# jtdsp16_ram_seq

===== src/rtl/jtdsp16_ram_seq.sv =====
// DSP16 data RAM sequencer: pointer registers, post-modify, virtual shift register wrap, host port sharing.
// Optional host arbitration is enabled by defining JTDSP16_RAM_HOST_EN.
module jtdsp16_ram_seq #(
   parameter int unsigned AW = 11
) (
   input  logic          clk,
   input  logic          rst,
   input  logic          cen,
   input  logic          req,
   input  logic [1:0]    op_ptr,
   input  logic [1:0]    op_mod,
   input  logic          op_wr,
   input  logic          op_z,
   input  logic [15:0]   wr_data,
   input  logic          cfg_we,
   input  logic [2:0]    cfg_sel,
   input  logic [15:0]   cfg_din,
   input  logic [15:0]   ram_dout,
   output logic [AW-1:0] ram_addr,
   output logic          ram_we,
   output logic [15:0]   ram_din,
   output logic [15:0]   rd_data,
   output logic          rd_valid,
   output logic          busy,
   input  logic          host_req,
   input  logic          host_we,
   input  logic [AW-1:0] host_addr,
   input  logic [15:0]   host_din,
   output logic          host_gnt
);

   localparam int unsigned DW = 16;

   typedef enum logic [1:0] { IDLE, ZWR, HOST } state_t;

   state_t        state;
   logic [DW-1:0] r [0:3];
   logic [DW-1:0] rb, re, j;
   logic [1:0]    z_ptr, z_mod;
   logic          rd_pend, busy_r;

   logic [1:0]    pm_ptr, pm_mod;
   logic [DW-1:0] pm_cur, pm_val;
   logic          pm_en;
   logic          host_go;

   // Post-modify of the pointer used by this cycle's access
   always_comb begin
      pm_ptr = op_ptr;
      pm_mod = op_mod;
      if (state == ZWR) begin
         pm_ptr = z_ptr;
         pm_mod = z_mod;
      end
      pm_cur = r[pm_ptr];
      pm_en  = (state == ZWR) || (state == IDLE && req && !op_z);
      pm_val = pm_cur;
      case (pm_mod)
         2'b01:   pm_val = (re != '0 && pm_cur == re) ? rb : pm_cur + DW'(1);
         2'b10:   pm_val = pm_cur - DW'(1);
         2'b11:   pm_val = pm_cur + j;
         default: pm_val = pm_cur;
      endcase
   end

`ifdef JTDSP16_RAM_HOST_EN
   assign host_go = (state == IDLE) && !req && host_req;
   // A request arriving during a host slot must be held until the slot ends
   assign busy    = busy_r | ((state == HOST) && req);
`else
   logic unused_host;
   assign unused_host = ^{host_req, host_we, host_addr, host_din};
   assign host_go     = 1'b0;
   assign busy        = busy_r;
`endif

   assign rd_data = ram_dout;

   always_ff @(posedge clk) begin
      if (rst) begin
         state    <= IDLE;
         for (int i = 0; i < 4; i++) r[i] <= '0;
         rb       <= '0;
         re       <= '0;
         j        <= '0;
         z_ptr    <= '0;
         z_mod    <= '0;
         ram_addr <= '0;
         ram_we   <= 1'b0;
         ram_din  <= '0;
         rd_pend  <= 1'b0;
         rd_valid <= 1'b0;
         busy_r   <= 1'b0;
         host_gnt <= 1'b0;
      end else if (cen) begin
         ram_we   <= 1'b0;
         host_gnt <= 1'b0;
         rd_pend  <= 1'b0;
         rd_valid <= rd_pend;
         if (pm_en) r[pm_ptr] <= pm_val;
         case (state)
            IDLE: begin
               if (req) begin
                  ram_addr <= r[op_ptr][AW-1:0];
                  ram_din  <= wr_data;
                  if (op_z) begin
                     rd_pend <= 1'b1;
                     busy_r  <= 1'b1;
                     z_ptr   <= op_ptr;
                     z_mod   <= op_mod;
                     state   <= ZWR;
                  end else begin
                     ram_we  <= op_wr;
                     rd_pend <= !op_wr;
                  end
               end else if (host_go) begin
                  ram_addr <= host_addr;
                  ram_we   <= host_we;
                  ram_din  <= host_din;
                  host_gnt <= 1'b1;
                  state    <= HOST;
               end
            end
            // Second half of a compound access: address is still on ram_addr
            ZWR: begin
               ram_we  <= 1'b1;
               ram_din <= wr_data;
               busy_r  <= 1'b0;
               state   <= IDLE;
            end
            HOST:    state <= IDLE;
            default: state <= IDLE;
         endcase
         // Register loads come last so they override a same-cycle post-modify
         if (cfg_we) begin
            case (cfg_sel)
               3'd0, 3'd1, 3'd2, 3'd3: r[cfg_sel[1:0]] <= cfg_din;
               3'd4:    rb <= cfg_din;
               3'd5:    re <= cfg_din;
               3'd6:    j  <= cfg_din;
               default: ;
            endcase
         end
      end
   end

endmodule


===== config.mk =====
export PLATFORM = sky130hd
export DESIGN_NAME = jtdsp16_ram_seq
export DESIGN_NICKNAME = d
export VERILOG_FILES = /design/src/rtl/jtdsp16_ram_seq.sv
export SDC_FILE = /design/constraint.sdc
export NUM_CORES = 1
export LEC_CHECK = 0
export CAP_MARGIN = 20
export CORE_MARGIN = 3
export CORE_UTILIZATION = 35
export DETAILED_ROUTE_END_ITERATION = 8
export GPL_ROUTABILITY_DRIVEN = 0
export PLACE_DENSITY = 0.58
export SYNTH_ARGS = -nofsm -noshare
export SYNTH_HDL_FRONTEND = slang
export SYNTH_SLANG_ARGS = --single-unit

===== constraint.sdc =====
create_clock -name clk -period 4.1 [get_ports clk]
set_input_delay 0.41 -clock clk [delete_from_list [all_inputs] [get_ports clk]]
set_output_delay 0.41 -clock clk [all_outputs]
set_load 0.1 [all_outputs]

==> notes.md <==
run metrics: IO Pins=about 140, buffer count from post-CTS setup fixing=0, biggest cell category by area in the final layout=combinational gates, Setup TNS Final=0 ns, post-route clock period utilization=96.10%, Max Cap Violations=0, vias after detailed routing=8883, data required time of the critical path=4.28 ns, post-route cell area=11800 sq um, cell types with the highest counts after synthesis=sky130_fd_sc_hd__nand2_1, sky130_fd_sc_hd__a21oi_1, sky130_fd_sc_hd__dfxtp_1, CTS Sinks=147, count of plain and timing-repair buffers in the layout=238, yosys cell count=1080, number of well-tap cells placed=330, chip area in the Yosys report=around 9000 sq um, cell with the biggest individual delay on the critical path=sky130_fd_sc_hd__mux4_2, sequential cell area fraction in the yosys report=39.55%, max incr delay on CP=0.67 ns, antenna violations before repair=0, fraction of registers with async set or reset after synthesis=0%, netlist area before placement=between 9000 and 10000 sq um, tool warning count=55, post-synthesis xor/xnor area fraction=2.223%, distinct cell type count after synthesis=75, CTS root buf=sky130_fd_sc_hd__clkbuf_16, cell area reported after detailed placement=11110 sq um, kind of capture point of the worst setup path=flop, run status=complete, no violations, share of post-route cells with drive strength above 1=19.71%, PortBufs=75, global-route wire length before repair=49.34 mm, # resized after CTS=4, worst hold path class=in2reg, Post-DP HPWL=roughly 25 mm, via count of the first global-routing pass=8419, maximum vdd drop=between 0.0002 and 0.00025 V
-- sequential cells by signal (all words and copies together) (netlist names), 2 cells and up --
name      cells
r            64
re           16
z_mod         2
ram_din      16
ram_addr     11
z_ptr         2
rb           16
j            16
-- path summary, 6_finish.rpt --
check	start	endpoint	slack (ns)
max	busy	r[3][1]	0.16
max reg2reg	busy	r[3][1]	0.16
min reg2reg	j[11]	j[11]	0.45
min	rst	rb[11]	0.41
-- report_power, final --
part	total (mW)	switching, mW	leakage (nW)	internal [mW]
Combinational	1.20	0.696	2.74	0.504
Clock	1.52	0.696	0.284	0.826
Sequential	1.62	0.0344	1.34	1.59
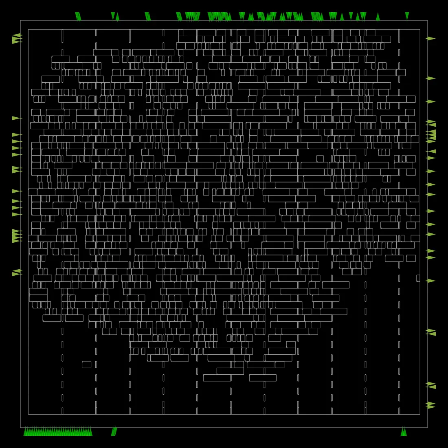
jtdsp16_ram_seq: cell placement
final instance count without filler cells: 1593
core area: 25330 sq um

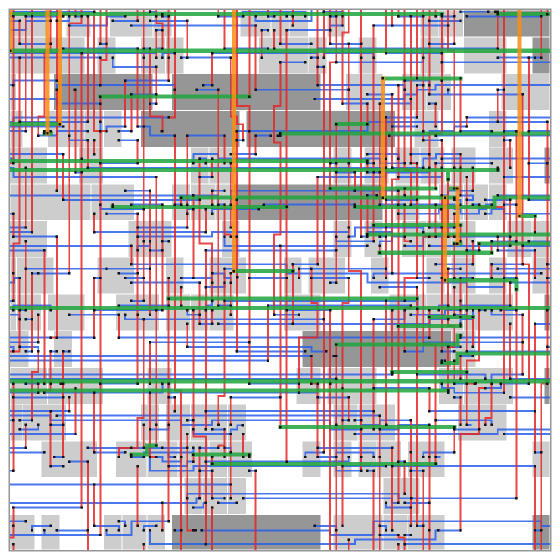
jtdsp16_ram_seq: close-up of the layout
Region (63, 30) to (103, 70) um. Cells in grey, sequential cells in the stronger grey; small squares are vias.
| layer | colour |
|---|---|
| metal 3 | green |
| metal 2 | red |
| metal 1 | blue |
| metal 4 | orange |
netlist names of flops here include: r (6), rb (2)
sequential cells in the window: 8
most frequent: nand2_1 (28), nor2_1 (11)
cells with their middle in the window: 127


# chip8_sprite_engine

==> src/rtl/chip8_pkg.sv <==
// Shared types and constants for the CHIP-8 / SCHIP sprite draw engine.
package chip8_pkg;

  localparam int unsigned DEF_COLS   = 64;
  localparam int unsigned DEF_ROWS   = 32;
  localparam int unsigned DEF_ADDR_W = 12;

  // SCHIP 16x16 sprite geometry
  localparam int unsigned SCHIP_ROWS = 16;
  localparam int unsigned SCHIP_BITS = 16;

  typedef enum logic [2:0] {
    ST_IDLE,
    ST_FETCH,
    ST_FB_RD,
    ST_FB_MOD,
    ST_FB_WR,
    ST_DONE
  } state_t;

  // Rows to draw: n, or 16 for an SCHIP sprite (n=0 with wide), or none.
  function automatic logic [4:0] row_count(input logic [3:0] i_n, input logic i_wide);
    if (i_n != 4'd0) return {1'b0, i_n};
    return i_wide ? 5'(SCHIP_ROWS) : 5'd0;
  endfunction

endpackage

==> src/rtl/chip8_sprite_shifter.sv <==
// Places an 8- or 16-pixel sprite row at column x inside a COLS-wide mask,
// either wrapping or clipping pixels that fall past the right edge.
module chip8_sprite_shifter
  import chip8_pkg::*;
#(
  parameter int unsigned COLS = DEF_COLS
) (
  input  logic [SCHIP_BITS-1:0]    i_sprite,
  input  logic [$clog2(COLS)-1:0]  i_x,
  input  logic                     i_wide,
  input  logic                     i_clip,
  output logic [COLS-1:0]          o_mask
);

  logic [SCHIP_BITS-1:0] w_aligned;
  logic [SCHIP_BITS-1:0] w_rev;
  logic [2*COLS-1:0]     w_ext;

  // Sprite MSB is the leftmost pixel while mask bit c is column c, so the row
  // is bit-reversed and shifted into a double-width window; the upper half
  // holds the pixels past the right edge, folded back (wrap) or dropped (clip).
  always_comb begin
    w_aligned = i_wide ? i_sprite : {i_sprite[7:0], 8'h00};
    w_rev     = {<<{w_aligned}};
    w_ext     = (2*COLS)'(w_rev) << i_x;
    o_mask    = w_ext[COLS-1:0] | (i_clip ? '0 : w_ext[2*COLS-1:COLS]);
  end

endmodule

==> src/rtl/chip8_sprite_engine.sv <==
// DXYN sprite draw engine: per sprite row, fetch the sprite byte(s), then
// read-modify-write one framebuffer row, accumulating the collision result.
module chip8_sprite_engine
  import chip8_pkg::*;
#(
  parameter int unsigned COLS   = DEF_COLS,
  parameter int unsigned ROWS   = DEF_ROWS,
  parameter int unsigned ADDR_W = DEF_ADDR_W
) (
  input  logic                     clk,
  input  logic                     rst_n,
  input  logic                     start,
  output logic                     ready,
  input  logic [$clog2(COLS)-1:0]  x,
  input  logic [$clog2(ROWS)-1:0]  y,
  input  logic [3:0]               n,
  input  logic [ADDR_W-1:0]        i_base,
  input  logic                     wide_en,
  input  logic                     clip_en,
  output logic                     mem_req,
  output logic [ADDR_W-1:0]        mem_addr,
  input  logic                     mem_valid,
  input  logic [7:0]               mem_rdata,
  output logic [$clog2(ROWS)-1:0]  fb_row,
  output logic                     fb_rd_en,
  input  logic [COLS-1:0]          fb_rdata,
  output logic                     fb_wr_en,
  output logic [COLS-1:0]          fb_wdata,
  output logic                     done,
  output logic                     collision,
  output logic [4:0]               hit_rows
);

  localparam int unsigned XW   = $clog2(COLS);
  localparam int unsigned YW   = $clog2(ROWS);
  localparam int unsigned YB_W = YW + 6;

  state_t                r_state;
  logic [XW-1:0]         r_x;
  logic [YW-1:0]         r_y;
  logic [YW-1:0]         r_row;
  logic                  r_wide;
  logic                  r_clip;
  logic                  r_half;
  logic [4:0]            r_nrows;
  logic [4:0]            r_cnt;
  logic [4:0]            r_hit;
  logic [SCHIP_BITS-1:0] r_spr;
  logic [ADDR_W-1:0]     r_addr;
  logic [COLS-1:0]       r_wdata;
  logic                  r_mem_req;
  logic                  r_fb_rd;
  logic                  r_fb_wr;
  logic                  r_done;
  logic                  r_coll;

  logic [4:0]            w_nrows;
  logic [4:0]            w_cnt_nx;
  logic [YB_W-1:0]       w_ybound;
  logic                  w_clip_end;
  logic [COLS-1:0]       w_mask;

  assign w_nrows    = row_count(n, wide_en);
  assign w_cnt_nx   = r_cnt + 5'd1;
  assign w_ybound   = YB_W'(r_y) + YB_W'(w_cnt_nx);
  assign w_clip_end = r_clip && (w_ybound >= YB_W'(ROWS));

  chip8_sprite_shifter #(.COLS(COLS)) u_shifter (
    .i_sprite (r_spr),
    .i_x      (r_x),
    .i_wide   (r_wide),
    .i_clip   (r_clip),
    .o_mask   (w_mask)
  );

  // Draw sequencer; every strobe is a flop updated alongside the state so a
  // reset clears all of them at once.
  always_ff @(posedge clk or negedge rst_n) begin
    if (!rst_n) begin
      r_state   <= ST_IDLE;
      r_x       <= '0;
      r_y       <= '0;
      r_row     <= '0;
      r_wide    <= 1'b0;
      r_clip    <= 1'b0;
      r_half    <= 1'b0;
      r_nrows   <= '0;
      r_cnt     <= '0;
      r_hit     <= '0;
      r_spr     <= '0;
      r_addr    <= '0;
      r_wdata   <= '0;
      r_mem_req <= 1'b0;
      r_fb_rd   <= 1'b0;
      r_fb_wr   <= 1'b0;
      r_done    <= 1'b0;
      r_coll    <= 1'b0;
    end else begin
      r_done <= 1'b0;
      unique case (r_state)
        ST_IDLE: begin
          if (start) begin
            r_x     <= x;
            r_y     <= y;
            r_row   <= y;
            r_wide  <= wide_en && (n == 4'd0);
            r_clip  <= clip_en;
            r_nrows <= w_nrows;
            r_cnt   <= '0;
            r_half  <= 1'b0;
            r_addr  <= i_base;
            r_coll  <= 1'b0;
            r_hit   <= '0;
            if (w_nrows == 5'd0) begin
              r_state <= ST_DONE;
              r_done  <= 1'b1;
            end else begin
              r_state   <= ST_FETCH;
              r_mem_req <= 1'b1;
            end
          end
        end
        ST_FETCH: begin
          if (mem_valid) begin
            // One address increment per captured byte gives base+r (narrow)
            // and base+2r, base+2r+1 (wide) without a multiplier.
            r_addr <= r_addr + 1'b1;
            if (r_wide && !r_half) begin
              r_spr[15:8] <= mem_rdata;
              r_half      <= 1'b1;
            end else begin
              if (r_wide) r_spr[7:0] <= mem_rdata;
              else        r_spr      <= {8'h00, mem_rdata};
              r_half    <= 1'b0;
              r_mem_req <= 1'b0;
              r_fb_rd   <= 1'b1;
              r_state   <= ST_FB_RD;
            end
          end
        end
        ST_FB_RD: begin
          r_fb_rd <= 1'b0;
          r_state <= ST_FB_MOD;
        end
        ST_FB_MOD: begin
          r_wdata <= fb_rdata ^ w_mask;
          if ((fb_rdata & w_mask) != '0) begin
            r_coll <= 1'b1;
            if (r_hit != 5'd16) r_hit <= r_hit + 5'd1;
          end
          r_fb_wr <= 1'b1;
          r_state <= ST_FB_WR;
        end
        ST_FB_WR: begin
          r_fb_wr <= 1'b0;
          r_cnt   <= w_cnt_nx;
          r_row   <= r_row + YW'(1);
          if ((w_cnt_nx == r_nrows) || w_clip_end) begin
            r_state <= ST_DONE;
            r_done  <= 1'b1;
          end else begin
            r_state   <= ST_FETCH;
            r_mem_req <= 1'b1;
          end
        end
        ST_DONE: begin
          r_state <= ST_IDLE;
        end
        default: begin
          r_state <= ST_IDLE;
        end
      endcase
    end
  end

  assign ready     = (r_state == ST_IDLE);
  assign mem_req   = r_mem_req;
  assign mem_addr  = r_addr;
  assign fb_row    = r_row;
  assign fb_rd_en  = r_fb_rd;
  assign fb_wr_en  = r_fb_wr;
  assign fb_wdata  = r_wdata;
  assign done      = r_done;
  assign collision = r_coll;
  assign hit_rows  = r_hit;

endmodule

==> config.mk <==
export PLATFORM = sky130hd
export DESIGN_NAME = chip8_sprite_engine
export DESIGN_NICKNAME = d
export VERILOG_FILES = /design/src/rtl/chip8_pkg.sv /design/src/rtl/chip8_sprite_shifter.sv /design/src/rtl/chip8_sprite_engine.sv
export SDC_FILE = /design/constraint.sdc
export NUM_CORES = 1
export LEC_CHECK = 0
export CAP_MARGIN = 5
export CORE_UTILIZATION = 65
export CTS_BUF_LIST = sky130_fd_sc_hd__clkbuf_2
export DETAILED_ROUTE_END_ITERATION = 12
export DONT_BUFFER_PORTS = 1
export PLACE_DENSITY_LB_ADDON = 0.2
export SYNTH_ARGS = -nofsm -noshare
export SYNTH_HDL_FRONTEND = slang
export SYNTH_HIERARCHICAL = 1
export SYNTH_SLANG_ARGS = --single-unit
==> constraint.sdc <==
create_clock -name clk -period 5.45 [get_ports clk]
set_input_delay 0.8175 -clock clk [delete_from_list [all_inputs] [get_ports clk]]
set_output_delay 0.8175 -clock clk [all_outputs]
set_load 0.05 [all_outputs]
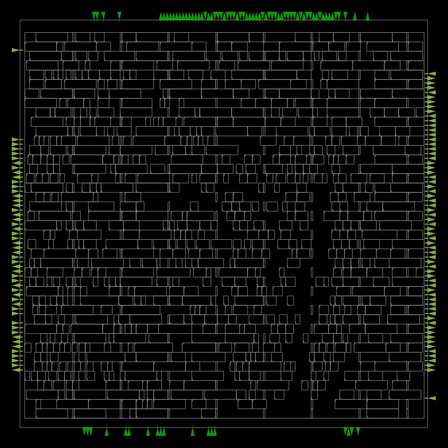
chip8_sprite_engine: cell placement
fraction of the core area covered by cells at the end of the flow: 70.37%
core area: 12880 sq um
sequential cell area share: 36.73%
number of well-tap cells placed: 172
Cell Rows: 41

==> notes.md <==
run metrics: run status=complete, no violations, clock tree from TritonCTS=yes, cell type with the highest aggregate area in the netlist=sky130_fd_sc_hd__dfrtp_1, reg2reg start=r_x[0], number of nets at floorplan=1014, # resized after CTS=0, antenna-violating nets left=0, fraction of registers with async set or reset after synthesis=100.0%, netlist area before placement=a little under 9000 sq um, post-synthesis xor/xnor area fraction=1.233%, tool warning count=32, mux share=18.54%, final count of negative-setup-slack endpoints=0, max incr delay on CP=about 1.1 ns, leakage power=4.002 nW, worst setup path category=reg2reg, CTS Sinks=133, total power draw=6.697 mW, Most Used Layer, Global Route=met2, Setup TNS Final=0 ns, cell depth of the worst flop-to-flop path=11, global-route wire length before repair=38.55 mm, share of post-route cells with drive strength above 1=roughly 16%, post-route cell area=9061 sq um, end point of the critical path=hit_rows[0], maximum count of clock buffers along a single path=2, worst-path cell chain=mux4_1 > nand2_1 > o21ai_0 > o21ai_1 > o21ai_0 > ha_1 > nor4_1 > nand2_1 > or3_1 > o21ai_2 > mux2i_1, worst path bufs/invs=0, share of synthesized cell area in and, or, nand and nor gates=roughly an eighth, Final Routed Wirelength=24.18 mm, Max Cap Violations=0
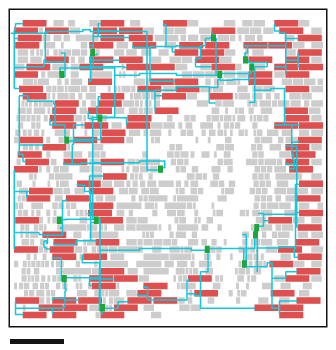
chip8_sprite_engine: clock network drawn from the DEF
Scale bar: 20 um.
[clock drivers] green | count: 17
[flip-flops] red | count: 133
[clock wires] cyan | length: 1620 um
flops lie: all over the die

## power breakdown
group | switching, mW | internal, mW
registers | 1.74 | 1.41
logic | 1.66 | 1.21
clock network | 0.374 | 0.309
total | 3.77 | 2.92
## area by class of cell
cell class	count	area, sq um
timing repair buffer	7	75.07
fill	969	3815
tap	172	215.2
multi-input combinational	640	5107
antenna	1	2.502
clock inverter	12	176.4
inverter	15	56.30
clock buffer	20	100.1
sequential	133	3328
## layer usage
metal  part of all wire [%]  wire length (um)  vias up
met5                  0.050                12        -
met4                    4.2              1017        2
met3                    9.1              2193       84
met2                     49             11870      395
met1                     38              9093     3391
li1                       -                 -     3122

# multi_edge_detector

<file path="config.mk">
export PLATFORM = sky130hd
export DESIGN_NAME = multi_edge_detector
export DESIGN_NICKNAME = d
export VERILOG_FILES = /design/src/rtl/multi_edge_detector.sv
export SDC_FILE = /design/constraint.sdc
export NUM_CORES = 1
export LEC_CHECK = 0
export CORE_UTILIZATION = 42
export CTS_BUF_LIST = sky130_fd_sc_hd__clkbuf_4
export CTS_CLUSTER_DIAMETER = 150
export CTS_CLUSTER_SIZE = 25
export DETAILED_ROUTE_END_ITERATION = 8
export PLACE_DENSITY = 0.79
export SETUP_SLACK_MARGIN = 0.15
export SLEW_MARGIN = 0
export SYNTH_ARGS = -nofsm -noshare
export SYNTH_HDL_FRONTEND = slang
export SYNTH_SLANG_ARGS = --single-unit
</file>
<file path="constraint.sdc">
create_clock -name clk -period 3.4 [get_ports clk]
set_input_delay 0.68 -clock clk [delete_from_list [all_inputs] [get_ports clk]]
set_output_delay 0.68 -clock clk [all_outputs]
set_load 0.05 [all_outputs]
</file>
<file path="src/rtl/multi_edge_detector.sv">
// Multi-channel edge detector: per-channel synchroniser, optional glitch filter,
// mode-selected edge pulses, sticky status with clear, irq summary and saturating event count.
module multi_edge_detector #(
    parameter int WIDTH       = 8,
    parameter int SYNC_STAGES = 2,
    parameter int FILT_CYCLES = 0,
    parameter int CNT_W       = 8
) (
    input  logic                 clk,
    input  logic                 rst,
    input  logic [WIDTH-1:0]     din,
    input  logic [2*WIDTH-1:0]   mode,
    input  logic [WIDTH-1:0]     clr,
    input  logic                 cnt_clr,
    output logic [WIDTH-1:0]     level,
    output logic [WIDTH-1:0]     edge_pulse,
    output logic [WIDTH-1:0]     status,
    output logic                 irq,
    output logic [CNT_W-1:0]     evt_cnt
);

    localparam int PC_W  = $clog2(WIDTH + 1);
    localparam int SUM_W = ((CNT_W > PC_W) ? CNT_W : PC_W) + 1;
    localparam logic [SUM_W-1:0] CNT_MAX = {{(SUM_W-CNT_W){1'b0}}, {CNT_W{1'b1}}};

    logic [WIDTH-1:0] r_level;
    logic [WIDTH-1:0] r_edge_pulse;
    logic [WIDTH-1:0] r_status;
    logic [CNT_W-1:0] r_evt_cnt;

    logic [WIDTH-1:0] w_s;
    logic [WIDTH-1:0] w_level_next;
    logic [WIDTH-1:0] w_chg;
    logic [WIDTH-1:0] w_pulse_next;
    logic [WIDTH-1:0] w_status_next;
    logic [PC_W-1:0]  w_pop;
    logic [SUM_W-1:0] w_sum;
    logic [CNT_W-1:0] w_cnt_next;

    genvar gi;
    generate
        for (gi = 0; gi < WIDTH; gi++) begin : g_chan
            logic [SYNC_STAGES-1:0] r_sync;

            always_ff @(posedge clk or posedge rst) begin
                if (rst) begin
                    r_sync <= '0;
                end else begin
                    r_sync[0] <= din[gi];
                    for (int k = 1; k < SYNC_STAGES; k++) begin
                        r_sync[k] <= r_sync[k-1];
                    end
                end
            end

            assign w_s[gi] = r_sync[SYNC_STAGES-1];

            if (FILT_CYCLES == 0) begin : g_nofilt
                assign w_level_next[gi] = w_s[gi];
            end else begin : g_filt
                localparam int FC_W = $clog2(FILT_CYCLES + 1);
                localparam logic [FC_W-1:0] FC_LAST = FC_W'(FILT_CYCLES - 1);
                logic [FC_W-1:0] r_fc;

                // A new level is only accepted once it has differed for FILT_CYCLES cycles in a row.
                assign w_level_next[gi] = ((w_s[gi] != r_level[gi]) && (r_fc == FC_LAST))
                                          ? w_s[gi] : r_level[gi];

                always_ff @(posedge clk or posedge rst) begin
                    if (rst) begin
                        r_fc <= '0;
                    end else if (w_s[gi] == r_level[gi]) begin
                        r_fc <= '0;
                    end else if (r_fc == FC_LAST) begin
                        r_fc <= '0;
                    end else begin
                        r_fc <= r_fc + 1'b1;
                    end
                end
            end

            assign w_chg[gi]        = w_level_next[gi] ^ r_level[gi];
            assign w_pulse_next[gi] = (w_chg[gi] &  w_level_next[gi] & mode[2*gi])
                                    | (w_chg[gi] & ~w_level_next[gi] & mode[2*gi+1]);
            // Set beats a simultaneous clear.
            assign w_status_next[gi] = w_pulse_next[gi] | (r_status[gi] & ~clr[gi]);
        end
    endgenerate

    always_comb begin
        w_pop = '0;
        for (int k = 0; k < WIDTH; k++) begin
            w_pop = w_pop + PC_W'(w_pulse_next[k]);
        end
    end

    // Clearing reloads with this cycle's events so none are dropped.
    always_comb begin
        w_sum      = (cnt_clr ? '0 : SUM_W'(r_evt_cnt)) + SUM_W'(w_pop);
        w_cnt_next = (w_sum > CNT_MAX) ? CNT_MAX[CNT_W-1:0] : w_sum[CNT_W-1:0];
    end

    always_ff @(posedge clk or posedge rst) begin
        if (rst) begin
            r_level      <= '0;
            r_edge_pulse <= '0;
            r_status     <= '0;
            r_evt_cnt    <= '0;
        end else begin
            r_level      <= w_level_next;
            r_edge_pulse <= w_pulse_next;
            r_status     <= w_status_next;
            r_evt_cnt    <= w_cnt_next;
        end
    end

    assign level      = r_level;
    assign edge_pulse = r_edge_pulse;
    assign status     = r_status;
    assign irq        = |r_status;
    assign evt_cnt    = r_evt_cnt;

endmodule

</file>
==> notes.md <==
run metrics: failing checks=negative setup slack, worst path setup slack after routing=-0.3199 ns, most numerous logic cell after layout=sky130_fd_sc_hd__clkdlybuf4s50_1, worst hold path class=reg2reg, Top Layer Used=met4, endpoints failing hold=0, sequential group share of total power=43.6%, data required time of the critical path=3.67 ns, largest delay contributor family on the critical path=adder cells, total power draw=~1.5 mW, Comb/total area=a little under a quarter, Final Routed Wirelength=4.034 mm, worst-case headroom to the max-slew limit=a little under two fifths, Critical Path Source=mode[0], sequential cell area fraction in the yosys report=61.46%, fraction of the core area covered by cells at the end of the flow=67.83%, global-route track usage on met1=24.15%, power attributed to combinational cells=0.581 mW, cts-stage hold buffer count=0, Max Cap Violations=0, 1st-iter DRT viols=72, final count of negative-setup-slack endpoints=8, count of flip-flops and latches=48, Seq. cell area=about 1200 sq um, clock latency at the later pin of the worst-skew pair=0.36 ns, die area=4930 sq um, Worst Hold Slack=0.3624 ns, run status=finished, violations left, post-synthesis share of cell area spent on and-or and or-and gates=10.05%, Most Used Layer, Global Route=met2, global-route wire length before repair=between 6 and 7 mm, number of nets at floorplan=roughly 210, via count of the first global-routing pass=1556, average wire length per cell after detail routing=12.85 um, sequential cell power=~0.66 mW, fraction of power consumed by the clock network=between 10% and 20%, netlist area before placement=1954 sq um, crit-path max FO=3, post-layout minimum cycle time=about 3.7 ns
worst min path at each step:
stage / startpoint / to
2_1_floorplan: g_chan[0].r_sync[0] / g_chan[0].r_sync[1]
3_3_place_gp: g_chan[7].r_sync[0] / g_chan[7].r_sync[1]
3_5_place_dp: g_chan[3].r_sync[0] / g_chan[3].r_sync[1]
4_1_cts: g_chan[5].r_sync[0] / g_chan[5].r_sync[1]
5_1_grt: g_chan[5].r_sync[0] / g_chan[5].r_sync[1]
6_report: g_chan[3].r_sync[0] / g_chan[3].r_sync[1]
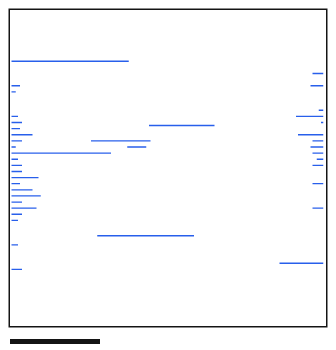
multi_edge_detector: met3 routing
Scale bar: 20 um.
nets with wire on the layer: 38
share of all routed wire: 4.7%
main direction: horizontal
longest straight run: 25.8 um
wire length on this layer: 191 um

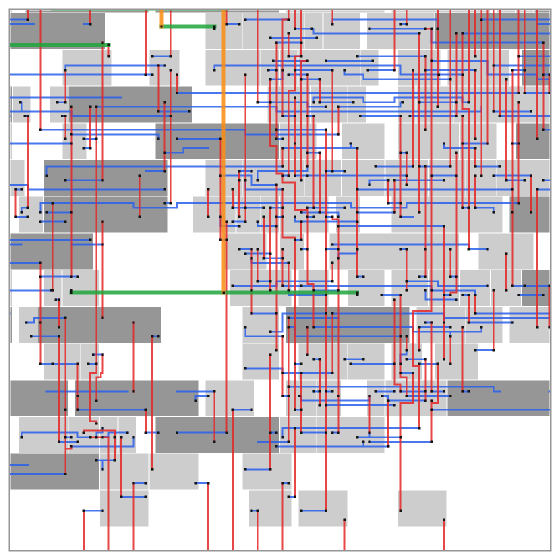
multi_edge_detector: close-up of the layout
Region (15, 1) to (55, 41) um. Cells in grey, sequential cells in the stronger grey; small squares are vias.
| layer | colour |
|---|---|
| metal 2 | red |
| metal 3 | green |
| metal 1 | blue |
| metal 4 | orange |
most frequent: dfrtp_1 (13), inv_1 (10), clkdlybuf4s50_1 (9)
cells with their middle in the window: 98
sequential cells in the window: 13
netlist names of flops here include: evt_cnt (4), edge_pulse (3), g_chan.r_sync (3)


# regfile_sb

regfile_sb, close-up of the layout:
Region (57, 27) to (97, 67) um. Cells in grey, sequential cells in the stronger grey; small squares are vias.
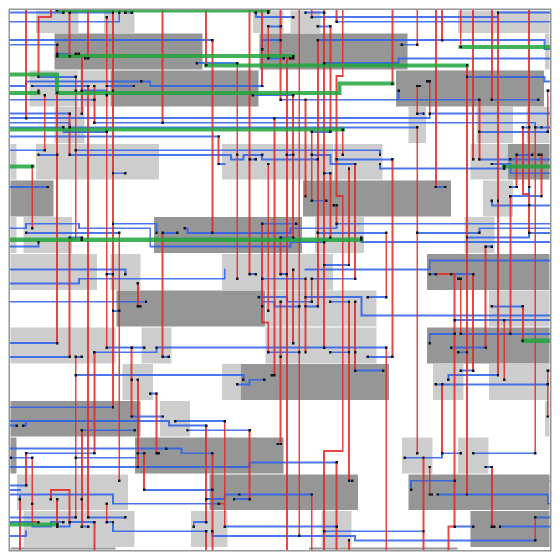
### config.mk
export PLATFORM = sky130hd
export DESIGN_NAME = regfile_sb
export DESIGN_NICKNAME = d
export VERILOG_FILES = /design/src/rtl/regfile_pkg.sv /design/src/rtl/regfile_scoreboard.sv /design/src/rtl/regfile_sb.sv
export SDC_FILE = /design/constraint.sdc
export NUM_CORES = 1
export LEC_CHECK = 0
export CORE_AREA = 2 2 152 154
export CTS_CLUSTER_SIZE = 40
export DETAILED_ROUTE_END_ITERATION = 10
export DIE_AREA = 0 0 154 156
export PLACE_DENSITY = 0.5
export SYNTH_ARGS = -nofsm -noshare
export SYNTH_HDL_FRONTEND = slang
export SYNTH_SLANG_ARGS = --single-unit
### constraint.sdc
create_clock -name clk -period 6.1 [get_ports clk]
set_clock_uncertainty 0.1 [all_clocks]
set_input_delay 1.525 -clock clk [delete_from_list [all_inputs] [get_ports clk]]
set_output_delay 1.525 -clock clk [all_outputs]
set_load 0.1 [all_outputs]
### src/rtl/regfile_pkg.sv
// Shared constants and helpers for the parametrised register file.
// Latency: n/a (declarations only).
// Backpressure: n/a.
package regfile_pkg;

   localparam int RF_DATA_W   = 16;
   localparam int RF_NUM_REGS = 8;
   localparam int RF_NUM_RD   = 2;
   localparam int RF_ADDR_W   = $clog2(RF_NUM_REGS);

   typedef logic [RF_ADDR_W-1:0] rf_addr_t;

   // Bit offset of port 'port' inside a packed bus of 'width'-bit fields.
   function automatic int port_lsb(input int port, input int width);
      return port * width;
   endfunction

endpackage

### src/rtl/regfile_scoreboard.sv
// Pending-write scoreboard: one busy bit per register, set on issue, cleared on writeback.
// Latency: busy_vec updates one clock after iss_en/wr_en; iss_waw is combinational.
// Backpressure: none; every issue and writeback is accepted in the cycle presented.
//
// Ports: clk/rst (sync, active-high), iss_en/iss_addr (mark pending),
//        wr_en/wr_addr (complete), busy_vec (state), iss_waw (issue onto busy reg).
module regfile_scoreboard
   import regfile_pkg::*;
#(
   parameter  int NUM_REGS = RF_NUM_REGS,
   parameter  int ZERO_REG = 1,
   localparam int ADDR_W   = $clog2(NUM_REGS)
) (
   input  logic                clk,
   input  logic                rst,
   input  logic                iss_en,
   input  logic [ADDR_W-1:0]   iss_addr,
   input  logic                wr_en,
   input  logic [ADDR_W-1:0]   wr_addr,
   output logic [NUM_REGS-1:0] busy_vec,
   output logic                iss_waw
);

   logic [NUM_REGS-1:0] busy_q;
   logic [NUM_REGS-1:0] busy_nxt;

   // Set has priority over clear: a freshly issued producer supersedes the
   // one completing in the same cycle, so the register stays pending.
   always_comb begin
      busy_nxt = busy_q;
      for (int r = 0; r < NUM_REGS; r++) begin
         if (iss_en && (iss_addr == ADDR_W'(r)))
            busy_nxt[r] = 1'b1;
         else if (wr_en && (wr_addr == ADDR_W'(r)))
            busy_nxt[r] = 1'b0;
      end
      if (ZERO_REG != 0)
         busy_nxt[0] = 1'b0;
   end

   always_ff @(posedge clk) begin
      if (rst)
         busy_q <= '0;
      else
         busy_q <= busy_nxt;
   end

   assign busy_vec = busy_q;
   // Uses the pre-update state; register 0 can never be busy when hardwired.
   assign iss_waw  = iss_en & busy_q[iss_addr];

endmodule

### src/rtl/regfile_sb.sv
// Register file with N combinational read ports, write bypass and pending-write scoreboard.
// Latency: reads 0 cycles (bypass gives same-cycle write data); writes visible next cycle.
// Backpressure: none; hazards are reported via rd_busy/iss_waw for the core to stall on.
//
// Ports: clk/rst (sync, active-high); rd_addr/rd_data/rd_busy packed per read port;
//        wr_en/wr_addr/wr_data writeback; iss_en/iss_addr mark destination pending;
//        iss_waw issue onto an already pending register; busy_vec raw scoreboard.
module regfile_sb
   import regfile_pkg::*;
#(
   parameter  int DATA_W   = RF_DATA_W,
   parameter  int NUM_REGS = RF_NUM_REGS,
   parameter  int NUM_RD   = RF_NUM_RD,
   parameter  int ZERO_REG = 1,
   parameter  int BYPASS   = 1,
   localparam int ADDR_W   = $clog2(NUM_REGS)
) (
   input  logic                     clk,
   input  logic                     rst,
   input  logic [NUM_RD*ADDR_W-1:0] rd_addr,
   output logic [NUM_RD*DATA_W-1:0] rd_data,
   output logic [NUM_RD-1:0]        rd_busy,
   input  logic                     wr_en,
   input  logic [ADDR_W-1:0]        wr_addr,
   input  logic [DATA_W-1:0]        wr_data,
   input  logic                     iss_en,
   input  logic [ADDR_W-1:0]        iss_addr,
   output logic                     iss_waw,
   output logic [NUM_REGS-1:0]      busy_vec
);

   logic [DATA_W-1:0] regs [NUM_REGS];
   logic              wr_ok;

   // A write takes effect (and may be forwarded) only outside reset and
   // never targets the hardwired zero register.
   assign wr_ok = wr_en && !rst && !((ZERO_REG != 0) && (wr_addr == '0));

   always_ff @(posedge clk) begin
      if (rst) begin
         for (int r = 0; r < NUM_REGS; r++)
            regs[r] <= '0;
      end else if (wr_ok) begin
         regs[wr_addr] <= wr_data;
      end
   end

   regfile_scoreboard #(
      .NUM_REGS (NUM_REGS),
      .ZERO_REG (ZERO_REG)
   ) u_sb (
      .clk      (clk),
      .rst      (rst),
      .iss_en   (iss_en),
      .iss_addr (iss_addr),
      .wr_en    (wr_en),
      .wr_addr  (wr_addr),
      .busy_vec (busy_vec),
      .iss_waw  (iss_waw)
   );

   for (genvar i = 0; i < NUM_RD; i++) begin : g_rd
      logic [ADDR_W-1:0] ra;
      logic              hit;
      logic              zero_ra;

      assign ra      = rd_addr[port_lsb(i, ADDR_W) +: ADDR_W];
      assign zero_ra = (ZERO_REG != 0) && (ra == '0);
      assign hit     = (BYPASS != 0) && wr_ok && (wr_addr == ra);

      assign rd_data[port_lsb(i, DATA_W) +: DATA_W] =
         zero_ra ? '0 : (hit ? wr_data : regs[ra]);
      // The producer completing this cycle satisfies the read via bypass.
      assign rd_busy[i] = busy_vec[ra] & ~hit;
   end

endmodule

==> notes.md <==
run metrics: pwr/cell area=~300 nW/um^2, power attributed to the clock group=1.08 mW, end point of the critical path=rd_data[10], most frequent CP cell=sky130_fd_sc_hd__buf_12, area overhead of the layout relative to synthesis=26.98%, net switching power=0.9309 mW, Critical Path Source=wr_addr[2], yosys cell count=539, run status=complete, no violations, Synth Warn #=0, pin count of the biggest net entering global routing=60, share of post-route cells with drive strength above 1=27.83%, number of flops mapped to enable cells by yosys=128, power attributed to combinational cells=roughly 0.8 mW, netlist area before placement=roughly 7700 sq um, post-route cell area=9798 sq um, clock tree from TritonCTS=yes, sequential cell power=around 1.1 mW, maximum level of the CTS H-tree=4, Worst Hold Slack=0.4365 ns, worst slew pin tran=approximately 1.1 ns, count of cell instances traversed by the critical path=7, endpoints failing hold=0, biggest cell category by area in the final layout=sequential cells, count of flip-flops and latches=135, sequential cell area fraction in the yosys report=51.63%, final-layout non-clock buffer area share=13.08%
About 'close-up of the layout' of regfile_sb:
| layer | colour |
|---|---|
| metal 2 | red |
| metal 3 | green |
| metal 1 | blue |
cells with their middle in the window: 51
sequential cells in the window: 15
most frequent: and2_1 (16), edfxtp_1 (15), mux4_2 (6)
netlist names of flops here include: regs (15)

## metal layers
metal  vias to the layer above  routed length [um]  global-route usage [%]
met5                         -                   0                       0
li1                       2273                   -                       -
met4                         0                 662                   7.699
met1                      2647               10260                   26.60
met3                        47                1249                   4.333
met2                       196               11180                   32.86
## per-stage QoR
stage	instances	total power, mW
6_report	921	2.989
5_1_grt	921	3.073
4_1_cts	921	3.006
3_5_place_dp	889	1.930
3_3_place_gp	889	1.925
2_1_floorplan	555	1.632
## state kept, by name, indices dropped and copies added, names as in the netlist
signal	count
u_sb.busy_vec	7
regs	128

# product_accumulator_flat

### src/rtl/product_accumulator_if.sv
// product_accumulator_if: product input stream and group-sum output stream handshakes
interface product_accumulator_if #(parameter int PROD_W = 8, parameter int ACC_W = 12);
  logic in_valid;
  logic in_ready;
  logic [PROD_W-1:0] in_p;
  logic out_valid;
  logic out_ready;
  logic [ACC_W-1:0] out_sum;
  logic out_ovf;
  modport master(output in_valid, in_p, out_ready, input in_ready, out_valid, out_sum, out_ovf);
  modport slave(input in_valid, in_p, out_ready, output in_ready, out_valid, out_sum, out_ovf);
endinterface

### src/rtl/product_accumulator.sv
// product_accumulator: sums each group of TERMS products and holds the result until consumed
module product_accumulator #(
  parameter int PROD_W = 8,
  parameter int ACC_W = 12,
  parameter int TERMS = 4,
  localparam int CW = TERMS > 1 ? $clog2(TERMS) : 1
) (
  input logic clk,
  input logic rst,
  input logic clear,
  product_accumulator_if.slave bus,
  output logic [CW-1:0] term_cnt
);
  typedef enum logic {ACCUM, HOLD} state_t;
  state_t state, next;
  logic [ACC_W-1:0] acc;
  logic ovf;
  logic [ACC_W:0] sum;
  logic accept, last;
  assign bus.in_ready = state == ACCUM && !clear;
  assign bus.out_valid = state == HOLD;
  assign accept = bus.in_valid && bus.in_ready;
  assign last = term_cnt == CW'(TERMS - 1);
  assign sum = {1'b0, acc} + (ACC_W + 1)'(bus.in_p);
  // state register
  always_ff @(posedge clk or posedge rst)
    if (rst) state <= ACCUM;
    else state <= next;
  // leave HOLD on handshake or clear; enter HOLD on the last term of a group
  always_comb begin
    next = state;
    next = state == ACCUM ? (accept && last ? HOLD : ACCUM) : (clear || bus.out_ready ? ACCUM : HOLD);
  end
  // running sum, carry flag and term count; result registers load on the last term
  always_ff @(posedge clk or posedge rst)
    if (rst) begin
      acc <= '0;
      ovf <= 1'b0;
      term_cnt <= '0;
      bus.out_sum <= '0;
      bus.out_ovf <= 1'b0;
    end else if (clear) begin
      acc <= '0;
      ovf <= 1'b0;
      term_cnt <= '0;
    end else if (accept && last) begin
      bus.out_sum <= sum[ACC_W-1:0];
      bus.out_ovf <= ovf | sum[ACC_W];
      acc <= '0;
      ovf <= 1'b0;
      term_cnt <= '0;
    end else if (accept) begin
      acc <= sum[ACC_W-1:0];
      ovf <= ovf | sum[ACC_W];
      term_cnt <= term_cnt + CW'(1);
    end
endmodule

### src/flat_wrapper.sv
// flat-port wrapper written by rule: the top's interface ports become plain ports
module product_accumulator_flat 
#(
  parameter int PROD_W = 8,
  parameter int ACC_W = 12,
  parameter int TERMS = 4,
  localparam int CW = TERMS > 1 ? $clog2(TERMS) : 1
)
  (clk, rst, clear, term_cnt, bus_in_valid, bus_in_p, bus_out_ready, bus_in_ready, bus_out_valid, bus_out_sum, bus_out_ovf);
  product_accumulator_if #(.PROD_W(PROD_W), .ACC_W(ACC_W)) bus_i ();
  input logic clk;
  input logic rst;
  input logic clear;
  output logic [CW-1:0] term_cnt;
  input wire logic [$bits(bus_i.in_valid)-1:0] bus_in_valid;
  input wire logic [$bits(bus_i.in_p)-1:0] bus_in_p;
  input wire logic [$bits(bus_i.out_ready)-1:0] bus_out_ready;
  output wire logic [$bits(bus_i.in_ready)-1:0] bus_in_ready;
  output wire logic [$bits(bus_i.out_valid)-1:0] bus_out_valid;
  output wire logic [$bits(bus_i.out_sum)-1:0] bus_out_sum;
  output wire logic [$bits(bus_i.out_ovf)-1:0] bus_out_ovf;
  assign bus_i.in_valid = bus_in_valid;
  assign bus_i.in_p = bus_in_p;
  assign bus_i.out_ready = bus_out_ready;
  assign bus_in_ready = bus_i.in_ready;
  assign bus_out_valid = bus_i.out_valid;
  assign bus_out_sum = bus_i.out_sum;
  assign bus_out_ovf = bus_i.out_ovf;
  product_accumulator #(.PROD_W(PROD_W), .ACC_W(ACC_W), .TERMS(TERMS)) u_core (.clk(clk), .rst(rst), .clear(clear), .bus(bus_i), .term_cnt(term_cnt));
endmodule
### config.mk
export PLATFORM = sky130hd
export DESIGN_NAME = product_accumulator_flat
export DESIGN_NICKNAME = d
export VERILOG_FILES = /design/src/rtl/product_accumulator_if.sv /design/src/rtl/product_accumulator.sv /design/src/flat_wrapper.sv
export SDC_FILE = /design/constraint.sdc
export NUM_CORES = 1
export LEC_CHECK = 0
export CORE_ASPECT_RATIO = 0.9
export CORE_MARGIN = 2
export CORE_UTILIZATION = 48
export CTS_BUF_LIST = sky130_fd_sc_hd__clkbuf_8
export DETAILED_ROUTE_END_ITERATION = 8
export PLACE_DENSITY = 0.82
export SETUP_SLACK_MARGIN = 0.2
export SYNTH_ARGS = -nofsm -noshare
export SYNTH_HDL_FRONTEND = slang
export SYNTH_SLANG_ARGS = --single-unit
### constraint.sdc
create_clock -name clk -period 1.7 [get_ports clk]
set_input_delay 0.17 -clock clk [delete_from_list [all_inputs] [get_ports clk]]
set_output_delay 0.17 -clock clk [all_outputs]
set_load 0.02 [all_outputs]
==> notes.md <==
run metrics: Inst Count DP=around 250, count of cell instances traversed by the critical path=8, net switching power=0.7460 mW, failing checks=negative setup slack, yosys adder share=8.500%, end point of the critical path=u_core.acc[8], global-route wire length before repair=6.465 mm, Max Cap Violations=0, Cell Rows=19, post-route clock period utilization=108.9%, leakage power=1.051 nW, Worst Hold Slack=0.2578 ns, RSZ-0062 raised after global routing=true, clock buffer count in the final layout=7, worst path setup slack after routing=-0.1509 ns, final count of negative-setup-slack endpoints=18, cell type with the highest aggregate area in the netlist=sky130_fd_sc_hd__dfrtp_1, top logic cells by instance count in the layout=sky130_fd_sc_hd__dfrtp_1, sky130_fd_sc_hd__nand2_1, sky130_fd_sc_hd__clkdlybuf4s50_1, worst hold path class=in2async, run status=finished, violations left, leading registers by flop count=u_core.acc (12), u_core.bus.out_sum (12), u_core.term_cnt (2), power attributed to combinational cells=0.823 mW, flops out of synthesis=29, placement-stage worst setup slack=-0.4396 ns, DRC viols=0, final-layout non-clock buffer area share=21.19%, Layout fillers=~190, Final Routed Wirelength=4.179 mm, arrival time at the worst endpoint=2.01 ns, number of well-tap cells placed=42, PortBufs=29, number of nets at floorplan=between 150 and 200
## through the flow
step	instance area (sq um)	power (mW)
after floorplan	1679	1.281
after global placement	2178	1.562
after detailed placement	2178	1.589
after CTS	2333	2.246
after global routing	2415	2.420
final	2415	2.310
## layer usage
metal  GRT usage [%]  vias to the layer above  part of all wire [%]
met2           39.58                       62                    50
li1                -                      687                     -
met5               0                        -                     0
met3           6.408                       16                   5.8
met4           11.25                        0                   3.1
met1           27.15                      693                    41
## timing repair
action | in CTS | in global routing
endpoints found under the setup margin | 25 | 23
buffers inserted | 3 | 2
gates cloned | 0 | 0
resized | 15 | 14
pin swaps | 13 | 11
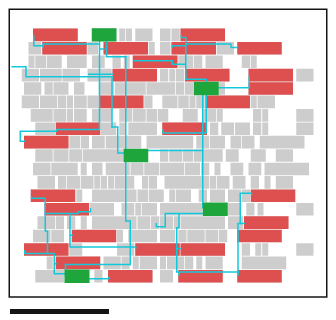
product_accumulator_flat: clock network drawn from the DEF
Scale bar: 20 um.
[flip-flops] red | count: 29
[clock wires] cyan | length: 423 um
[clock drivers] green | count: 5
routed clock nets: 6
flops lie: all over the die

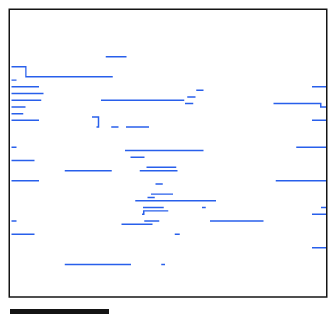
product_accumulator_flat: met3 routing
Scale bar: 20 um.
nets with wire on the layer: 36
share of all routed wire: 5.8%


# tc141_dlyarb

$ cat src/rtl/tc141_dlyarb.sv
`default_nettype none
// ============================================================================
// Module : tc141_dlyarb
// Desc   : Round-robin 4-way arbiter with per-requester credit limit feeding a
//          fixed-latency, non-stalling delay pipeline with flush.
// Rev    : 1.0 - initial release
// ============================================================================
module tc141_dlyarb #(
  parameter int DAT    = 8,
  parameter int NPP    = 4,
  parameter int MAXOUT = 2
) (
  input  logic             clk,
  input  logic             rst,
  input  logic [3:0]       req_vld,
  input  logic [4*DAT-1:0] req_dat,
  input  logic             flush,
  output logic [3:0]       req_rdy,
  output logic             out_vld,
  output logic [DAT-1:0]   out_dat,
  output logic [1:0]       out_id,
  output logic [4:0]       occ,
  output logic             busy
);

  localparam logic [3:0] c_max = 4'(MAXOUT);

  logic           r_vld [NPP];
  logic [1:0]     r_id  [NPP];
  logic [DAT-1:0] r_dat [NPP];
  logic [3:0]     r_cnt [4];
  logic [1:0]     r_ptr;
  logic [4:0]     r_occ;

  logic           w_exit;
  logic [1:0]     w_exit_id;
  logic [3:0]     w_ret;
  logic [3:0]     w_elig;
  logic           w_xfer;
  logic [1:0]     w_gnt_id;
  logic [3:0]     w_gnt;
  logic [DAT-1:0] w_sel_dat;
  logic [1:0]     w_idx;

  assign w_exit    = r_vld[NPP-1];
  assign w_exit_id = r_id[NPP-1];

  // A credit returning this cycle is usable this cycle, so a saturated
  // requester regains eligibility on the same cycle its oldest entry exits.
  always_comb begin
    w_ret  = '0;
    w_elig = '0;
    for (int i = 0; i < 4; i++) begin
      w_ret[i]  = w_exit && (w_exit_id == 2'(i));
      w_elig[i] = req_vld[i] && !flush && !rst &&
                  ((r_cnt[i] - {3'b000, w_ret[i]}) < c_max);
    end
  end

  always_comb begin
    w_xfer    = 1'b0;
    w_gnt_id  = 2'd0;
    w_idx     = 2'd0;
    w_sel_dat = '0;
    for (int k = 0; k < 4; k++) begin
      w_idx = r_ptr + 2'(k);
      if (!w_xfer && w_elig[w_idx]) begin
        w_xfer   = 1'b1;
        w_gnt_id = w_idx;
      end
    end
    for (int i = 0; i < 4; i++) begin
      if (w_gnt_id == 2'(i)) w_sel_dat = req_dat[i*DAT +: DAT];
    end
  end

  assign w_gnt   = w_xfer ? (4'b0001 << w_gnt_id) : 4'b0000;
  assign req_rdy = w_gnt;

  always_ff @(posedge clk) begin
    if (rst || flush) begin
      for (int s = 0; s < NPP; s++) begin
        r_vld[s] <= 1'b0;
        r_id[s]  <= 2'd0;
        r_dat[s] <= '0;
      end
      for (int i = 0; i < 4; i++) r_cnt[i] <= 4'd0;
      r_occ <= 5'd0;
      if (rst) r_ptr <= 2'd0;
    end else begin
      for (int s = 1; s < NPP; s++) begin
        r_vld[s] <= r_vld[s-1];
        r_id[s]  <= r_id[s-1];
        r_dat[s] <= r_dat[s-1];
      end
      r_vld[0] <= w_xfer;
      r_id[0]  <= w_xfer ? w_gnt_id : 2'd0;
      r_dat[0] <= w_xfer ? w_sel_dat : '0;

      if (w_xfer) r_ptr <= w_gnt_id + 2'd1;

      for (int i = 0; i < 4; i++) begin
        case ({w_gnt[i], w_ret[i]})
          2'b10:   r_cnt[i] <= r_cnt[i] + 4'd1;
          2'b01:   r_cnt[i] <= r_cnt[i] - 4'd1;
          default: r_cnt[i] <= r_cnt[i];
        endcase
      end

      case ({w_xfer, w_exit})
        2'b10:   r_occ <= r_occ + 5'd1;
        2'b01:   r_occ <= r_occ - 5'd1;
        default: r_occ <= r_occ;
      endcase
    end
  end

  assign out_vld = w_exit;
  assign out_id  = w_exit ? w_exit_id : 2'd0;
  assign out_dat = w_exit ? r_dat[NPP-1] : '0;
  assign occ     = r_occ;
  assign busy    = (r_occ != 5'd0);

endmodule
`default_nettype wire
$ cat config.mk
export PLATFORM = sky130hd
export DESIGN_NAME = tc141_dlyarb
export DESIGN_NICKNAME = d
export VERILOG_FILES = /design/src/rtl/tc141_dlyarb.sv
export SDC_FILE = /design/constraint.sdc
export NUM_CORES = 1
export LEC_CHECK = 0
export ABC_AREA = 1
export CAP_MARGIN = 20
export CORE_ASPECT_RATIO = 1.25
export CORE_MARGIN = 2
export CORE_UTILIZATION = 47
export CTS_CLUSTER_SIZE = 12
export DETAILED_ROUTE_END_ITERATION = 10
export GPL_ROUTABILITY_DRIVEN = 0
export PLACE_DENSITY_LB_ADDON = 0.2
export REMOVE_ABC_BUFFERS = 1
export SLEW_MARGIN = 20
export SYNTH_ARGS = -nofsm -noshare
export SYNTH_HDL_FRONTEND = slang
export SYNTH_SLANG_ARGS = --single-unit
$ cat constraint.sdc
create_clock -name clk -period 6.9 [get_ports clk]
set_input_delay 0.69 -clock clk [delete_from_list [all_inputs] [get_ports clk]]
set_output_delay 0.69 -clock clk [all_outputs]
set_load 0.005 [all_outputs]
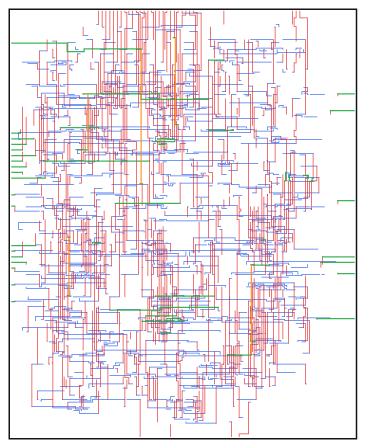
tc141_dlyarb: signal wires by layer
| layer | colour | wire length |
|---|---|---|
| metal 2 | red | 4110 um |
| metal 1 | blue | 3280 um |
| metal 4 | orange | 103 um |
| metal 3 | green | 324 um |

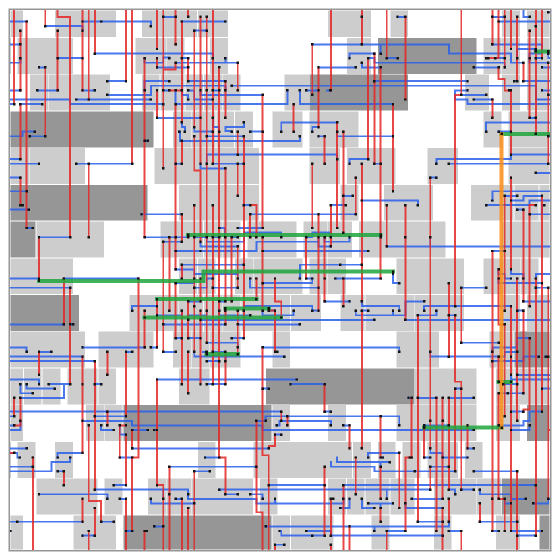
tc141_dlyarb: close-up of the layout
Region (22, 11) to (62, 51) um. Cells in grey, sequential cells in the stronger grey; small squares are vias.
| layer | colour |
|---|---|
| metal 3 | green |
| metal 4 | orange |
| metal 1 | blue |
| metal 2 | red |
cells with their middle in the window: 133
netlist names of flops here include: r_cnt (3), r_id (2), r_ptr (2)
most frequent: nand2_1 (30), inv_1 (17), nand3_1 (10)
sequential cells in the window: 7

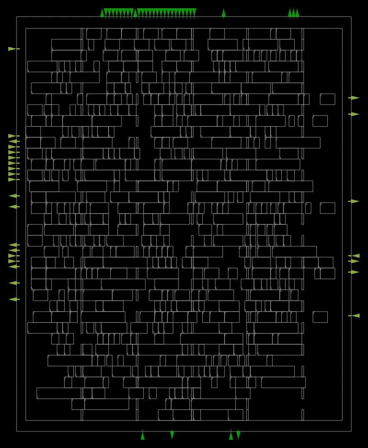
tc141_dlyarb: cell placement
final instance count without filler cells: 621
sequential cell area share: 33.29%
fraction of the core area covered by cells at the end of the flow: 59.00%
Cell Rows: 36

==> notes.md <==
run metrics: run status=complete, no violations, Overflow after GRT=0, clock transition at the registers of the reported paths=0.09 ns, count of final max-slew check failures=0, share of post-route cells with drive strength above 1=between 10 and 15%, capture endpoint of the worst hold path=r_vld[2], maximum count of clock buffers along a single path=2, flops out of synthesis=67, Inst Count DP=between 600 and 700, Avg Inst Size Synth=roughly 8.0 sq um, 1st-iter DRT viols=143, IO Pins=60, share of synthesized cell area in and, or, nand and nor gates=25.97%, register-to-register setup slack=2.26 ns, top logic cells by instance count in the layout=sky130_fd_sc_hd__inv_1, sky130_fd_sc_hd__nor2_1, sky130_fd_sc_hd__clkdlybuf4s50_1, maximum vdd drop=0.0002456 V, number of multi-input logic gates=roughly 290, CTS root buf=sky130_fd_sc_hd__clkbuf_8, Worst Hold Slack=0.4029 ns, antenna diode count=0, Comb/total area=39.26%, yosys cell count=466, Seq. cell area=1521 sq um, kind of capture point of the worst setup path=output pin
-- sequential cells by signal, summed over array words and instances, names as in the netlist --
register / flops
r_dat: 32
occ: 5
r_id: 8
r_vld: 4
r_cnt: 16
r_ptr: 2
-- cells by family after synthesis --
group,count (synthesis)
buffers and inverters,106
xor gates and xnor gates,14
AOI/OAI and AO/OA,54
and+or+nand+nor,196
adders and majority gates,29
DFF,67
-- routing by layer --
metal | wire (um) | up-vias | global-route usage [%]
met5 | 0 | - | 0
met4 | 103 | 0 | 8.065
met3 | 323 | 10 | 3.745
met2 | 4106 | 81 | 34.34
met1 | 3283 | 1443 | 21.95
li1 | - | 1576 | -

# alu_writeback

alu_writeback, signal wires by layer:
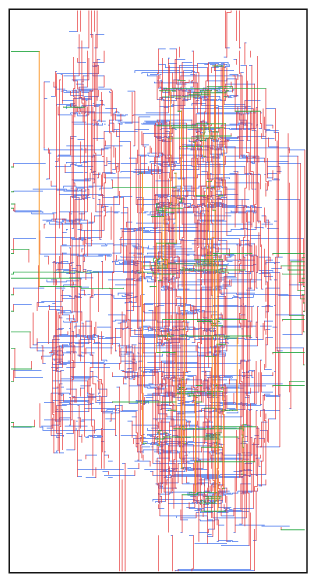
alu_writeback, clock network drawn from the DEF:
Scale bar: 20 um.
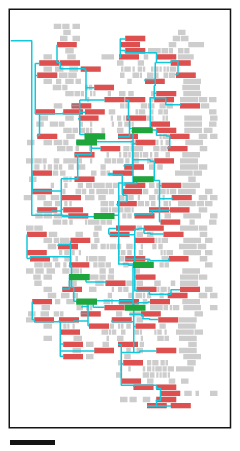
==> config.mk <==
export PLATFORM = sky130hd
export DESIGN_NAME = alu_writeback
export DESIGN_NICKNAME = d
export VERILOG_FILES = /design/src/rtl/alu_writeback_pkg.sv /design/src/rtl/alu_writeback_queue.sv /design/src/rtl/alu_writeback.sv
export SDC_FILE = /design/constraint.sdc
export NUM_CORES = 1
export LEC_CHECK = 0
export CORE_ASPECT_RATIO = 2
export CORE_MARGIN = 5
export CORE_UTILIZATION = 40
export CTS_CLUSTER_SIZE = 40
export DETAILED_ROUTE_END_ITERATION = 6
export RECOVER_POWER = 50
export SYNTH_ARGS = -nofsm -noshare
export SYNTH_HDL_FRONTEND = slang
export SYNTH_HIERARCHICAL = 1
export SYNTH_SLANG_ARGS = --single-unit
==> constraint.sdc <==
create_clock -name clk -period 2.88 [get_ports clk]
set_clock_uncertainty 0.05 [all_clocks]
set_input_delay 0.288 -clock clk [delete_from_list [all_inputs] [get_ports clk]]
set_output_delay 0.288 -clock clk [all_outputs]
set_load 0.01 [all_outputs]
==> src/rtl/alu_writeback_pkg.sv <==
// Shared definitions for the ALU writeback stage: queue state encoding,
// register address width and the ALU operation codes used upstream.
package alu_writeback_pkg;

    localparam int REG_AW = 3;

    // Encoded so the state value doubles as the queued-entry count
    typedef enum logic [1:0] {
        Q_EMPTY = 2'd0,
        Q_ONE   = 2'd1,
        Q_FULL  = 2'd2
    } q_state_e;

    typedef enum logic [3:0] {
        ALU_ADD = 4'd0,
        ALU_SUB = 4'd1,
        ALU_AND = 4'd2,
        ALU_OR  = 4'd3,
        ALU_XOR = 4'd4,
        ALU_NOT = 4'd5,
        ALU_SHL = 4'd6,
        ALU_SHR = 4'd7
    } alu_op_e;

    function automatic logic [1:0] q_count(input q_state_e s);
        return s;
    endfunction

endpackage

==> src/rtl/alu_writeback_queue.sv <==
// wb_queue: two-entry in-order buffer with push/pop and an occupancy count.
// Head is the oldest entry; tail only holds data while the queue is full.
module wb_queue
    import alu_writeback_pkg::*;
#(
    parameter int WIDTH = 8
) (
    input  logic             clk,
    input  logic             rst_n,
    input  logic             push,
    input  logic             pop,
    input  logic [WIDTH-1:0] push_data,
    output logic             ready,
    output logic [1:0]       count,
    output logic             head_valid,
    output logic [WIDTH-1:0] head_data,
    output logic             tail_valid,
    output logic [WIDTH-1:0] tail_data
);

    q_state_e state;
    q_state_e state_next;
    logic     load_head;
    logic     load_tail;
    logic     shift;

    always_ff @(posedge clk or negedge rst_n) begin
        if (!rst_n) begin
            state <= Q_EMPTY;
        end else begin
            state <= state_next;
        end
    end

    // A push into an empty queue is never popped in the same cycle, so
    // an accepted entry always commits on the following edge at the earliest
    always_comb begin
        state_next = state;
        load_head  = 1'b0;
        load_tail  = 1'b0;
        shift      = 1'b0;
        case (state)
            Q_EMPTY: begin
                if (push) begin
                    state_next = Q_ONE;
                    load_head  = 1'b1;
                end
            end
            Q_ONE: begin
                if (push && pop) begin
                    load_head = 1'b1;
                end else if (push) begin
                    state_next = Q_FULL;
                    load_tail  = 1'b1;
                end else if (pop) begin
                    state_next = Q_EMPTY;
                end
            end
            Q_FULL: begin
                if (pop) begin
                    state_next = Q_ONE;
                    shift      = 1'b1;
                end
            end
            default: state_next = Q_EMPTY;
        endcase
    end

    always_ff @(posedge clk or negedge rst_n) begin
        if (!rst_n) begin
            head_data <= '0;
            tail_data <= '0;
        end else begin
            if (load_head) begin
                head_data <= push_data;
            end else if (shift) begin
                head_data <= tail_data;
            end
            if (load_tail) begin
                tail_data <= push_data;
            end
        end
    end

    assign ready      = (state != Q_FULL);
    assign count      = q_count(state);
    assign head_valid = (state != Q_EMPTY);
    assign tail_valid = (state == Q_FULL);

endmodule

==> src/rtl/alu_writeback.sv <==
// ALU writeback stage: queues ALU results and commits them to the register
// file and flags in order. Define WB_BYPASS_EN to forward queued writes to the read ports.
module alu_writeback
    import alu_writeback_pkg::*;
#(
    parameter int NUM_REGS = 8,
    parameter int DATA_W   = 8
) (
    input  logic              clk,
    input  logic              rst_n,
    input  logic              in_valid,
    output logic              in_ready,
    input  logic [DATA_W-1:0] in_result,
    input  logic              in_carry,
    input  logic              in_zero,
    input  logic [REG_AW-1:0] in_dest,
    input  logic              in_wr_en,
    input  logic              in_flags_en,
    input  logic              ext_wr_en,
    input  logic [REG_AW-1:0] ext_wr_addr,
    input  logic [DATA_W-1:0] ext_wr_data,
    input  logic [REG_AW-1:0] rd_a_addr,
    input  logic [REG_AW-1:0] rd_b_addr,
    output logic [DATA_W-1:0] rd_a_data,
    output logic [DATA_W-1:0] rd_b_data,
    output logic              flags_c,
    output logic              flags_z,
    output logic [1:0]        pending
);

    localparam int ENTRY_W = DATA_W + REG_AW + 4;

    logic [ENTRY_W-1:0] push_entry;
    logic [ENTRY_W-1:0] head_entry;
    logic [ENTRY_W-1:0] tail_entry;
    logic               q_ready;
    logic               head_valid;
    logic               tail_valid;
    logic               push;
    logic               pop;

    logic [DATA_W-1:0]  head_result;
    logic               head_carry;
    logic               head_zero;
    logic [REG_AW-1:0]  head_dest;
    logic               head_wr_en;
    logic               head_flags_en;

    logic [DATA_W-1:0]  regs [NUM_REGS];

    assign push_entry = {in_wr_en, in_flags_en, in_dest, in_carry, in_zero, in_result};
    assign {head_wr_en, head_flags_en, head_dest, head_carry, head_zero, head_result} = head_entry;

    // An external write steals the write port, so the head waits a cycle
    assign push     = in_valid && q_ready;
    assign pop      = head_valid && !ext_wr_en;
    assign in_ready = q_ready;

    wb_queue #(
        .WIDTH(ENTRY_W)
    ) u_queue (
        .clk       (clk),
        .rst_n     (rst_n),
        .push      (push),
        .pop       (pop),
        .push_data (push_entry),
        .ready     (q_ready),
        .count     (pending),
        .head_valid(head_valid),
        .head_data (head_entry),
        .tail_valid(tail_valid),
        .tail_data (tail_entry)
    );

    always_ff @(posedge clk or negedge rst_n) begin
        if (!rst_n) begin
            for (int i = 0; i < NUM_REGS; i++) begin
                regs[i] <= '0;
            end
        end else if (ext_wr_en) begin
            regs[ext_wr_addr] <= ext_wr_data;
        end else if (pop && head_wr_en) begin
            regs[head_dest] <= head_result;
        end
    end

    always_ff @(posedge clk or negedge rst_n) begin
        if (!rst_n) begin
            flags_c <= 1'b0;
            flags_z <= 1'b0;
        end else if (pop && head_flags_en) begin
            flags_c <= head_carry;
            flags_z <= head_zero;
        end
    end

`ifdef WB_BYPASS_EN
    logic [DATA_W-1:0] tail_result;
    logic              tail_carry;
    logic              tail_zero;
    logic [REG_AW-1:0] tail_dest;
    logic              tail_wr_en;
    logic              tail_flags_en;
    logic              unused_tail;

    assign {tail_wr_en, tail_flags_en, tail_dest, tail_carry, tail_zero, tail_result} = tail_entry;
    assign unused_tail = ^{tail_flags_en, tail_carry, tail_zero};

    // Tail is younger than head, so its match is applied last and wins
    always_comb begin
        rd_a_data = regs[rd_a_addr];
        rd_b_data = regs[rd_b_addr];
        if (head_valid && head_wr_en && head_dest == rd_a_addr) rd_a_data = head_result;
        if (tail_valid && tail_wr_en && tail_dest == rd_a_addr) rd_a_data = tail_result;
        if (head_valid && head_wr_en && head_dest == rd_b_addr) rd_b_data = head_result;
        if (tail_valid && tail_wr_en && tail_dest == rd_b_addr) rd_b_data = tail_result;
    end
`else
    logic unused_tail;

    assign unused_tail = ^{tail_valid, tail_entry};
    assign rd_a_data   = regs[rd_a_addr];
    assign rd_b_data   = regs[rd_b_addr];
`endif

endmodule

==> notes.md <==
run metrics: run status=complete, no violations, post-synthesis share of cell area spent on and-or and or-and gates=20.78%, Post-DP HPWL=14.36 mm, top logic cells by instance count in the layout=sky130_fd_sc_hd__dfrtp_1, sky130_fd_sc_hd__nand2_1, sky130_fd_sc_hd__o22ai_1, sky130_fd_sc_hd__a2bb2oi_1, sky130_fd_sc_hd__clkdlybuf4s50_1, net switching fraction of the power=38.04%, Power Internal=between 4 and 5 mW, count of mapped cells out of synthesis=546, Cell Rows=64, Avg Inst Size Synth=approximately 11 sq um, fin nets=613, most numerous logic cell after layout=sky130_fd_sc_hd__dfrtp_1, DRC viols=0, Seq. cell area=2452 sq um, cell type with the highest aggregate area in the netlist=sky130_fd_sc_hd__dfrtp_1, leakage power=2.563 nW, chip area in the Yosys report=6153 sq um, biggest cell category by area in the final layout=combinational gates, clock tree from TritonCTS=yes, average wire length per cell after detail routing=about 24 um, Top area cell types=sky130_fd_sc_hd__dfrtp_1, sky130_fd_sc_hd__mux4_2, sky130_fd_sc_hd__a2bb2oi_1, sky130_fd_sc_hd__o22ai_1, sky130_fd_sc_hd__mux2_2, mux share=between 10% and 20%, flip-flop count of the largest register, all copies and words added=64, kind of capture point of the worst setup path=output pin, final count of negative-setup-slack endpoints=0, worst hold path class=reg2reg, fraction of registers with async set or reset after synthesis=100.0%, crit-path max FO=16, Worst Hold Slack=roughly 0.45 ns, sequential cell power=2.87 mW
## Picture notes: 'signal wires by layer' of alu_writeback
| layer | colour | wire length |
|---|---|---|
| metal 4 | orange | 963 um |
| metal 1 | blue | 6330 um |
| metal 3 | green | 887 um |
| metal 2 | red | 10200 um |

## Picture notes: 'clock network drawn from the DEF' of alu_writeback
[clock drivers] green | count: 9
[clock wires] cyan | length: 1220 um
[flip-flops] red | count: 98
routed clock nets: 10

==> worst max-delay path, stage by stage <==
cell	delay (ns)
sky130_fd_sc_hd__clkdlybuf4s50_1	0.51
sky130_fd_sc_hd__buf_12	0.19
sky130_fd_sc_hd__mux4_2	0.50
sky130_fd_sc_hd__mux2_2	0.31
sky130_fd_sc_hd__clkdlybuf4s50_1	0.49
==> metal layers <==
metal  routed length, um  vias to the layer above  global-route usage, %
met1                6326                     2474                  22.01
met5                   0                        -                      0
met4                 963                        0                  11.26
li1                    -                     2201                      -
met3                 886                       70                  2.299
met2               10240                      241                  39.43

# rf_frame_receiver_flat

===== src/rtl/rf_frame_receiver_if.sv =====
// ----------------------------------------------------------------------------
// rf_frame_receiver_if
//   Bundles the decoded-bit input stream and the frame-layer outputs of
//   rf_frame_receiver.
//   master : the side feeding decoded bits (decoder / testbench)
//   slave  : the frame receiver itself
// Signals
//   enable      master->slave  block enable
//   bit_stb     master->slave  one-cycle strobe, din/error carry a new bit
//   din         master->slave  decoded data bit
//   error       master->slave  Manchester violation for this bit
//   byte_out    slave->master  last completed payload byte
//   byte_valid  slave->master  one-cycle pulse, new payload byte
//   frame_ok    slave->master  one-cycle pulse, check byte matched
//   frame_err   slave->master  one-cycle pulse, frame aborted or bad check
//   busy        slave->master  high while a frame is being received
// ----------------------------------------------------------------------------
interface rf_frame_receiver_if;
    logic       enable;
    logic       bit_stb;
    logic       din;
    logic       error;
    logic [7:0] byte_out;
    logic       byte_valid;
    logic       frame_ok;
    logic       frame_err;
    logic       busy;

    modport master (
        output enable, bit_stb, din, error,
        input  byte_out, byte_valid, frame_ok, frame_err, busy
    );

    modport slave (
        input  enable, bit_stb, din, error,
        output byte_out, byte_valid, frame_ok, frame_err, busy
    );
endinterface


===== src/rtl/rf_frame_receiver.sv =====
// ----------------------------------------------------------------------------
// rf_frame_receiver
//   Frame layer behind the Manchester decoder. Hunts for a 16-bit sync word in
//   the strobed bit stream, then receives a length byte, LEN payload bytes and
//   a check byte. Payload bytes are emitted with a one-cycle strobe and every
//   frame ends with a frame_ok or frame_err pulse.
// Parameters
//   SYNC_WORD  sync pattern, MSB first
//   MAX_LEN    largest accepted length byte (1..255)
// Ports
//   clk2x      system clock
//   rst_n      asynchronous active-low reset
//   bus        rf_frame_receiver_if.slave (enable, bit_stb, din, error in;
//              byte_out, byte_valid, frame_ok, frame_err, busy out)
// Configuration
//   CRC8_EN    defined  : check byte is CRC-8 (poly 0x07, init 0x00, no
//                         reflection, no final XOR), updated bit by bit
//              undefined: check byte is the 8-bit sum of length and payload
// ----------------------------------------------------------------------------
module rf_frame_receiver #(
    parameter logic [15:0] SYNC_WORD = 16'h2DD4,
    parameter int unsigned MAX_LEN   = 32
) (
    input  logic               clk2x,
    input  logic               rst_n,
    rf_frame_receiver_if.slave bus
);
    localparam logic [7:0] MAX_LEN_B = MAX_LEN[7:0];

    typedef enum logic [1:0] {HUNT, LEN, DATA, CHK} state_t;

    state_t      state_q;
    logic [15:0] shift_q;
    logic [15:0] shift_d;
    logic [2:0]  bitcnt_q;
    logic [7:0]  acc_q;
    logic [7:0]  acc_d;
    logic [7:0]  rem_q;
    logic [7:0]  csum_q;
    logic [7:0]  csum_d;
    logic [7:0]  byte_out_q;
    logic        byte_valid_q;
    logic        frame_ok_q;
    logic        frame_err_q;
    logic        byte_done;

    always_comb begin
        shift_d   = {shift_q[14:0], bus.din};
        acc_d     = {acc_q[6:0], bus.din};
        byte_done = (bitcnt_q == 3'd7);
`ifdef CRC8_EN
        // MSB-first CRC-8 step for the incoming bit.
        csum_d = {csum_q[6:0], 1'b0} ^ ((csum_q[7] ^ bus.din) ? 8'h07 : 8'h00);
`else
        // Modular sum only advances once a whole byte has been assembled.
        csum_d = byte_done ? (csum_q + acc_d) : csum_q;
`endif
    end

    always_ff @(posedge clk2x or negedge rst_n) begin
        if (!rst_n) begin
            state_q      <= HUNT;
            shift_q      <= '0;
            bitcnt_q     <= '0;
            acc_q        <= '0;
            rem_q        <= '0;
            csum_q       <= '0;
            byte_out_q   <= '0;
            byte_valid_q <= 1'b0;
            frame_ok_q   <= 1'b0;
            frame_err_q  <= 1'b0;
        end else begin
            byte_valid_q <= 1'b0;
            frame_ok_q   <= 1'b0;
            frame_err_q  <= 1'b0;

            if (!bus.enable) begin
                // Silent drop: no frame_err for an interrupted frame.
                state_q <= HUNT;
                shift_q <= '0;
            end else if (bus.bit_stb) begin
                case (state_q)
                    HUNT: begin
                        if (bus.error) begin
                            shift_q <= '0;
                        end else if (shift_d == SYNC_WORD) begin
                            // Clear the hunt register so the next frame needs
                            // a complete fresh sync word.
                            state_q  <= LEN;
                            shift_q  <= '0;
                            bitcnt_q <= '0;
                            csum_q   <= '0;
                        end else begin
                            shift_q <= shift_d;
                        end
                    end
                    default: begin
                        if (bus.error) begin
                            frame_err_q <= 1'b1;
                            state_q     <= HUNT;
                        end else begin
                            acc_q    <= acc_d;
                            bitcnt_q <= bitcnt_q + 3'd1;
                            // The check byte itself is not part of the checksum.
                            if (state_q != CHK) begin
                                csum_q <= csum_d;
                            end
                            if (byte_done) begin
                                if (state_q == LEN) begin
                                    if (acc_d == 8'd0) begin
                                        state_q <= CHK;
                                    end else if (acc_d <= MAX_LEN_B) begin
                                        state_q <= DATA;
                                        rem_q   <= acc_d;
                                    end else begin
                                        frame_err_q <= 1'b1;
                                        state_q     <= HUNT;
                                    end
                                end else if (state_q == DATA) begin
                                    byte_out_q   <= acc_d;
                                    byte_valid_q <= 1'b1;
                                    rem_q        <= rem_q - 8'd1;
                                    if (rem_q == 8'd1) begin
                                        state_q <= CHK;
                                    end
                                end else begin
                                    if (acc_d == csum_q) begin
                                        frame_ok_q <= 1'b1;
                                    end else begin
                                        frame_err_q <= 1'b1;
                                    end
                                    state_q <= HUNT;
                                end
                            end
                        end
                    end
                endcase
            end
        end
    end

    assign bus.byte_out   = byte_out_q;
    assign bus.byte_valid = byte_valid_q;
    assign bus.frame_ok   = frame_ok_q;
    assign bus.frame_err  = frame_err_q;
    assign bus.busy       = (state_q != HUNT);
endmodule


===== src/flat_wrapper.sv =====
// flat-port wrapper written by rule: the top's interface ports become plain ports
module rf_frame_receiver_flat 
#(
    parameter logic [15:0] SYNC_WORD = 16'h2DD4,
    parameter int unsigned MAX_LEN   = 32
)
  (clk2x, rst_n, bus_enable, bus_bit_stb, bus_din, bus_error, bus_byte_out, bus_byte_valid, bus_frame_ok, bus_frame_err, bus_busy);
  rf_frame_receiver_if bus_i ();
  input  logic clk2x;
  input  logic rst_n;
  input wire logic [$bits(bus_i.enable)-1:0] bus_enable;
  input wire logic [$bits(bus_i.bit_stb)-1:0] bus_bit_stb;
  input wire logic [$bits(bus_i.din)-1:0] bus_din;
  input wire logic [$bits(bus_i.error)-1:0] bus_error;
  output wire logic [$bits(bus_i.byte_out)-1:0] bus_byte_out;
  output wire logic [$bits(bus_i.byte_valid)-1:0] bus_byte_valid;
  output wire logic [$bits(bus_i.frame_ok)-1:0] bus_frame_ok;
  output wire logic [$bits(bus_i.frame_err)-1:0] bus_frame_err;
  output wire logic [$bits(bus_i.busy)-1:0] bus_busy;
  assign bus_i.enable = bus_enable;
  assign bus_i.bit_stb = bus_bit_stb;
  assign bus_i.din = bus_din;
  assign bus_i.error = bus_error;
  assign bus_byte_out = bus_i.byte_out;
  assign bus_byte_valid = bus_i.byte_valid;
  assign bus_frame_ok = bus_i.frame_ok;
  assign bus_frame_err = bus_i.frame_err;
  assign bus_busy = bus_i.busy;
  rf_frame_receiver #(.SYNC_WORD(SYNC_WORD), .MAX_LEN(MAX_LEN)) u_core (.clk2x(clk2x), .rst_n(rst_n), .bus(bus_i));
endmodule

===== config.mk =====
export PLATFORM = sky130hd
export DESIGN_NAME = rf_frame_receiver_flat
export DESIGN_NICKNAME = d
export VERILOG_FILES = /design/src/rtl/rf_frame_receiver_if.sv /design/src/rtl/rf_frame_receiver.sv /design/src/flat_wrapper.sv
export SDC_FILE = /design/constraint.sdc
export NUM_CORES = 1
export LEC_CHECK = 0
export CORE_AREA = 4 4 91 84
export DETAILED_ROUTE_END_ITERATION = 12
export DIE_AREA = 0 0 95 88
export PLACE_DENSITY_LB_ADDON = 0.05
export SLEW_MARGIN = 20
export SYNTH_ARGS = -nofsm -noshare
export SYNTH_HDL_FRONTEND = slang
export SYNTH_SLANG_ARGS = --single-unit

===== constraint.sdc =====
create_clock -name clk2x -period 2.15 [get_ports clk2x]
set_input_delay 0.5375 -clock clk2x [delete_from_list [all_inputs] [get_ports clk2x]]
set_output_delay 0.5375 -clock clk2x [all_outputs]
set_load 0.05 [all_outputs]

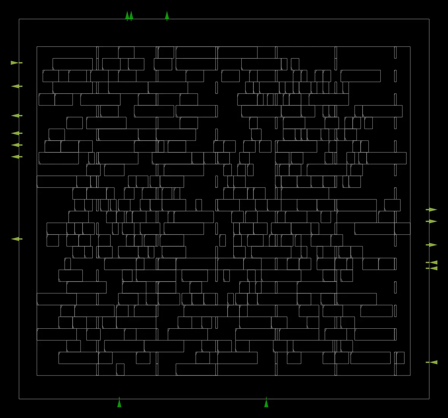
rf_frame_receiver_flat: cell placement
sequential cell area share: 37.99%
count of flip-flops and latches: 54
Cell Rows: 28
Layout fillers: 628
number of well-tap cells placed: 90

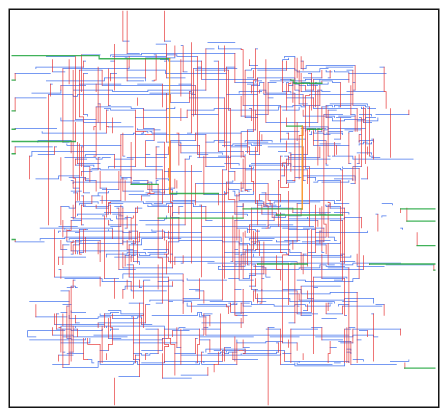
rf_frame_receiver_flat: signal wires by layer
| layer | colour | wire length |
|---|---|---|
| metal 4 | orange | 48.3 um |
| metal 3 | green | 181 um |
| metal 2 | red | 2640 um |
| metal 1 | blue | 3490 um |

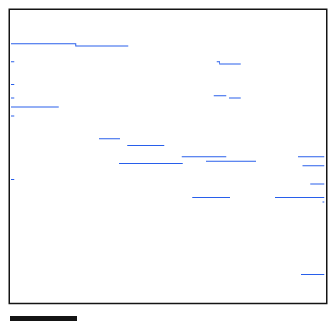
rf_frame_receiver_flat: met3 routing
Scale bar: 20 um.
share of all routed wire: 2.9%
wire length on this layer: 181 um
longest straight run: 19.3 um
main direction: horizontal

==> notes.md <==
run metrics: run status=complete, no violations, max incr delay on CP=roughly 0.56 ns, leakage power=1.675 nW, crit-path max FO=4, global-route wire length before repair=10.89 mm, worst slew pin tran=roughly 0.69 ns, data required time of the critical path=roughly 2.4 ns, Avg Inst Size Synth=roughly 11 sq um, total power draw=1.874 mW, number of buffers inserted during clock tree synthesis=5, fraction of synthesized cell area taken by the top area cell type=47.81%, Total Routing Usage GR=16.83%, flip-flop count of the largest register, all copies and words added=15, final count of negative-setup-slack endpoints=0, clock latency at the later pin of the worst-skew pair=0.32 ns, most flop-heavy register=u_core.shift_q, average wire length per cell after detail routing=roughly 16 um, Logic pwr share=6.5%, worst hold path class=in2async, Setup TNS Final=0 ns, top achievable clock speed=~0.47 GHz, count of mapped cells out of synthesis=258, post-layout minimum cycle time=between 2 and 2.5 ns, 1st-iter DRT viols=76, reg2reg start=u_core.shift_q[2], share of synthesized cell area in and, or, nand and nor gates=roughly 14%, CTS root buf=sky130_fd_sc_hd__clkbuf_8, post-route clock period utilization=a little over nine tenths, post-DR vias/cell=5.367, PortBufs=17, Worst Hold Slack=0.1628 ns, CTS Sinks=54, register-to-register setup slack=0.04 ns, Seq. cell area=1351 sq um, pwr/cell area=around 530 nW/um^2, worst path bufs/invs=1, overall die width=95 um, Final Routed Wirelength=6.357 mm, end point of the critical path=u_core.csum_q[2], tool warning count=32, number of flops mapped to enable cells by yosys=0
[metal layers]
layer  up-vias  global-route usage, %  wire length [um]
met5         -                      0                 0
li1       1073                      -                 -
met1      1057                  26.38              3486
met4         0                  5.111                48
met2        29                  23.30              2642
met3         4                  3.093               180
[layout make-up]
cell class,instances,share of cell area (%)
clock buffer,5,1.935
clock inverter,3,1.266
inverter,10,1.055
multi-input combinational,183,40.59
sequential,54,37.99
tap,90,3.166
timing repair buffer,58,14.00

# distinct_ctrl

==> src/rtl/distinct_ctrl.sv <==
// rtl/distinct_ctrl.sv - sequencer turning a key stream into first occurrences via the distinct hash table
module distinct_ctrl #(
  parameter int KEY_BITS     = 32,
  parameter int MAX_OUT      = 4,
  parameter int RECENT_DEPTH = 8,
  parameter int CNT_BITS     = 32
) (
  input  logic                aclk,
  input  logic                aresetn,
  input  logic                s_key_valid,
  output logic                s_key_ready,
  input  logic [KEY_BITS-1:0] s_key_data,
  input  logic                s_key_last,
  output logic                m_lup_valid,
  input  logic                m_lup_ready,
  output logic [KEY_BITS-1:0] m_lup_key,
  output logic                m_lup_last,
  input  logic                s_rsp_valid,
  output logic                s_rsp_ready,
  input  logic [KEY_BITS-1:0] s_rsp_key,
  input  logic                s_rsp_hit,
  input  logic                s_rsp_last,
  output logic                m_upd_valid,
  output logic [KEY_BITS-1:0] m_upd_key,
  output logic                tbl_clear,
  output logic                m_out_valid,
  input  logic                m_out_ready,
  output logic [KEY_BITS-1:0] m_out_key,
  output logic                m_out_keep,
  output logic                m_out_last,
  output logic [CNT_BITS-1:0] stat_in,
  output logic [CNT_BITS-1:0] stat_out,
  output logic                busy
);
  localparam int PTR_W = $clog2(MAX_OUT);
  localparam int OUT_W = $clog2(MAX_OUT + 1);
  localparam int RW    = $clog2(RECENT_DEPTH);

  typedef enum logic [1:0] {RUN, DRAIN, CLEAR} state_t;
  state_t state, state_nxt;

  logic [OUT_W-1:0]        outst;
  logic [KEY_BITS-1:0]     req_fifo [MAX_OUT];
  logic [PTR_W-1:0]        req_wr, req_rd;
  logic [KEY_BITS-1:0]     recent_key [RECENT_DEPTH];
  logic [RECENT_DEPTH-1:0] recent_vld;
  logic [RW-1:0]           recent_wr;
  logic [CNT_BITS-1:0]     run_in, run_out;
  logic                    room, lup_hs, rsp_hs, out_hs, recent_hit, dup;
  logic [KEY_BITS-1:0]     key_req;
  logic                    unused_rsp_key;

  // The table never returns the requested key, so the head of the issued-key FIFO stands in for it.
  assign unused_rsp_key = ^s_rsp_key;
  assign room        = outst < OUT_W'(MAX_OUT);
  assign lup_hs      = m_lup_valid && m_lup_ready;
  assign s_rsp_ready = !m_out_valid || m_out_ready;
  assign rsp_hs      = s_rsp_valid && s_rsp_ready;
  assign out_hs      = m_out_valid && m_out_ready;
  assign key_req     = req_fifo[req_rd];
  assign m_lup_key   = s_key_data;
  assign m_lup_last  = s_key_last;

  always_comb begin
    recent_hit = 1'b0;
    for (int i = 0; i < RECENT_DEPTH; i++)
      if (recent_vld[i] && recent_key[i] == key_req) recent_hit = 1'b1;
  end

  assign dup         = s_rsp_hit || recent_hit;
  assign m_upd_valid = rsp_hs && !dup;
  assign m_upd_key   = key_req;

  always_ff @(posedge aclk) begin
    if (!aresetn) state <= RUN;
    else          state <= state_nxt;
  end

  always_comb begin
    state_nxt = state;
    case (state)
      RUN:     if (lup_hs && s_key_last) state_nxt = DRAIN;
      DRAIN:   if (outst == '0 && (!m_out_valid || m_out_ready)) state_nxt = CLEAR;
      CLEAR:   state_nxt = RUN;
      default: state_nxt = RUN;
    endcase
  end

  always_comb begin
    s_key_ready = 1'b0;
    m_lup_valid = 1'b0;
    tbl_clear   = 1'b0;
    busy        = 1'b1;
    case (state)
      RUN: begin
        s_key_ready = m_lup_ready && room;
        m_lup_valid = s_key_valid && room;
        busy        = 1'b0;
      end
      CLEAR:   tbl_clear = 1'b1;
      default: ;
    endcase
  end

  always_ff @(posedge aclk) begin
    if (lup_hs) req_fifo[req_wr] <= s_key_data;
    if (m_upd_valid) recent_key[recent_wr] <= key_req;
  end

  always_ff @(posedge aclk) begin
    if (!aresetn) begin
      outst       <= '0;
      req_wr      <= '0;
      req_rd      <= '0;
      recent_vld  <= '0;
      recent_wr   <= '0;
      m_out_valid <= 1'b0;
      m_out_key   <= '0;
      m_out_keep  <= 1'b0;
      m_out_last  <= 1'b0;
      run_in      <= '0;
      run_out     <= '0;
      stat_in     <= '0;
      stat_out    <= '0;
    end else begin
      if (lup_hs) req_wr <= req_wr + 1'b1;
      if (rsp_hs) req_rd <= req_rd + 1'b1;
      case ({lup_hs, rsp_hs})
        2'b10:   outst <= outst + 1'b1;
        2'b01:   outst <= outst - 1'b1;
        default: ;
      endcase

      if (m_upd_valid) begin
        recent_vld[recent_wr] <= 1'b1;
        recent_wr <= (recent_wr == RW'(RECENT_DEPTH - 1)) ? '0 : recent_wr + 1'b1;
      end

      // A duplicate still has to carry the end-of-stream marker downstream.
      if (rsp_hs && (!dup || s_rsp_last)) begin
        m_out_valid <= 1'b1;
        m_out_key   <= key_req;
        m_out_keep  <= !dup;
        m_out_last  <= s_rsp_last;
      end else if (out_hs) begin
        m_out_valid <= 1'b0;
      end

      if (lup_hs) run_in <= run_in + 1'b1;
      if (out_hs && m_out_keep) run_out <= run_out + 1'b1;

      if (state == CLEAR) begin
        stat_in    <= run_in;
        stat_out   <= run_out;
        run_in     <= '0;
        run_out    <= '0;
        recent_vld <= '0;
        recent_wr  <= '0;
      end
    end
  end
endmodule

==> config.mk <==
export PLATFORM = sky130hd
export DESIGN_NAME = distinct_ctrl
export DESIGN_NICKNAME = d
export VERILOG_FILES = /design/src/rtl/distinct_ctrl.sv
export SDC_FILE = /design/constraint.sdc
export NUM_CORES = 1
export LEC_CHECK = 0
export CORE_UTILIZATION = 25
export CTS_CLUSTER_SIZE = 40
export DETAILED_ROUTE_END_ITERATION = 12
export GPL_ROUTABILITY_DRIVEN = 0
export PLACE_DENSITY = 0.51
export SYNTH_ARGS = -nofsm -noshare
export SYNTH_HDL_FRONTEND = slang
export SYNTH_SLANG_ARGS = --single-unit
==> constraint.sdc <==
create_clock -name aclk -period 7.2 [get_ports aclk]
set_input_delay 1.08 -clock aclk [delete_from_list [all_inputs] [get_ports aclk]]
set_output_delay 1.08 -clock aclk [all_outputs]
set_load 0.05 [all_outputs]
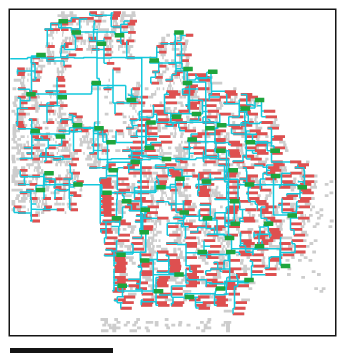
distinct_ctrl: clock network drawn from the DEF
Scale bar: 100 um.
[clock wires] cyan | length: 7740 um
[clock drivers] green | count: 68
[flip-flops] red | count: 569
routed clock nets: 69

==> notes.md <==
run metrics: run status=complete, no violations, Most Used Layer, Global Route=met2, primary flip-flop cell chosen by synthesis mapping=sky130_fd_sc_hd__edfxtp_1, number of flops mapped to enable cells by yosys=around 380, global routing usage on met2=23.07%, share of post-route cells with drive strength above 1=a little under a tenth, antenna-violating nets left=0, count of flip-flops and latches=569, PortBufs=approximately 210, yosys cell count=1869, cell depth of the worst flop-to-flop path=11, vias after detailed routing=15490, cell types with the highest counts after synthesis=sky130_fd_sc_hd__edfxtp_1, sky130_fd_sc_hd__nand2_1, sky130_fd_sc_hd__dfxtp_1, cell with the biggest individual delay on the critical path=sky130_fd_sc_hd__mux4_2, Seq. cell area=15240 sq um, end point of the critical path=m_upd_valid, number of buffers inserted during clock tree synthesis=68, top achievable clock speed=approximately 0.15 GHz, average wire length per cell after detail routing=approximately 21 um, initial standard-cell utilization of the core=25.21%, most flop-heavy register=recent_key, count of final max-slew check failures=0, post-synthesis xor/xnor area fraction=10.50%, Total Routing Usage GR=between 10% and 20%, worst-case headroom to the max-slew limit=19.03%, detailed-routed wire length on met2=32.81 mm, placement-stage worst setup slack=1.212 ns, most frequent CP cell=sky130_fd_sc_hd__nand4_1, biggest cell category by area in the final layout=sequential cells, worst hold path class=reg2reg, maximum count of clock buffers along a single path=3, worst slew pin tran=about 1.2 ns, CP Launch Type=flop, buffer count from post-CTS setup fixing=0, leading registers by flop count=recent_key (256), req_fifo (128), top logic cells by instance count in the layout=sky130_fd_sc_hd__edfxtp_1, sky130_fd_sc_hd__nand2_1, sky130_fd_sc_hd__clkdlybuf4s50_1, DRC viols=0, chip area in the Yosys report=between 20000 and 25000 sq um, area overhead of the layout relative to synthesis=22.93%
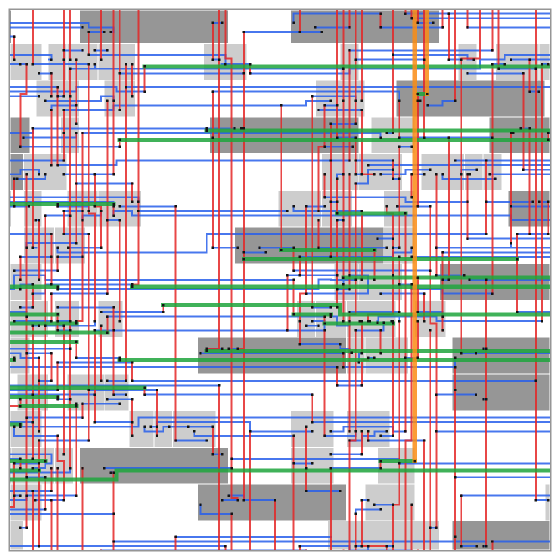
distinct_ctrl: close-up of the layout
Region (137, 74) to (177, 114) um. Cells in grey, sequential cells in the stronger grey; small squares are vias.
| layer | colour |
|---|---|
| metal 1 | blue |
| metal 2 | red |
| metal 3 | green |
| metal 4 | orange |
netlist names of flops here include: recent_key (12)
sequential cells in the window: 12
most frequent: edfxtp_1 (12), xor2_1 (7)
cells with their middle in the window: 68

==> power breakdown <==
group | internal (mW) | switching, mW
clock | 2.15 | 1.38
sequential | 3.61 | 0.0553
combinational | 0.388 | 0.834
total | 6.15 | 2.27
==> worst min path at each step <==
stage,start,endpoint,slack [ns],cells past startpoint
4_1_cts,m_out_key[1],m_out_key[1],0.46,2
3_3_place_gp,m_out_key[29],m_out_key[29],0.45,2
5_1_grt,m_out_key[31],m_out_key[31],0.48,2
3_5_place_dp,m_out_key[30],m_out_key[30],0.45,2
2_1_floorplan,recent_vld[0],recent_vld[0],0.43,1
6_report,m_out_key[1],m_out_key[1],0.46,2

# rf_wb_arbiter

### config.mk
export PLATFORM = sky130hd
export DESIGN_NAME = rf_wb_arbiter
export DESIGN_NICKNAME = d
export VERILOG_FILES = /design/src/rtl/rf_wb_arbiter_pkg.sv /design/src/rtl/rf_wb_arbiter_rr_arb.sv /design/src/rtl/rf_wb_arbiter.sv
export SDC_FILE = /design/constraint.sdc
export NUM_CORES = 1
export LEC_CHECK = 0
export CAP_MARGIN = 40
export CELL_PAD_IN_SITES_DETAIL_PLACEMENT = 1
export CELL_PAD_IN_SITES_GLOBAL_PLACEMENT = 1
export CORE_AREA = 2 2 103 105
export DETAILED_ROUTE_END_ITERATION = 8
export DIE_AREA = 0 0 105 107
export PLACE_DENSITY = 0.86
export SLEW_MARGIN = 20
export SYNTH_ARGS = -nofsm -noshare
export SYNTH_HDL_FRONTEND = slang
export SYNTH_HIERARCHICAL = 1
export SYNTH_SLANG_ARGS = --single-unit
export TNS_END_PERCENT = 10
### constraint.sdc
create_clock -name clk -period 3.06 [get_ports clk]
set_input_delay 0.612 -clock clk [delete_from_list [all_inputs] [get_ports clk]]
set_output_delay 0.612 -clock clk [all_outputs]
set_load 0.01 [all_outputs]
### src/rtl/rf_wb_arbiter_pkg.sv
// Purpose: shared types and constants for the register-file writeback arbiter.
// Latency: n/a (types and constants only).
// Backpressure: n/a.
package rf_wb_arbiter_pkg;

  localparam int N_BITS     = 32;  // RF data width
  localparam int WB_NUM_REQ = 3;   // writeback sources sharing the RF write port

  // Source indices into the arbiter request vectors
  localparam int WB_SRC_PIPE = 0;  // in-order pipeline W stage
  localparam int WB_SRC_MDU  = 1;  // multi-cycle mul/div unit
  localparam int WB_SRC_CSR  = 2;  // CSR unit

  // Control packet carried to the RF write port
  typedef struct packed {
    logic       wen;
    logic [4:0] waddr;
  } rf_wb_ctrl_t;

endpackage

### src/rtl/rf_wb_arbiter_rr_arb.sv
// Purpose: combinational rotating-priority (round-robin) arbiter.
// Latency: 0 cycles, purely combinational.
// Backpressure: none; the caller decides whether the grant is consumed.
//
// Ports:
//   req     - request vector, one bit per source
//   ptr     - highest-priority index for this cycle (must be < N)
//   gnt     - one-hot grant, zero when nothing is requested
//   gnt_idx - binary index of the granted source
//   any     - at least one request is present
module rr_arb #(
  parameter  int N  = 3,
  localparam int IW = (N > 1) ? $clog2(N) : 1
) (
  input  logic [N-1:0]  req,
  input  logic [IW-1:0] ptr,
  output logic [N-1:0]  gnt,
  output logic [IW-1:0] gnt_idx,
  output logic          any
);

  // Two copies of the request vector back to back: scanning the window
  // [ptr, ptr+N) ascending is a wrap-around search starting at ptr.
  logic [2*N-1:0] dbl;

  assign dbl = {req, req};

  always_comb begin
    any     = 1'b0;
    gnt_idx = '0;
    for (int j = 0; j < 2 * N; j++) begin
      if (!any && dbl[j] && (j >= int'(ptr)) && (j < int'(ptr) + N)) begin
        any     = 1'b1;
        gnt_idx = (j >= N) ? IW'(j - N) : IW'(j);
      end
    end
    gnt = '0;
    if (any) gnt[gnt_idx] = 1'b1;
  end

endmodule

### src/rtl/rf_wb_arbiter.sv
// Purpose: round-robin share of the single RF write port among NUM_REQ writeback sources.
// Latency: 1 cycle from the valid&ready transfer to the registered RF write outputs.
// Backpressure: one source is granted per cycle via req_ready; losers hold their request.
//
// Ports:
//   clk, rst_n      - clock, synchronous active-low reset
//   req_valid/ready - per-source handshake; transfer when both are high
//   req_ctrl/data   - per-source {wen, waddr} packet and write data
//   rf_wb_ctrl_out  - registered packet to the RF (wen low when idle or waddr==0)
//   data_out        - registered write data to the RF
//   grant_id        - registered index of the source behind the current output
module rf_wb_arbiter
  import rf_wb_arbiter_pkg::*;
#(
  parameter  int NUM_REQ = WB_NUM_REQ,
  localparam int IW      = $clog2(NUM_REQ)
) (
  input  logic                             clk,
  input  logic                             rst_n,
  input  logic [NUM_REQ-1:0]               req_valid,
  output logic [NUM_REQ-1:0]               req_ready,
  input  rf_wb_ctrl_t [NUM_REQ-1:0]        req_ctrl,
  input  logic [NUM_REQ-1:0][N_BITS-1:0]   req_data,
  output rf_wb_ctrl_t                      rf_wb_ctrl_out,
  output logic [N_BITS-1:0]                data_out,
  output logic [IW-1:0]                    grant_id
);

  logic [IW-1:0]       rr_ptr_q, rr_ptr_d;
  rf_wb_ctrl_t         ctrl_q, ctrl_d;
  logic [N_BITS-1:0]   data_q, data_d;
  logic [IW-1:0]       gid_q, gid_d;

  logic [NUM_REQ-1:0]  gnt;
  logic [IW-1:0]       gnt_idx;
  logic                any;
  logic                xfer;
  rf_wb_ctrl_t         sel_ctrl;

  rr_arb #(.N(NUM_REQ)) u_rr_arb (
    .req     (req_valid),
    .ptr     (rr_ptr_q),
    .gnt     (gnt),
    .gnt_idx (gnt_idx),
    .any     (any)
  );

  // Grants are suppressed in reset so a pending request is never consumed.
  assign req_ready = gnt & {NUM_REQ{rst_n}};
  assign xfer      = any & rst_n;
  assign sel_ctrl  = req_ctrl[gnt_idx];

  always_comb begin
    rr_ptr_d     = rr_ptr_q;
    ctrl_d       = ctrl_q;
    ctrl_d.wen   = 1'b0;    // idle cycles never write; waddr holds
    data_d       = data_q;
    gid_d        = gid_q;
    if (xfer) begin
      ctrl_d.waddr = sel_ctrl.waddr;
      // x0 is hardwired zero: accept the write but never assert wen for it
      ctrl_d.wen   = sel_ctrl.wen && (sel_ctrl.waddr != 5'd0);
      data_d       = req_data[gnt_idx];
      gid_d        = gnt_idx;
      rr_ptr_d     = (gnt_idx == IW'(NUM_REQ - 1)) ? '0 : gnt_idx + IW'(1);
    end
  end

  always_ff @(posedge clk) begin
    if (!rst_n) begin
      rr_ptr_q <= '0;
      ctrl_q   <= '0;
      data_q   <= '0;
      gid_q    <= '0;
    end else begin
      rr_ptr_q <= rr_ptr_d;
      ctrl_q   <= ctrl_d;
      data_q   <= data_d;
      gid_q    <= gid_d;
    end
  end

  assign rf_wb_ctrl_out = ctrl_q;
  assign data_out       = data_q;
  assign grant_id       = gid_q;

endmodule
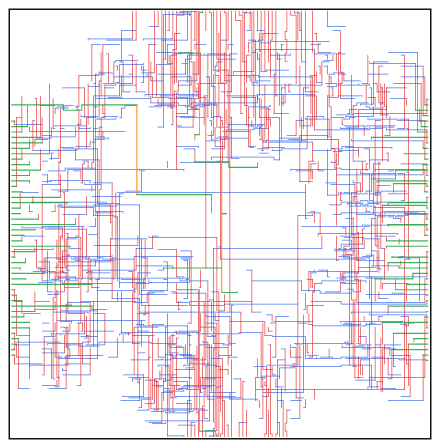
rf_wb_arbiter: signal wires by layer
| layer | colour | wire length |
|---|---|---|
| metal 2 | red | 4950 um |
| metal 3 | green | 566 um |
| metal 1 | blue | 3770 um |
| metal 4 | orange | 121 um |

==> notes.md <==
run metrics: run status=complete, no violations, arrival time at the worst endpoint=2.35 ns, power attributed to the clock group=0.535 mW, count of plain and timing-repair buffers in the layout=~170, clock buffer count in the final layout=5, top achievable clock speed=0.3378 GHz, Power Internal=2.266 mW, post-DR vias/cell=4.734, Avg Inst Size Synth=8.383 sq um, endpoints failing hold=0, largest delay contributor family on the critical path=buffers and inverters, leakage power=between 1.5 and 2 nW, fraction of area in clock buffers and inverters=under 10%, antenna violations before repair=0, vias after detailed routing=2779, number of multi-input logic gates=222, Seq. cell area=about 840 sq um, Comb/total area=33.87%, netlist area before placement=between 2000 and 2500 sq um, worst hold path class=reg2reg, cell types with the highest counts after synthesis=sky130_fd_sc_hd__nor2_1, sky130_fd_sc_hd__mux2i_1, sky130_fd_sc_hd__dfxtp_1
[per-stage QoR]
step	setup WS (ns)	area [sq um]	util, %
5_1_grt	0.02545	4389	43.49
6_report	0.09998	4389	43.49
2_1_floorplan	0.7258	2456	-
4_1_cts	0.01313	4377	43.37
3_3_place_gp	-0.01686	4234	41.95
3_5_place_dp	-0.2269	4234	41.95
[registers in the layout, indices dropped and copies added, names as in the netlist]
signal	flops
data_out	32
rf_wb_ctrl_out	6
grant_id	2
rr_ptr_q	2

# pipeline_hazard_ctrl_flat

pipeline_hazard_ctrl_flat, signal wires by layer:
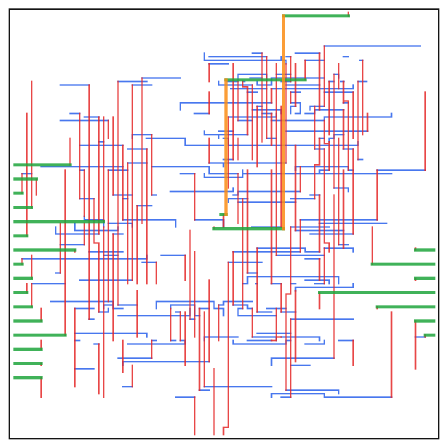
pipeline_hazard_ctrl_flat, clock network drawn from the DEF:
Scale bar: 10 um.
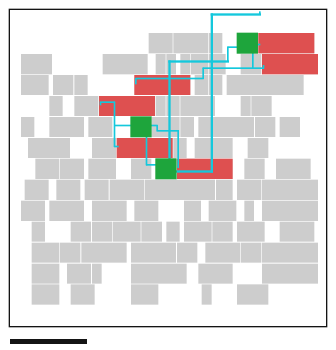
[src/rtl/pipeline_hazard_ctrl_pkg.sv]
// Shared pipeline definitions: hazard-FSM state encoding, SRAM wait default
// and the register-match helper used by the hazard detector.
package pipeline_hazard_ctrl_pkg;

  localparam int unsigned SRAM_WAIT_DEFAULT = 5;

  localparam logic [1:0] ST_IDLE = 2'd0;
  localparam logic [1:0] ST_WAIT = 2'd1;
  localparam logic [1:0] ST_DONE = 2'd2;

  // r0 is hard-wired zero, so a write to it never creates a dependency.
  function automatic logic reg_match(input logic [4:0] dest,
                                     input logic [4:0] src1,
                                     input logic [4:0] src2,
                                     input logic       src2_valid);
    return (dest != 5'd0) && ((dest == src1) || ((dest == src2) && src2_valid));
  endfunction

endpackage

[src/rtl/pipeline_hazard_ctrl_if.sv]
// Pipeline-register fields seen by the hazard controller and the stall/flush
// controls it returns.
interface pipeline_hazard_ctrl_if;

  logic [4:0] id_src1;
  logic [4:0] id_src2;
  logic       id_src2_valid;
  logic [4:0] exe_dest;
  logic       exe_wb_en;
  logic       exe_mem_r_en;
  logic [4:0] mem_dest;
  logic       mem_wb_en;
  logic       mem_access;
  logic       br_taken;

  logic       stall;
  logic       loadForwardStall;
  logic       superStall;
  logic       Flush;
  logic       pc_freeze;
  logic       sram_ready;

  modport master (
    output id_src1, id_src2, id_src2_valid, exe_dest, exe_wb_en, exe_mem_r_en,
           mem_dest, mem_wb_en, mem_access, br_taken,
    input  stall, loadForwardStall, superStall, Flush, pc_freeze, sram_ready
  );

  modport slave (
    input  id_src1, id_src2, id_src2_valid, exe_dest, exe_wb_en, exe_mem_r_en,
           mem_dest, mem_wb_en, mem_access, br_taken,
    output stall, loadForwardStall, superStall, Flush, pc_freeze, sram_ready
  );

endinterface

[src/rtl/pipeline_hazard_ctrl_hazard_detect.sv]
// Combinational RAW hazard detection; with forwarding only a load in EXE
// can still block the ID instruction.
module hazard_detect
  import pipeline_hazard_ctrl_pkg::*;
#(
  parameter bit FORWARD_EN = 1'b1
) (
  input  logic [4:0] id_src1,
  input  logic [4:0] id_src2,
  input  logic       id_src2_valid,
  input  logic [4:0] exe_dest,
  input  logic       exe_wb_en,
  input  logic       exe_mem_r_en,
  input  logic [4:0] mem_dest,
  input  logic       mem_wb_en,
  output logic       haz
);

  logic exe_match;
  logic mem_match;

  always_comb begin
    exe_match = reg_match(exe_dest, id_src1, id_src2, id_src2_valid);
    mem_match = reg_match(mem_dest, id_src1, id_src2, id_src2_valid);
    if (FORWARD_EN) begin
      haz = exe_mem_r_en & exe_match;
    end else begin
      haz = (exe_wb_en & exe_match) | (mem_wb_en & mem_match);
    end
  end

endmodule

[src/rtl/pipeline_hazard_ctrl.sv]
// Pipeline hazard controller: RAW stall, branch flush and SRAM superStall
// sequencing (IDLE -> WAIT -> DONE) around each MEM-stage access.
module pipeline_hazard_ctrl
  import pipeline_hazard_ctrl_pkg::*;
#(
  parameter int unsigned SRAM_WAIT  = SRAM_WAIT_DEFAULT,
  parameter bit          FORWARD_EN = 1'b1
) (
  input  logic                  clk,
  input  logic                  rst,
  pipeline_hazard_ctrl_if.slave hif
);

  localparam logic [3:0] CNT_LOAD = 4'(SRAM_WAIT - 1);

  logic [1:0] state_q, state_d;
  logic [3:0] cnt_q, cnt_d;
  logic       haz;
  logic       super_stall, flush, stall_c, in_done, pc_freeze_c;

  hazard_detect #(.FORWARD_EN(FORWARD_EN)) u_hazard_detect (
    .id_src1       (hif.id_src1),
    .id_src2       (hif.id_src2),
    .id_src2_valid (hif.id_src2_valid),
    .exe_dest      (hif.exe_dest),
    .exe_wb_en     (hif.exe_wb_en),
    .exe_mem_r_en  (hif.exe_mem_r_en),
    .mem_dest      (hif.mem_dest),
    .mem_wb_en     (hif.mem_wb_en),
    .haz           (haz)
  );

  always_comb begin
    state_d = state_q;
    cnt_d   = cnt_q;
    case (state_q)
      ST_IDLE: begin
        if (hif.mem_access) begin
          state_d = ST_WAIT;
          cnt_d   = CNT_LOAD;
        end
      end
      ST_WAIT: begin
        if (cnt_q != '0) cnt_d = cnt_q - 4'd1;
        else             state_d = ST_DONE;
      end
      ST_DONE: state_d = ST_IDLE;
      default: begin
        state_d = ST_IDLE;
        cnt_d   = '0;
      end
    endcase
  end

  always_ff @(posedge clk) begin
    if (rst) begin
      state_q <= ST_IDLE;
      cnt_q   <= '0;
    end else begin
      state_q <= state_d;
      cnt_q   <= cnt_d;
    end
  end

  // pc_freeze is masked by Flush: the DONE cycle may carry a deferred branch
  // flush, and the PC must then take the branch target rather than hold.
  always_comb begin
    in_done     = (state_q == ST_DONE);
    super_stall = ((state_q == ST_IDLE) & hif.mem_access) | (state_q == ST_WAIT);
    flush       = hif.br_taken & ~super_stall;
    stall_c     = haz & ~flush & ~super_stall & ~in_done;
    pc_freeze_c = (stall_c | super_stall | in_done) & ~flush;

    hif.stall            = ~rst & stall_c;
    hif.loadForwardStall = ~rst & in_done;
    hif.superStall       = ~rst & super_stall;
    hif.Flush            = ~rst & flush;
    hif.pc_freeze        = ~rst & pc_freeze_c;
    hif.sram_ready       = ~rst & in_done;
  end

endmodule

[src/flat_wrapper.sv]
// flat-port wrapper written by rule: the top's interface ports become plain ports
module pipeline_hazard_ctrl_flat import pipeline_hazard_ctrl_pkg::*;
#(
  parameter int unsigned SRAM_WAIT  = SRAM_WAIT_DEFAULT,
  parameter bit          FORWARD_EN = 1'b1
)
  (clk, rst, hif_id_src1, hif_id_src2, hif_id_src2_valid, hif_exe_dest, hif_exe_wb_en, hif_exe_mem_r_en, hif_mem_dest, hif_mem_wb_en, hif_mem_access, hif_br_taken, hif_stall, hif_loadForwardStall, hif_superStall, hif_Flush, hif_pc_freeze, hif_sram_ready);
  pipeline_hazard_ctrl_if hif_i ();
  input  logic clk;
  input  logic rst;
  input wire logic [$bits(hif_i.id_src1)-1:0] hif_id_src1;
  input wire logic [$bits(hif_i.id_src2)-1:0] hif_id_src2;
  input wire logic [$bits(hif_i.id_src2_valid)-1:0] hif_id_src2_valid;
  input wire logic [$bits(hif_i.exe_dest)-1:0] hif_exe_dest;
  input wire logic [$bits(hif_i.exe_wb_en)-1:0] hif_exe_wb_en;
  input wire logic [$bits(hif_i.exe_mem_r_en)-1:0] hif_exe_mem_r_en;
  input wire logic [$bits(hif_i.mem_dest)-1:0] hif_mem_dest;
  input wire logic [$bits(hif_i.mem_wb_en)-1:0] hif_mem_wb_en;
  input wire logic [$bits(hif_i.mem_access)-1:0] hif_mem_access;
  input wire logic [$bits(hif_i.br_taken)-1:0] hif_br_taken;
  output wire logic [$bits(hif_i.stall)-1:0] hif_stall;
  output wire logic [$bits(hif_i.loadForwardStall)-1:0] hif_loadForwardStall;
  output wire logic [$bits(hif_i.superStall)-1:0] hif_superStall;
  output wire logic [$bits(hif_i.Flush)-1:0] hif_Flush;
  output wire logic [$bits(hif_i.pc_freeze)-1:0] hif_pc_freeze;
  output wire logic [$bits(hif_i.sram_ready)-1:0] hif_sram_ready;
  assign hif_i.id_src1 = hif_id_src1;
  assign hif_i.id_src2 = hif_id_src2;
  assign hif_i.id_src2_valid = hif_id_src2_valid;
  assign hif_i.exe_dest = hif_exe_dest;
  assign hif_i.exe_wb_en = hif_exe_wb_en;
  assign hif_i.exe_mem_r_en = hif_exe_mem_r_en;
  assign hif_i.mem_dest = hif_mem_dest;
  assign hif_i.mem_wb_en = hif_mem_wb_en;
  assign hif_i.mem_access = hif_mem_access;
  assign hif_i.br_taken = hif_br_taken;
  assign hif_stall = hif_i.stall;
  assign hif_loadForwardStall = hif_i.loadForwardStall;
  assign hif_superStall = hif_i.superStall;
  assign hif_Flush = hif_i.Flush;
  assign hif_pc_freeze = hif_i.pc_freeze;
  assign hif_sram_ready = hif_i.sram_ready;
  pipeline_hazard_ctrl #(.SRAM_WAIT(SRAM_WAIT), .FORWARD_EN(FORWARD_EN)) u_core (.clk(clk), .rst(rst), .hif(hif_i));
endmodule
[config.mk]
export PLATFORM = sky130hd
export DESIGN_NAME = pipeline_hazard_ctrl_flat
export DESIGN_NICKNAME = d
export VERILOG_FILES = /design/src/rtl/pipeline_hazard_ctrl_pkg.sv /design/src/rtl/pipeline_hazard_ctrl_if.sv /design/src/rtl/pipeline_hazard_ctrl_hazard_detect.sv /design/src/rtl/pipeline_hazard_ctrl.sv /design/src/flat_wrapper.sv
export SDC_FILE = /design/constraint.sdc
export NUM_CORES = 1
export LEC_CHECK = 0
export CAP_MARGIN = 20
export CORE_UTILIZATION = 35
export CTS_CLUSTER_SIZE = 30
export DETAILED_ROUTE_END_ITERATION = 8
export PLACE_DENSITY = 0.78
export SLEW_MARGIN = 30
export SYNTH_ARGS = -nofsm -noshare
export SYNTH_HDL_FRONTEND = slang
export SYNTH_SLANG_ARGS = --single-unit
export TNS_END_PERCENT = 5
[constraint.sdc]
create_clock -name clk -period 1.8 [get_ports clk]
set_input_delay 0.36 -clock clk [delete_from_list [all_inputs] [get_ports clk]]
set_output_delay 0.36 -clock clk [all_outputs]
set_load 0.05 [all_outputs]
==> notes.md <==
run metrics: reg2reg start=u_core.cnt_q[0], Synth Warn #=0, cell types with the highest counts after synthesis=sky130_fd_sc_hd__xor2_1, sky130_fd_sc_hd__dfxtp_1, sky130_fd_sc_hd__nor2_1, Total Routing Usage GR=20.40%, capture endpoint of the worst hold path=u_core.cnt_q[1], cell area reported after detailed placement=approximately 950 sq um, pin count of the biggest net entering global routing=11, failing checks=negative setup slack, CP Launch Type=input pin, core area=1366 sq um, placement-stage worst setup slack=-0.5182 ns, maximum level of the CTS H-tree=1, kind of capture point of the worst setup path=output pin, Avg Inst Size Synth=roughly 8.6 sq um, final-layout non-clock buffer area share=roughly two fifths, number of multi-input logic gates=50, hold path cells=2, die area=1683 sq um, antenna violations before repair=0, Setup TNS Final=-0.2237 ns, CTS Sinks=6, count of cell instances traversed by the critical path=5, global-route wire length before repair=2.132 mm, pwr/cell area=661.5 nW/um^2, run status=finished, violations left, global-route met3 utilization=~7%, top achievable clock speed=a little over 0.5 GHz, worst path setup slack after routing=-0.1487 ns, fraction of synthesized cell area taken by the top area cell type=a little under a quarter, final count of negative-setup-slack endpoints=2, post-route cell area=1015 sq um, register-to-register setup slack=0.26 ns, top logic cells by instance count in the layout=sky130_fd_sc_hd__buf_4, sky130_fd_sc_hd__xor2_1, sky130_fd_sc_hd__dfxtp_1, multi-input logic area=around 450 sq um, fraction of registers with async set or reset after synthesis=0%, Max Cap Violations=0, power attributed to the clock group=between 0.1 and 0.15 mW, number of buffers inserted during clock tree synthesis=3, global placement routability congestion=0.7186, post-route clock period utilization=108.3%, worst hold path class=reg2reg, end point of the critical path=hif_pc_freeze
Notes on 'signal wires by layer' of pipeline_hazard_ctrl_flat above:
| layer | colour | wire length |
|---|---|---|
| metal 1 | blue | 564 um |
| metal 4 | orange | 33.3 um |
| metal 2 | red | 783 um |
| metal 3 | green | 94.2 um |

Notes on 'clock network drawn from the DEF' of pipeline_hazard_ctrl_flat above:
[flip-flops] red | count: 6
[clock drivers] green | count: 3
[clock wires] cyan | length: 113 um
routed clock nets: 4

==> logic make-up after synthesis <==
| family | after synthesis | share of synthesized area (%) |
|---|---|---|
| compound gates | 13 | 18.31 |
| xor+xnor | 12 | 19.72 |
| fa+ha+maj | 2 | 4.694 |
| buf+inv | 6 | 5.165 |
| flops | 6 | 22.54 |
| simple gates | 23 | 29.58 |
==> registers in the layout (all words and copies together), names as in the netlist <==
name            count
u_core.cnt_q        4
u_core.state_q      2
==> timing repair <==
item                                    CTS  global route
resized                                  32            14
endpoints found under the setup margin    3             6
setup buffers                             1             0
hold endpoints to repair                  0             0
pin swaps                                10            10

# booth_seq_mul

booth_seq_mul, clock network drawn from the DEF:
Scale bar: 50 um.
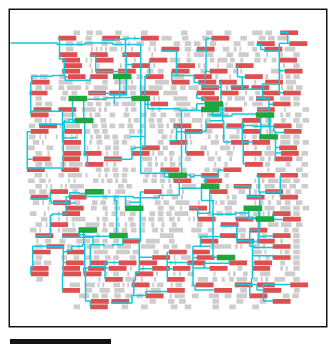
booth_seq_mul, cell placement:
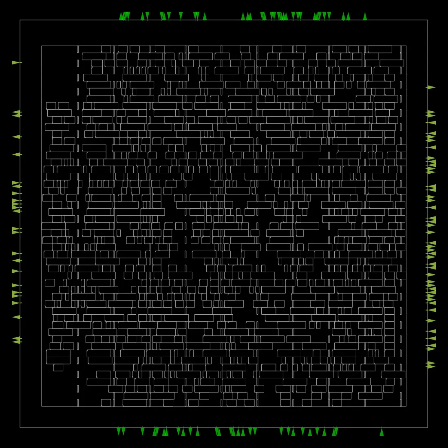
$ cat src/rtl/booth_seq_mul_pkg.sv
// Shared constants for the radix-4 Booth sequential multiplier:
// FSM state encodings, Booth partial-product select codes and the
// three-bit recoding function.
package booth_seq_mul_pkg;

    typedef enum logic [1:0] {
        ST_IDLE = 2'd0,
        ST_RUN  = 2'd1,
        ST_DONE = 2'd2
    } state_t;

    typedef enum logic [2:0] {
        SEL_ZERO = 3'd0,
        SEL_POS1 = 3'd1,
        SEL_POS2 = 3'd2,
        SEL_NEG1 = 3'd3,
        SEL_NEG2 = 3'd4
    } booth_sel_t;

    // Radix-4 Booth recoding of {q[i+1], q[i], q[i-1]} into a digit select.
    function automatic booth_sel_t booth_decode(input logic [2:0] bits);
        booth_sel_t sel;
        case (bits)
            3'b000, 3'b111: sel = SEL_ZERO;
            3'b001, 3'b010: sel = SEL_POS1;
            3'b011:         sel = SEL_POS2;
            3'b100:         sel = SEL_NEG2;
            3'b101, 3'b110: sel = SEL_NEG1;
            default:        sel = SEL_ZERO;
        endcase
        return sel;
    endfunction

endpackage

$ cat src/rtl/booth_recode.sv
// Combinational Booth digit recoder: turns the low three accumulator bits
// into a W-bit partial product plus carry-in. Negative digits are produced
// as the inverted operand with carry-in 1, so the adder completes the
// two's-complement negation.
module booth_recode
    import booth_seq_mul_pkg::*;
#(
    parameter int W = 34
) (
    input  logic [2:0]   bits,
    input  logic [W-1:0] mcand,
    output logic [W-1:0] pp,
    output logic         cin
);

    booth_sel_t   sel_s;
    logic [W-1:0] mcand_x2_s;

    assign mcand_x2_s = {mcand[W-2:0], 1'b0};

    // Select the partial product and carry-in for the current Booth digit.
    always_comb begin
        sel_s = booth_decode(bits);
        pp    = {W{1'b0}};
        cin   = 1'b0;
        case (sel_s)
            SEL_ZERO: begin pp = {W{1'b0}};  cin = 1'b0; end
            SEL_POS1: begin pp = mcand;       cin = 1'b0; end
            SEL_POS2: begin pp = mcand_x2_s;  cin = 1'b0; end
            SEL_NEG1: begin pp = ~mcand;      cin = 1'b1; end
            SEL_NEG2: begin pp = ~mcand_x2_s; cin = 1'b1; end
            default:  begin pp = {W{1'b0}};  cin = 1'b0; end
        endcase
    end

endmodule

$ cat src/rtl/ripple_carry_adder.sv
// Generic W-bit ripple-carry adder, sum = a + b + cin (modulo 2^W).
module ripple_carry_adder #(
    parameter int W = 34
) (
    input  logic [W-1:0] a,
    input  logic [W-1:0] b,
    input  logic         cin,
    output logic [W-1:0] sum
);

    // Ripple the carry bit by bit from LSB to MSB.
    always_comb begin
        logic c;
        c   = cin;
        sum = {W{1'b0}};
        for (int i = 0; i < W; i++) begin
            sum[i] = a[i] ^ b[i] ^ c;
            c      = (a[i] & b[i]) | (c & (a[i] ^ b[i]));
        end
    end

endmodule

$ cat src/rtl/booth_seq_mul.sv
// Sequential signed multiplier, radix-4 Booth, two multiplier bits per
// clock. Accumulator layout (2*BITS+3 bits):
//   [2*BITS+2 : BITS+1]  running partial sum (BITS+2 bits, two guard bits)
//   [BITS     : 1]       remaining multiplier bits / low product bits
//   [0]                  Booth guard bit
// After BITS/2 steps the exact product sits in [2*BITS : 1].
module booth_seq_mul
    import booth_seq_mul_pkg::*;
#(
    parameter int BITS = 32
) (
    input  logic            clk,
    input  logic            clr,
    input  logic            start,
    input  logic [BITS-1:0] multiplicand,
    input  logic [BITS-1:0] multiplier,
    output logic            busy,
    output logic            done,
    output logic [BITS-1:0] product_hi,
    output logic [BITS-1:0] product_lo
);

    localparam int EW = BITS + 2;
    localparam int AW = 2 * BITS + 3;
    localparam int CW = $clog2(BITS / 2 + 1);

    state_t         state_r;
    logic [EW-1:0]  m_ext_r;
    logic [AW-1:0]  acc_r;
    logic [CW-1:0]  cnt_r;

    logic [EW-1:0]  pp_s;
    logic           cin_s;
    logic [EW-1:0]  sum_s;
    logic [AW-1:0]  acc_next_s;
    logic           last_s;

    booth_recode #(.W(EW)) u_recode (
        .bits  (acc_r[2:0]),
        .mcand (m_ext_r),
        .pp    (pp_s),
        .cin   (cin_s)
    );

    ripple_carry_adder #(.W(EW)) u_adder (
        .a   (acc_r[AW-1 -: EW]),
        .b   (pp_s),
        .cin (cin_s),
        .sum (sum_s)
    );

    // Arithmetic shift right by two of {new partial sum, low accumulator bits}.
    assign acc_next_s = {{2{sum_s[EW-1]}}, sum_s, acc_r[BITS:2]};
    assign last_s     = (cnt_r == CW'(1));

    // Control FSM, datapath registers and registered handshake outputs.
    always_ff @(posedge clk or posedge clr) begin
        if (clr) begin
            state_r    <= ST_IDLE;
            m_ext_r    <= {EW{1'b0}};
            acc_r      <= {AW{1'b0}};
            cnt_r      <= {CW{1'b0}};
            product_hi <= {BITS{1'b0}};
            product_lo <= {BITS{1'b0}};
            busy       <= 1'b0;
            done       <= 1'b0;
        end else begin
            case (state_r)
                ST_IDLE, ST_DONE: begin
                    if (start) begin
                        m_ext_r <= {{2{multiplicand[BITS-1]}}, multiplicand};
                        acc_r   <= {{EW{1'b0}}, multiplier, 1'b0};
                        cnt_r   <= CW'(BITS / 2);
                        state_r <= ST_RUN;
                        busy    <= 1'b1;
                        done    <= 1'b0;
                    end else begin
                        state_r <= ST_IDLE;
                        busy    <= 1'b0;
                        done    <= 1'b0;
                    end
                end
                ST_RUN: begin
                    acc_r <= acc_next_s;
                    cnt_r <= cnt_r - CW'(1);
                    if (last_s) begin
                        product_hi <= acc_next_s[2*BITS:BITS+1];
                        product_lo <= acc_next_s[BITS:1];
                        state_r    <= ST_DONE;
                        busy       <= 1'b0;
                        done       <= 1'b1;
                    end else begin
                        state_r <= ST_RUN;
                        busy    <= 1'b1;
                        done    <= 1'b0;
                    end
                end
                default: begin
                    state_r <= ST_IDLE;
                    busy    <= 1'b0;
                    done    <= 1'b0;
                end
            endcase
        end
    end

endmodule

$ cat config.mk
export PLATFORM = sky130hd
export DESIGN_NAME = booth_seq_mul
export DESIGN_NICKNAME = d
export VERILOG_FILES = /design/src/rtl/booth_seq_mul_pkg.sv /design/src/rtl/booth_recode.sv /design/src/rtl/ripple_carry_adder.sv /design/src/rtl/booth_seq_mul.sv
export SDC_FILE = /design/constraint.sdc
export NUM_CORES = 1
export LEC_CHECK = 0
export CAP_MARGIN = 10
export CELL_PAD_IN_SITES_DETAIL_PLACEMENT = 1
export CELL_PAD_IN_SITES_GLOBAL_PLACEMENT = 1
export CORE_MARGIN = 8
export CORE_UTILIZATION = 43
export CTS_CLUSTER_DIAMETER = 40
export DETAILED_ROUTE_END_ITERATION = 8
export PLACE_DENSITY_LB_ADDON = 0.1
export SYNTH_ARGS = -nofsm -noshare
export SYNTH_HDL_FRONTEND = slang
export SYNTH_SLANG_ARGS = --single-unit
$ cat constraint.sdc
create_clock -name clk -period 17.1 [get_ports clk]
set_clock_uncertainty 0.1 [all_clocks]
set_input_delay 3.42 -clock clk [delete_from_list [all_inputs] [get_ports clk]]
set_output_delay 3.42 -clock clk [all_outputs]
set_load 0.03 [all_outputs]
==> notes.md <==
run metrics: run status=complete, no violations, met1 wire length=approximately 9.7 mm, most popular library cell in the synthesized design by count=sky130_fd_sc_hd__dfrtp_1, CTS root buf=sky130_fd_sc_hd__clkbuf_16, Avg Inst Size Synth=~12 sq um, flip-flop count of the largest register, all copies and words added=between 60 and 70, clock transition at the registers of the reported paths=~0.07 ns, Max Cap Violations=0, sequential cell power=about 0.8 mW, top achievable clock speed=0.06123 GHz, Top Layer Used=met4, sequential cell area fraction in the yosys report=49.32%, PortBufs=132, Post-DP HPWL=around 15 mm, worst-case headroom to the max-slew limit=around a third, worst slew pin tran=0.9828 ns, distinct cell type count after synthesis=33, cell type with the highest aggregate area in the netlist=sky130_fd_sc_hd__dfrtp_1, Most Used Layer, Global Route=met2, maximum level of the CTS H-tree=4, max incr delay on CP=0.49 ns, antenna violations before repair=0, detailed-routed wire length on met2=11.12 mm, kind of capture point of the worst setup path=flop, sequential group share of total power=28.4%, flops out of synthesis=approximately 170, hold path cells=1, final count of negative-setup-slack endpoints=0, area overhead of the layout relative to synthesis=24.67%, global routing usage on met2=between 30% and 40%, fin nets=930, Top area cell types=sky130_fd_sc_hd__dfrtp_1, sky130_fd_sc_hd__mux2_4, sky130_fd_sc_hd__fa_1, sky130_fd_sc_hd__nand2_1, sky130_fd_sc_hd__a22o_1, biggest cell category by area in the final layout=sequential cells, end point of the critical path=product_hi[30], post-synthesis share of cell area spent on and-or and or-and gates=about 15%, RSZ-0062 raised after global routing=false
Notes on 'clock network drawn from the DEF' of booth_seq_mul above:
[clock wires] cyan | length: 2240 um
[flip-flops] red | count: 168
[clock drivers] green | count: 17
flops lie: all over the die
routed clock nets: 18

Notes on 'cell placement' of booth_seq_mul above:
Cell Rows: 51
core area: 19460 sq um
number of well-tap cells placed: 265

-- critical path, delay by kind of cell (launching register included) --
| kind | cells | cell delay [ns] |
|---|---|---|
| adders and majority gates | 34 | 14.14 |
| and+or+nand+nor | 1 | 0.43 |
| buffers and inverters | 4 | 0.45 |
| DFF | 1 | 0.38 |
| muxes | 1 | 0.28 |
| AOI/OAI and AO/OA | 2 | 0.41 |
-- stage by stage --
stage	instances	hold slack, ns	setup slack (ns)
floorplan	724	0.3661	1.387
global placement	1070	0.3893	0.6954
detailed placement	1070	0.3937	0.4372
CTS	1102	0.4099	0.3333
global route	1103	0.4212	0.04517
finish	1103	0.4060	0.7687


## Gallery

Close-up of the layout.
shot_01.png
Region (58, 27) to (98, 67) um. Cells in grey, sequential cells in the stronger grey; small squares are vias.
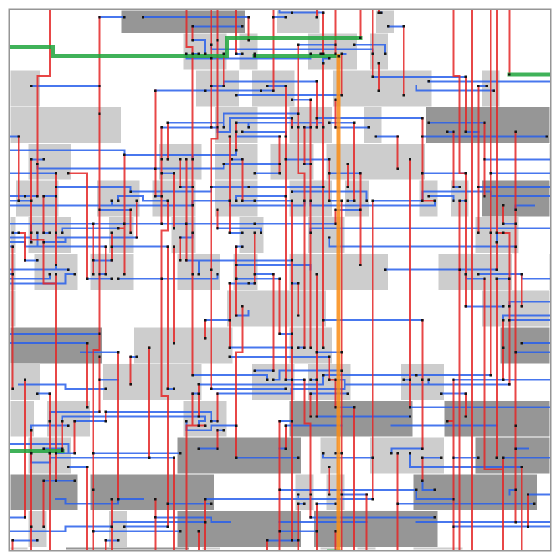
shot_02.png
Region (39, 15) to (79, 55) um. Cells in grey, sequential cells in the stronger grey; small squares are vias.
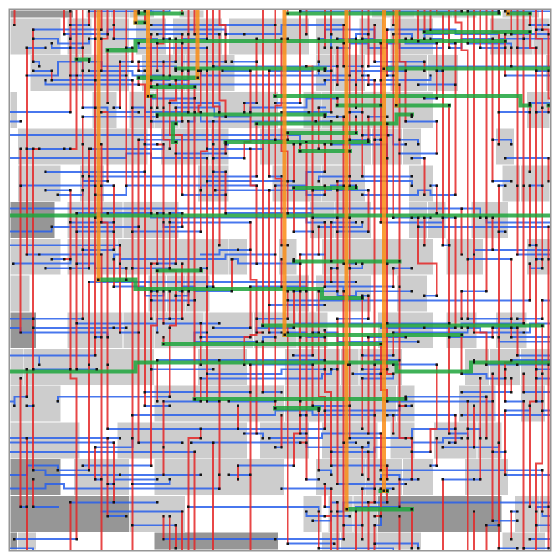
shot_03.png
Region (29, 36) to (69, 76) um. Cells in grey, sequential cells in the stronger grey; small squares are vias.
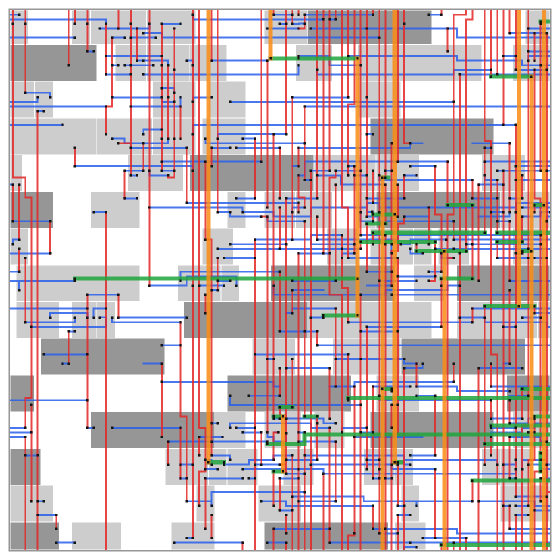
shot_04.png
Region (28, 6) to (68, 46) um. Cells in grey, sequential cells in the stronger grey; small squares are vias.
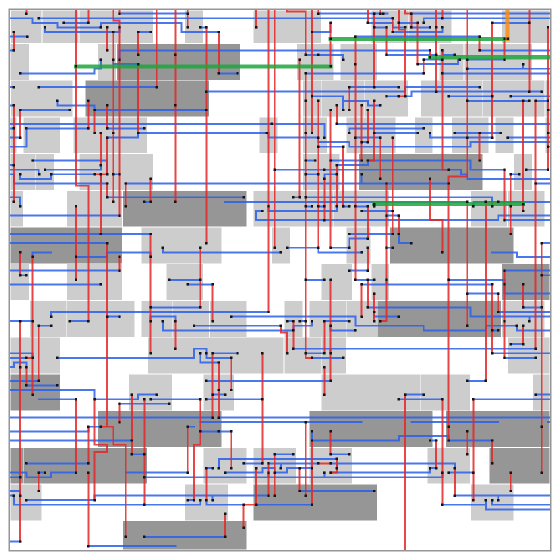
shot_05.png
Region (32, 12) to (72, 52) um. Cells in grey, sequential cells in the stronger grey; small squares are vias.
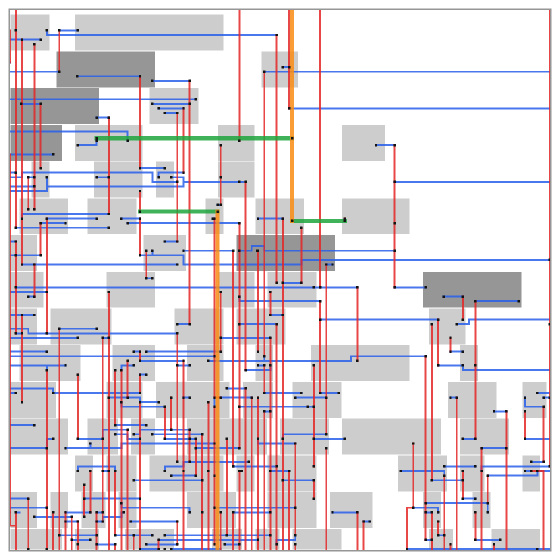
For alu_writeback, see shot_03.png.
For chip8_sprite_engine, see shot_02.png.
For booth_seq_mul, see shot_01.png.
For rf_frame_receiver_flat, see shot_04.png.
For rf_wb_arbiter, see shot_05.png.

Key to shot_01.png:
| layer | colour |
|---|---|
| metal 2 | red |
| metal 1 | blue |
| metal 4 | orange |
| metal 3 | green |
cells with their middle in the window: 70
most frequent: dfrtp_1 (13), nand2_1 (9), xor2_1 (8)
sequential cells in the window: 13
netlist names of flops here include: m_ext_r (6), acc_r (5), product_hi (2)


==> screenshots <==
Clock network drawn from the DEF.
Plate I
Scale bar: 20 um.
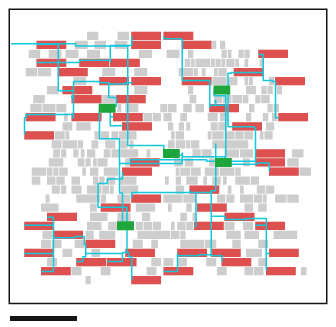
Plate II
Scale bar: 20 um.
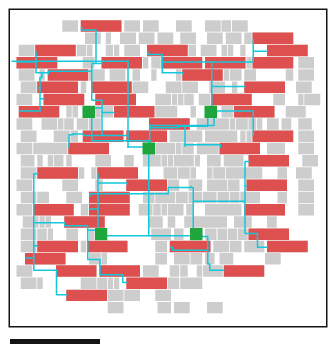
Plate III
Scale bar: 20 um.
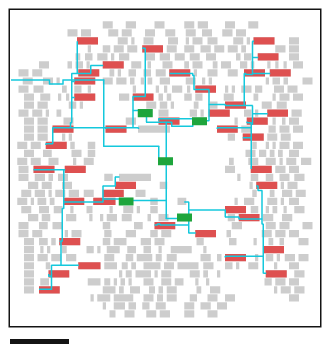
Plate IV
Scale bar: 50 um.
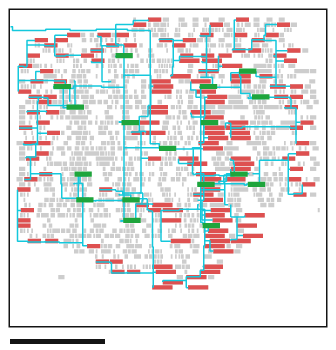
Plate V
Scale bar: 20 um.
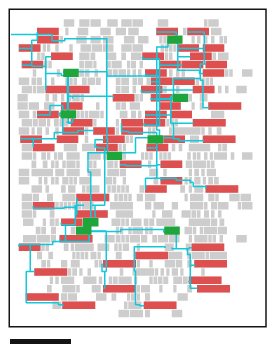
Plate VI
Scale bar: 50 um.
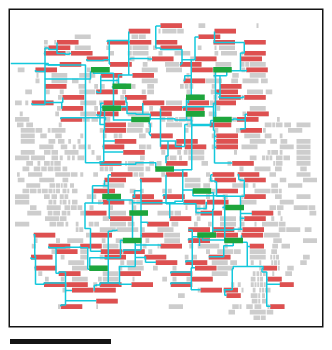
Plate I -> rf_frame_receiver_flat
Plate IV -> jtdsp16_ram_seq
Plate V -> tc141_dlyarb
Plate II -> multi_edge_detector
Plate VI -> regfile_sb
Plate III -> rf_wb_arbiter
- smallest die: Plate II
- largest die: Plate IV

Power and IR drop assume default switching activity.
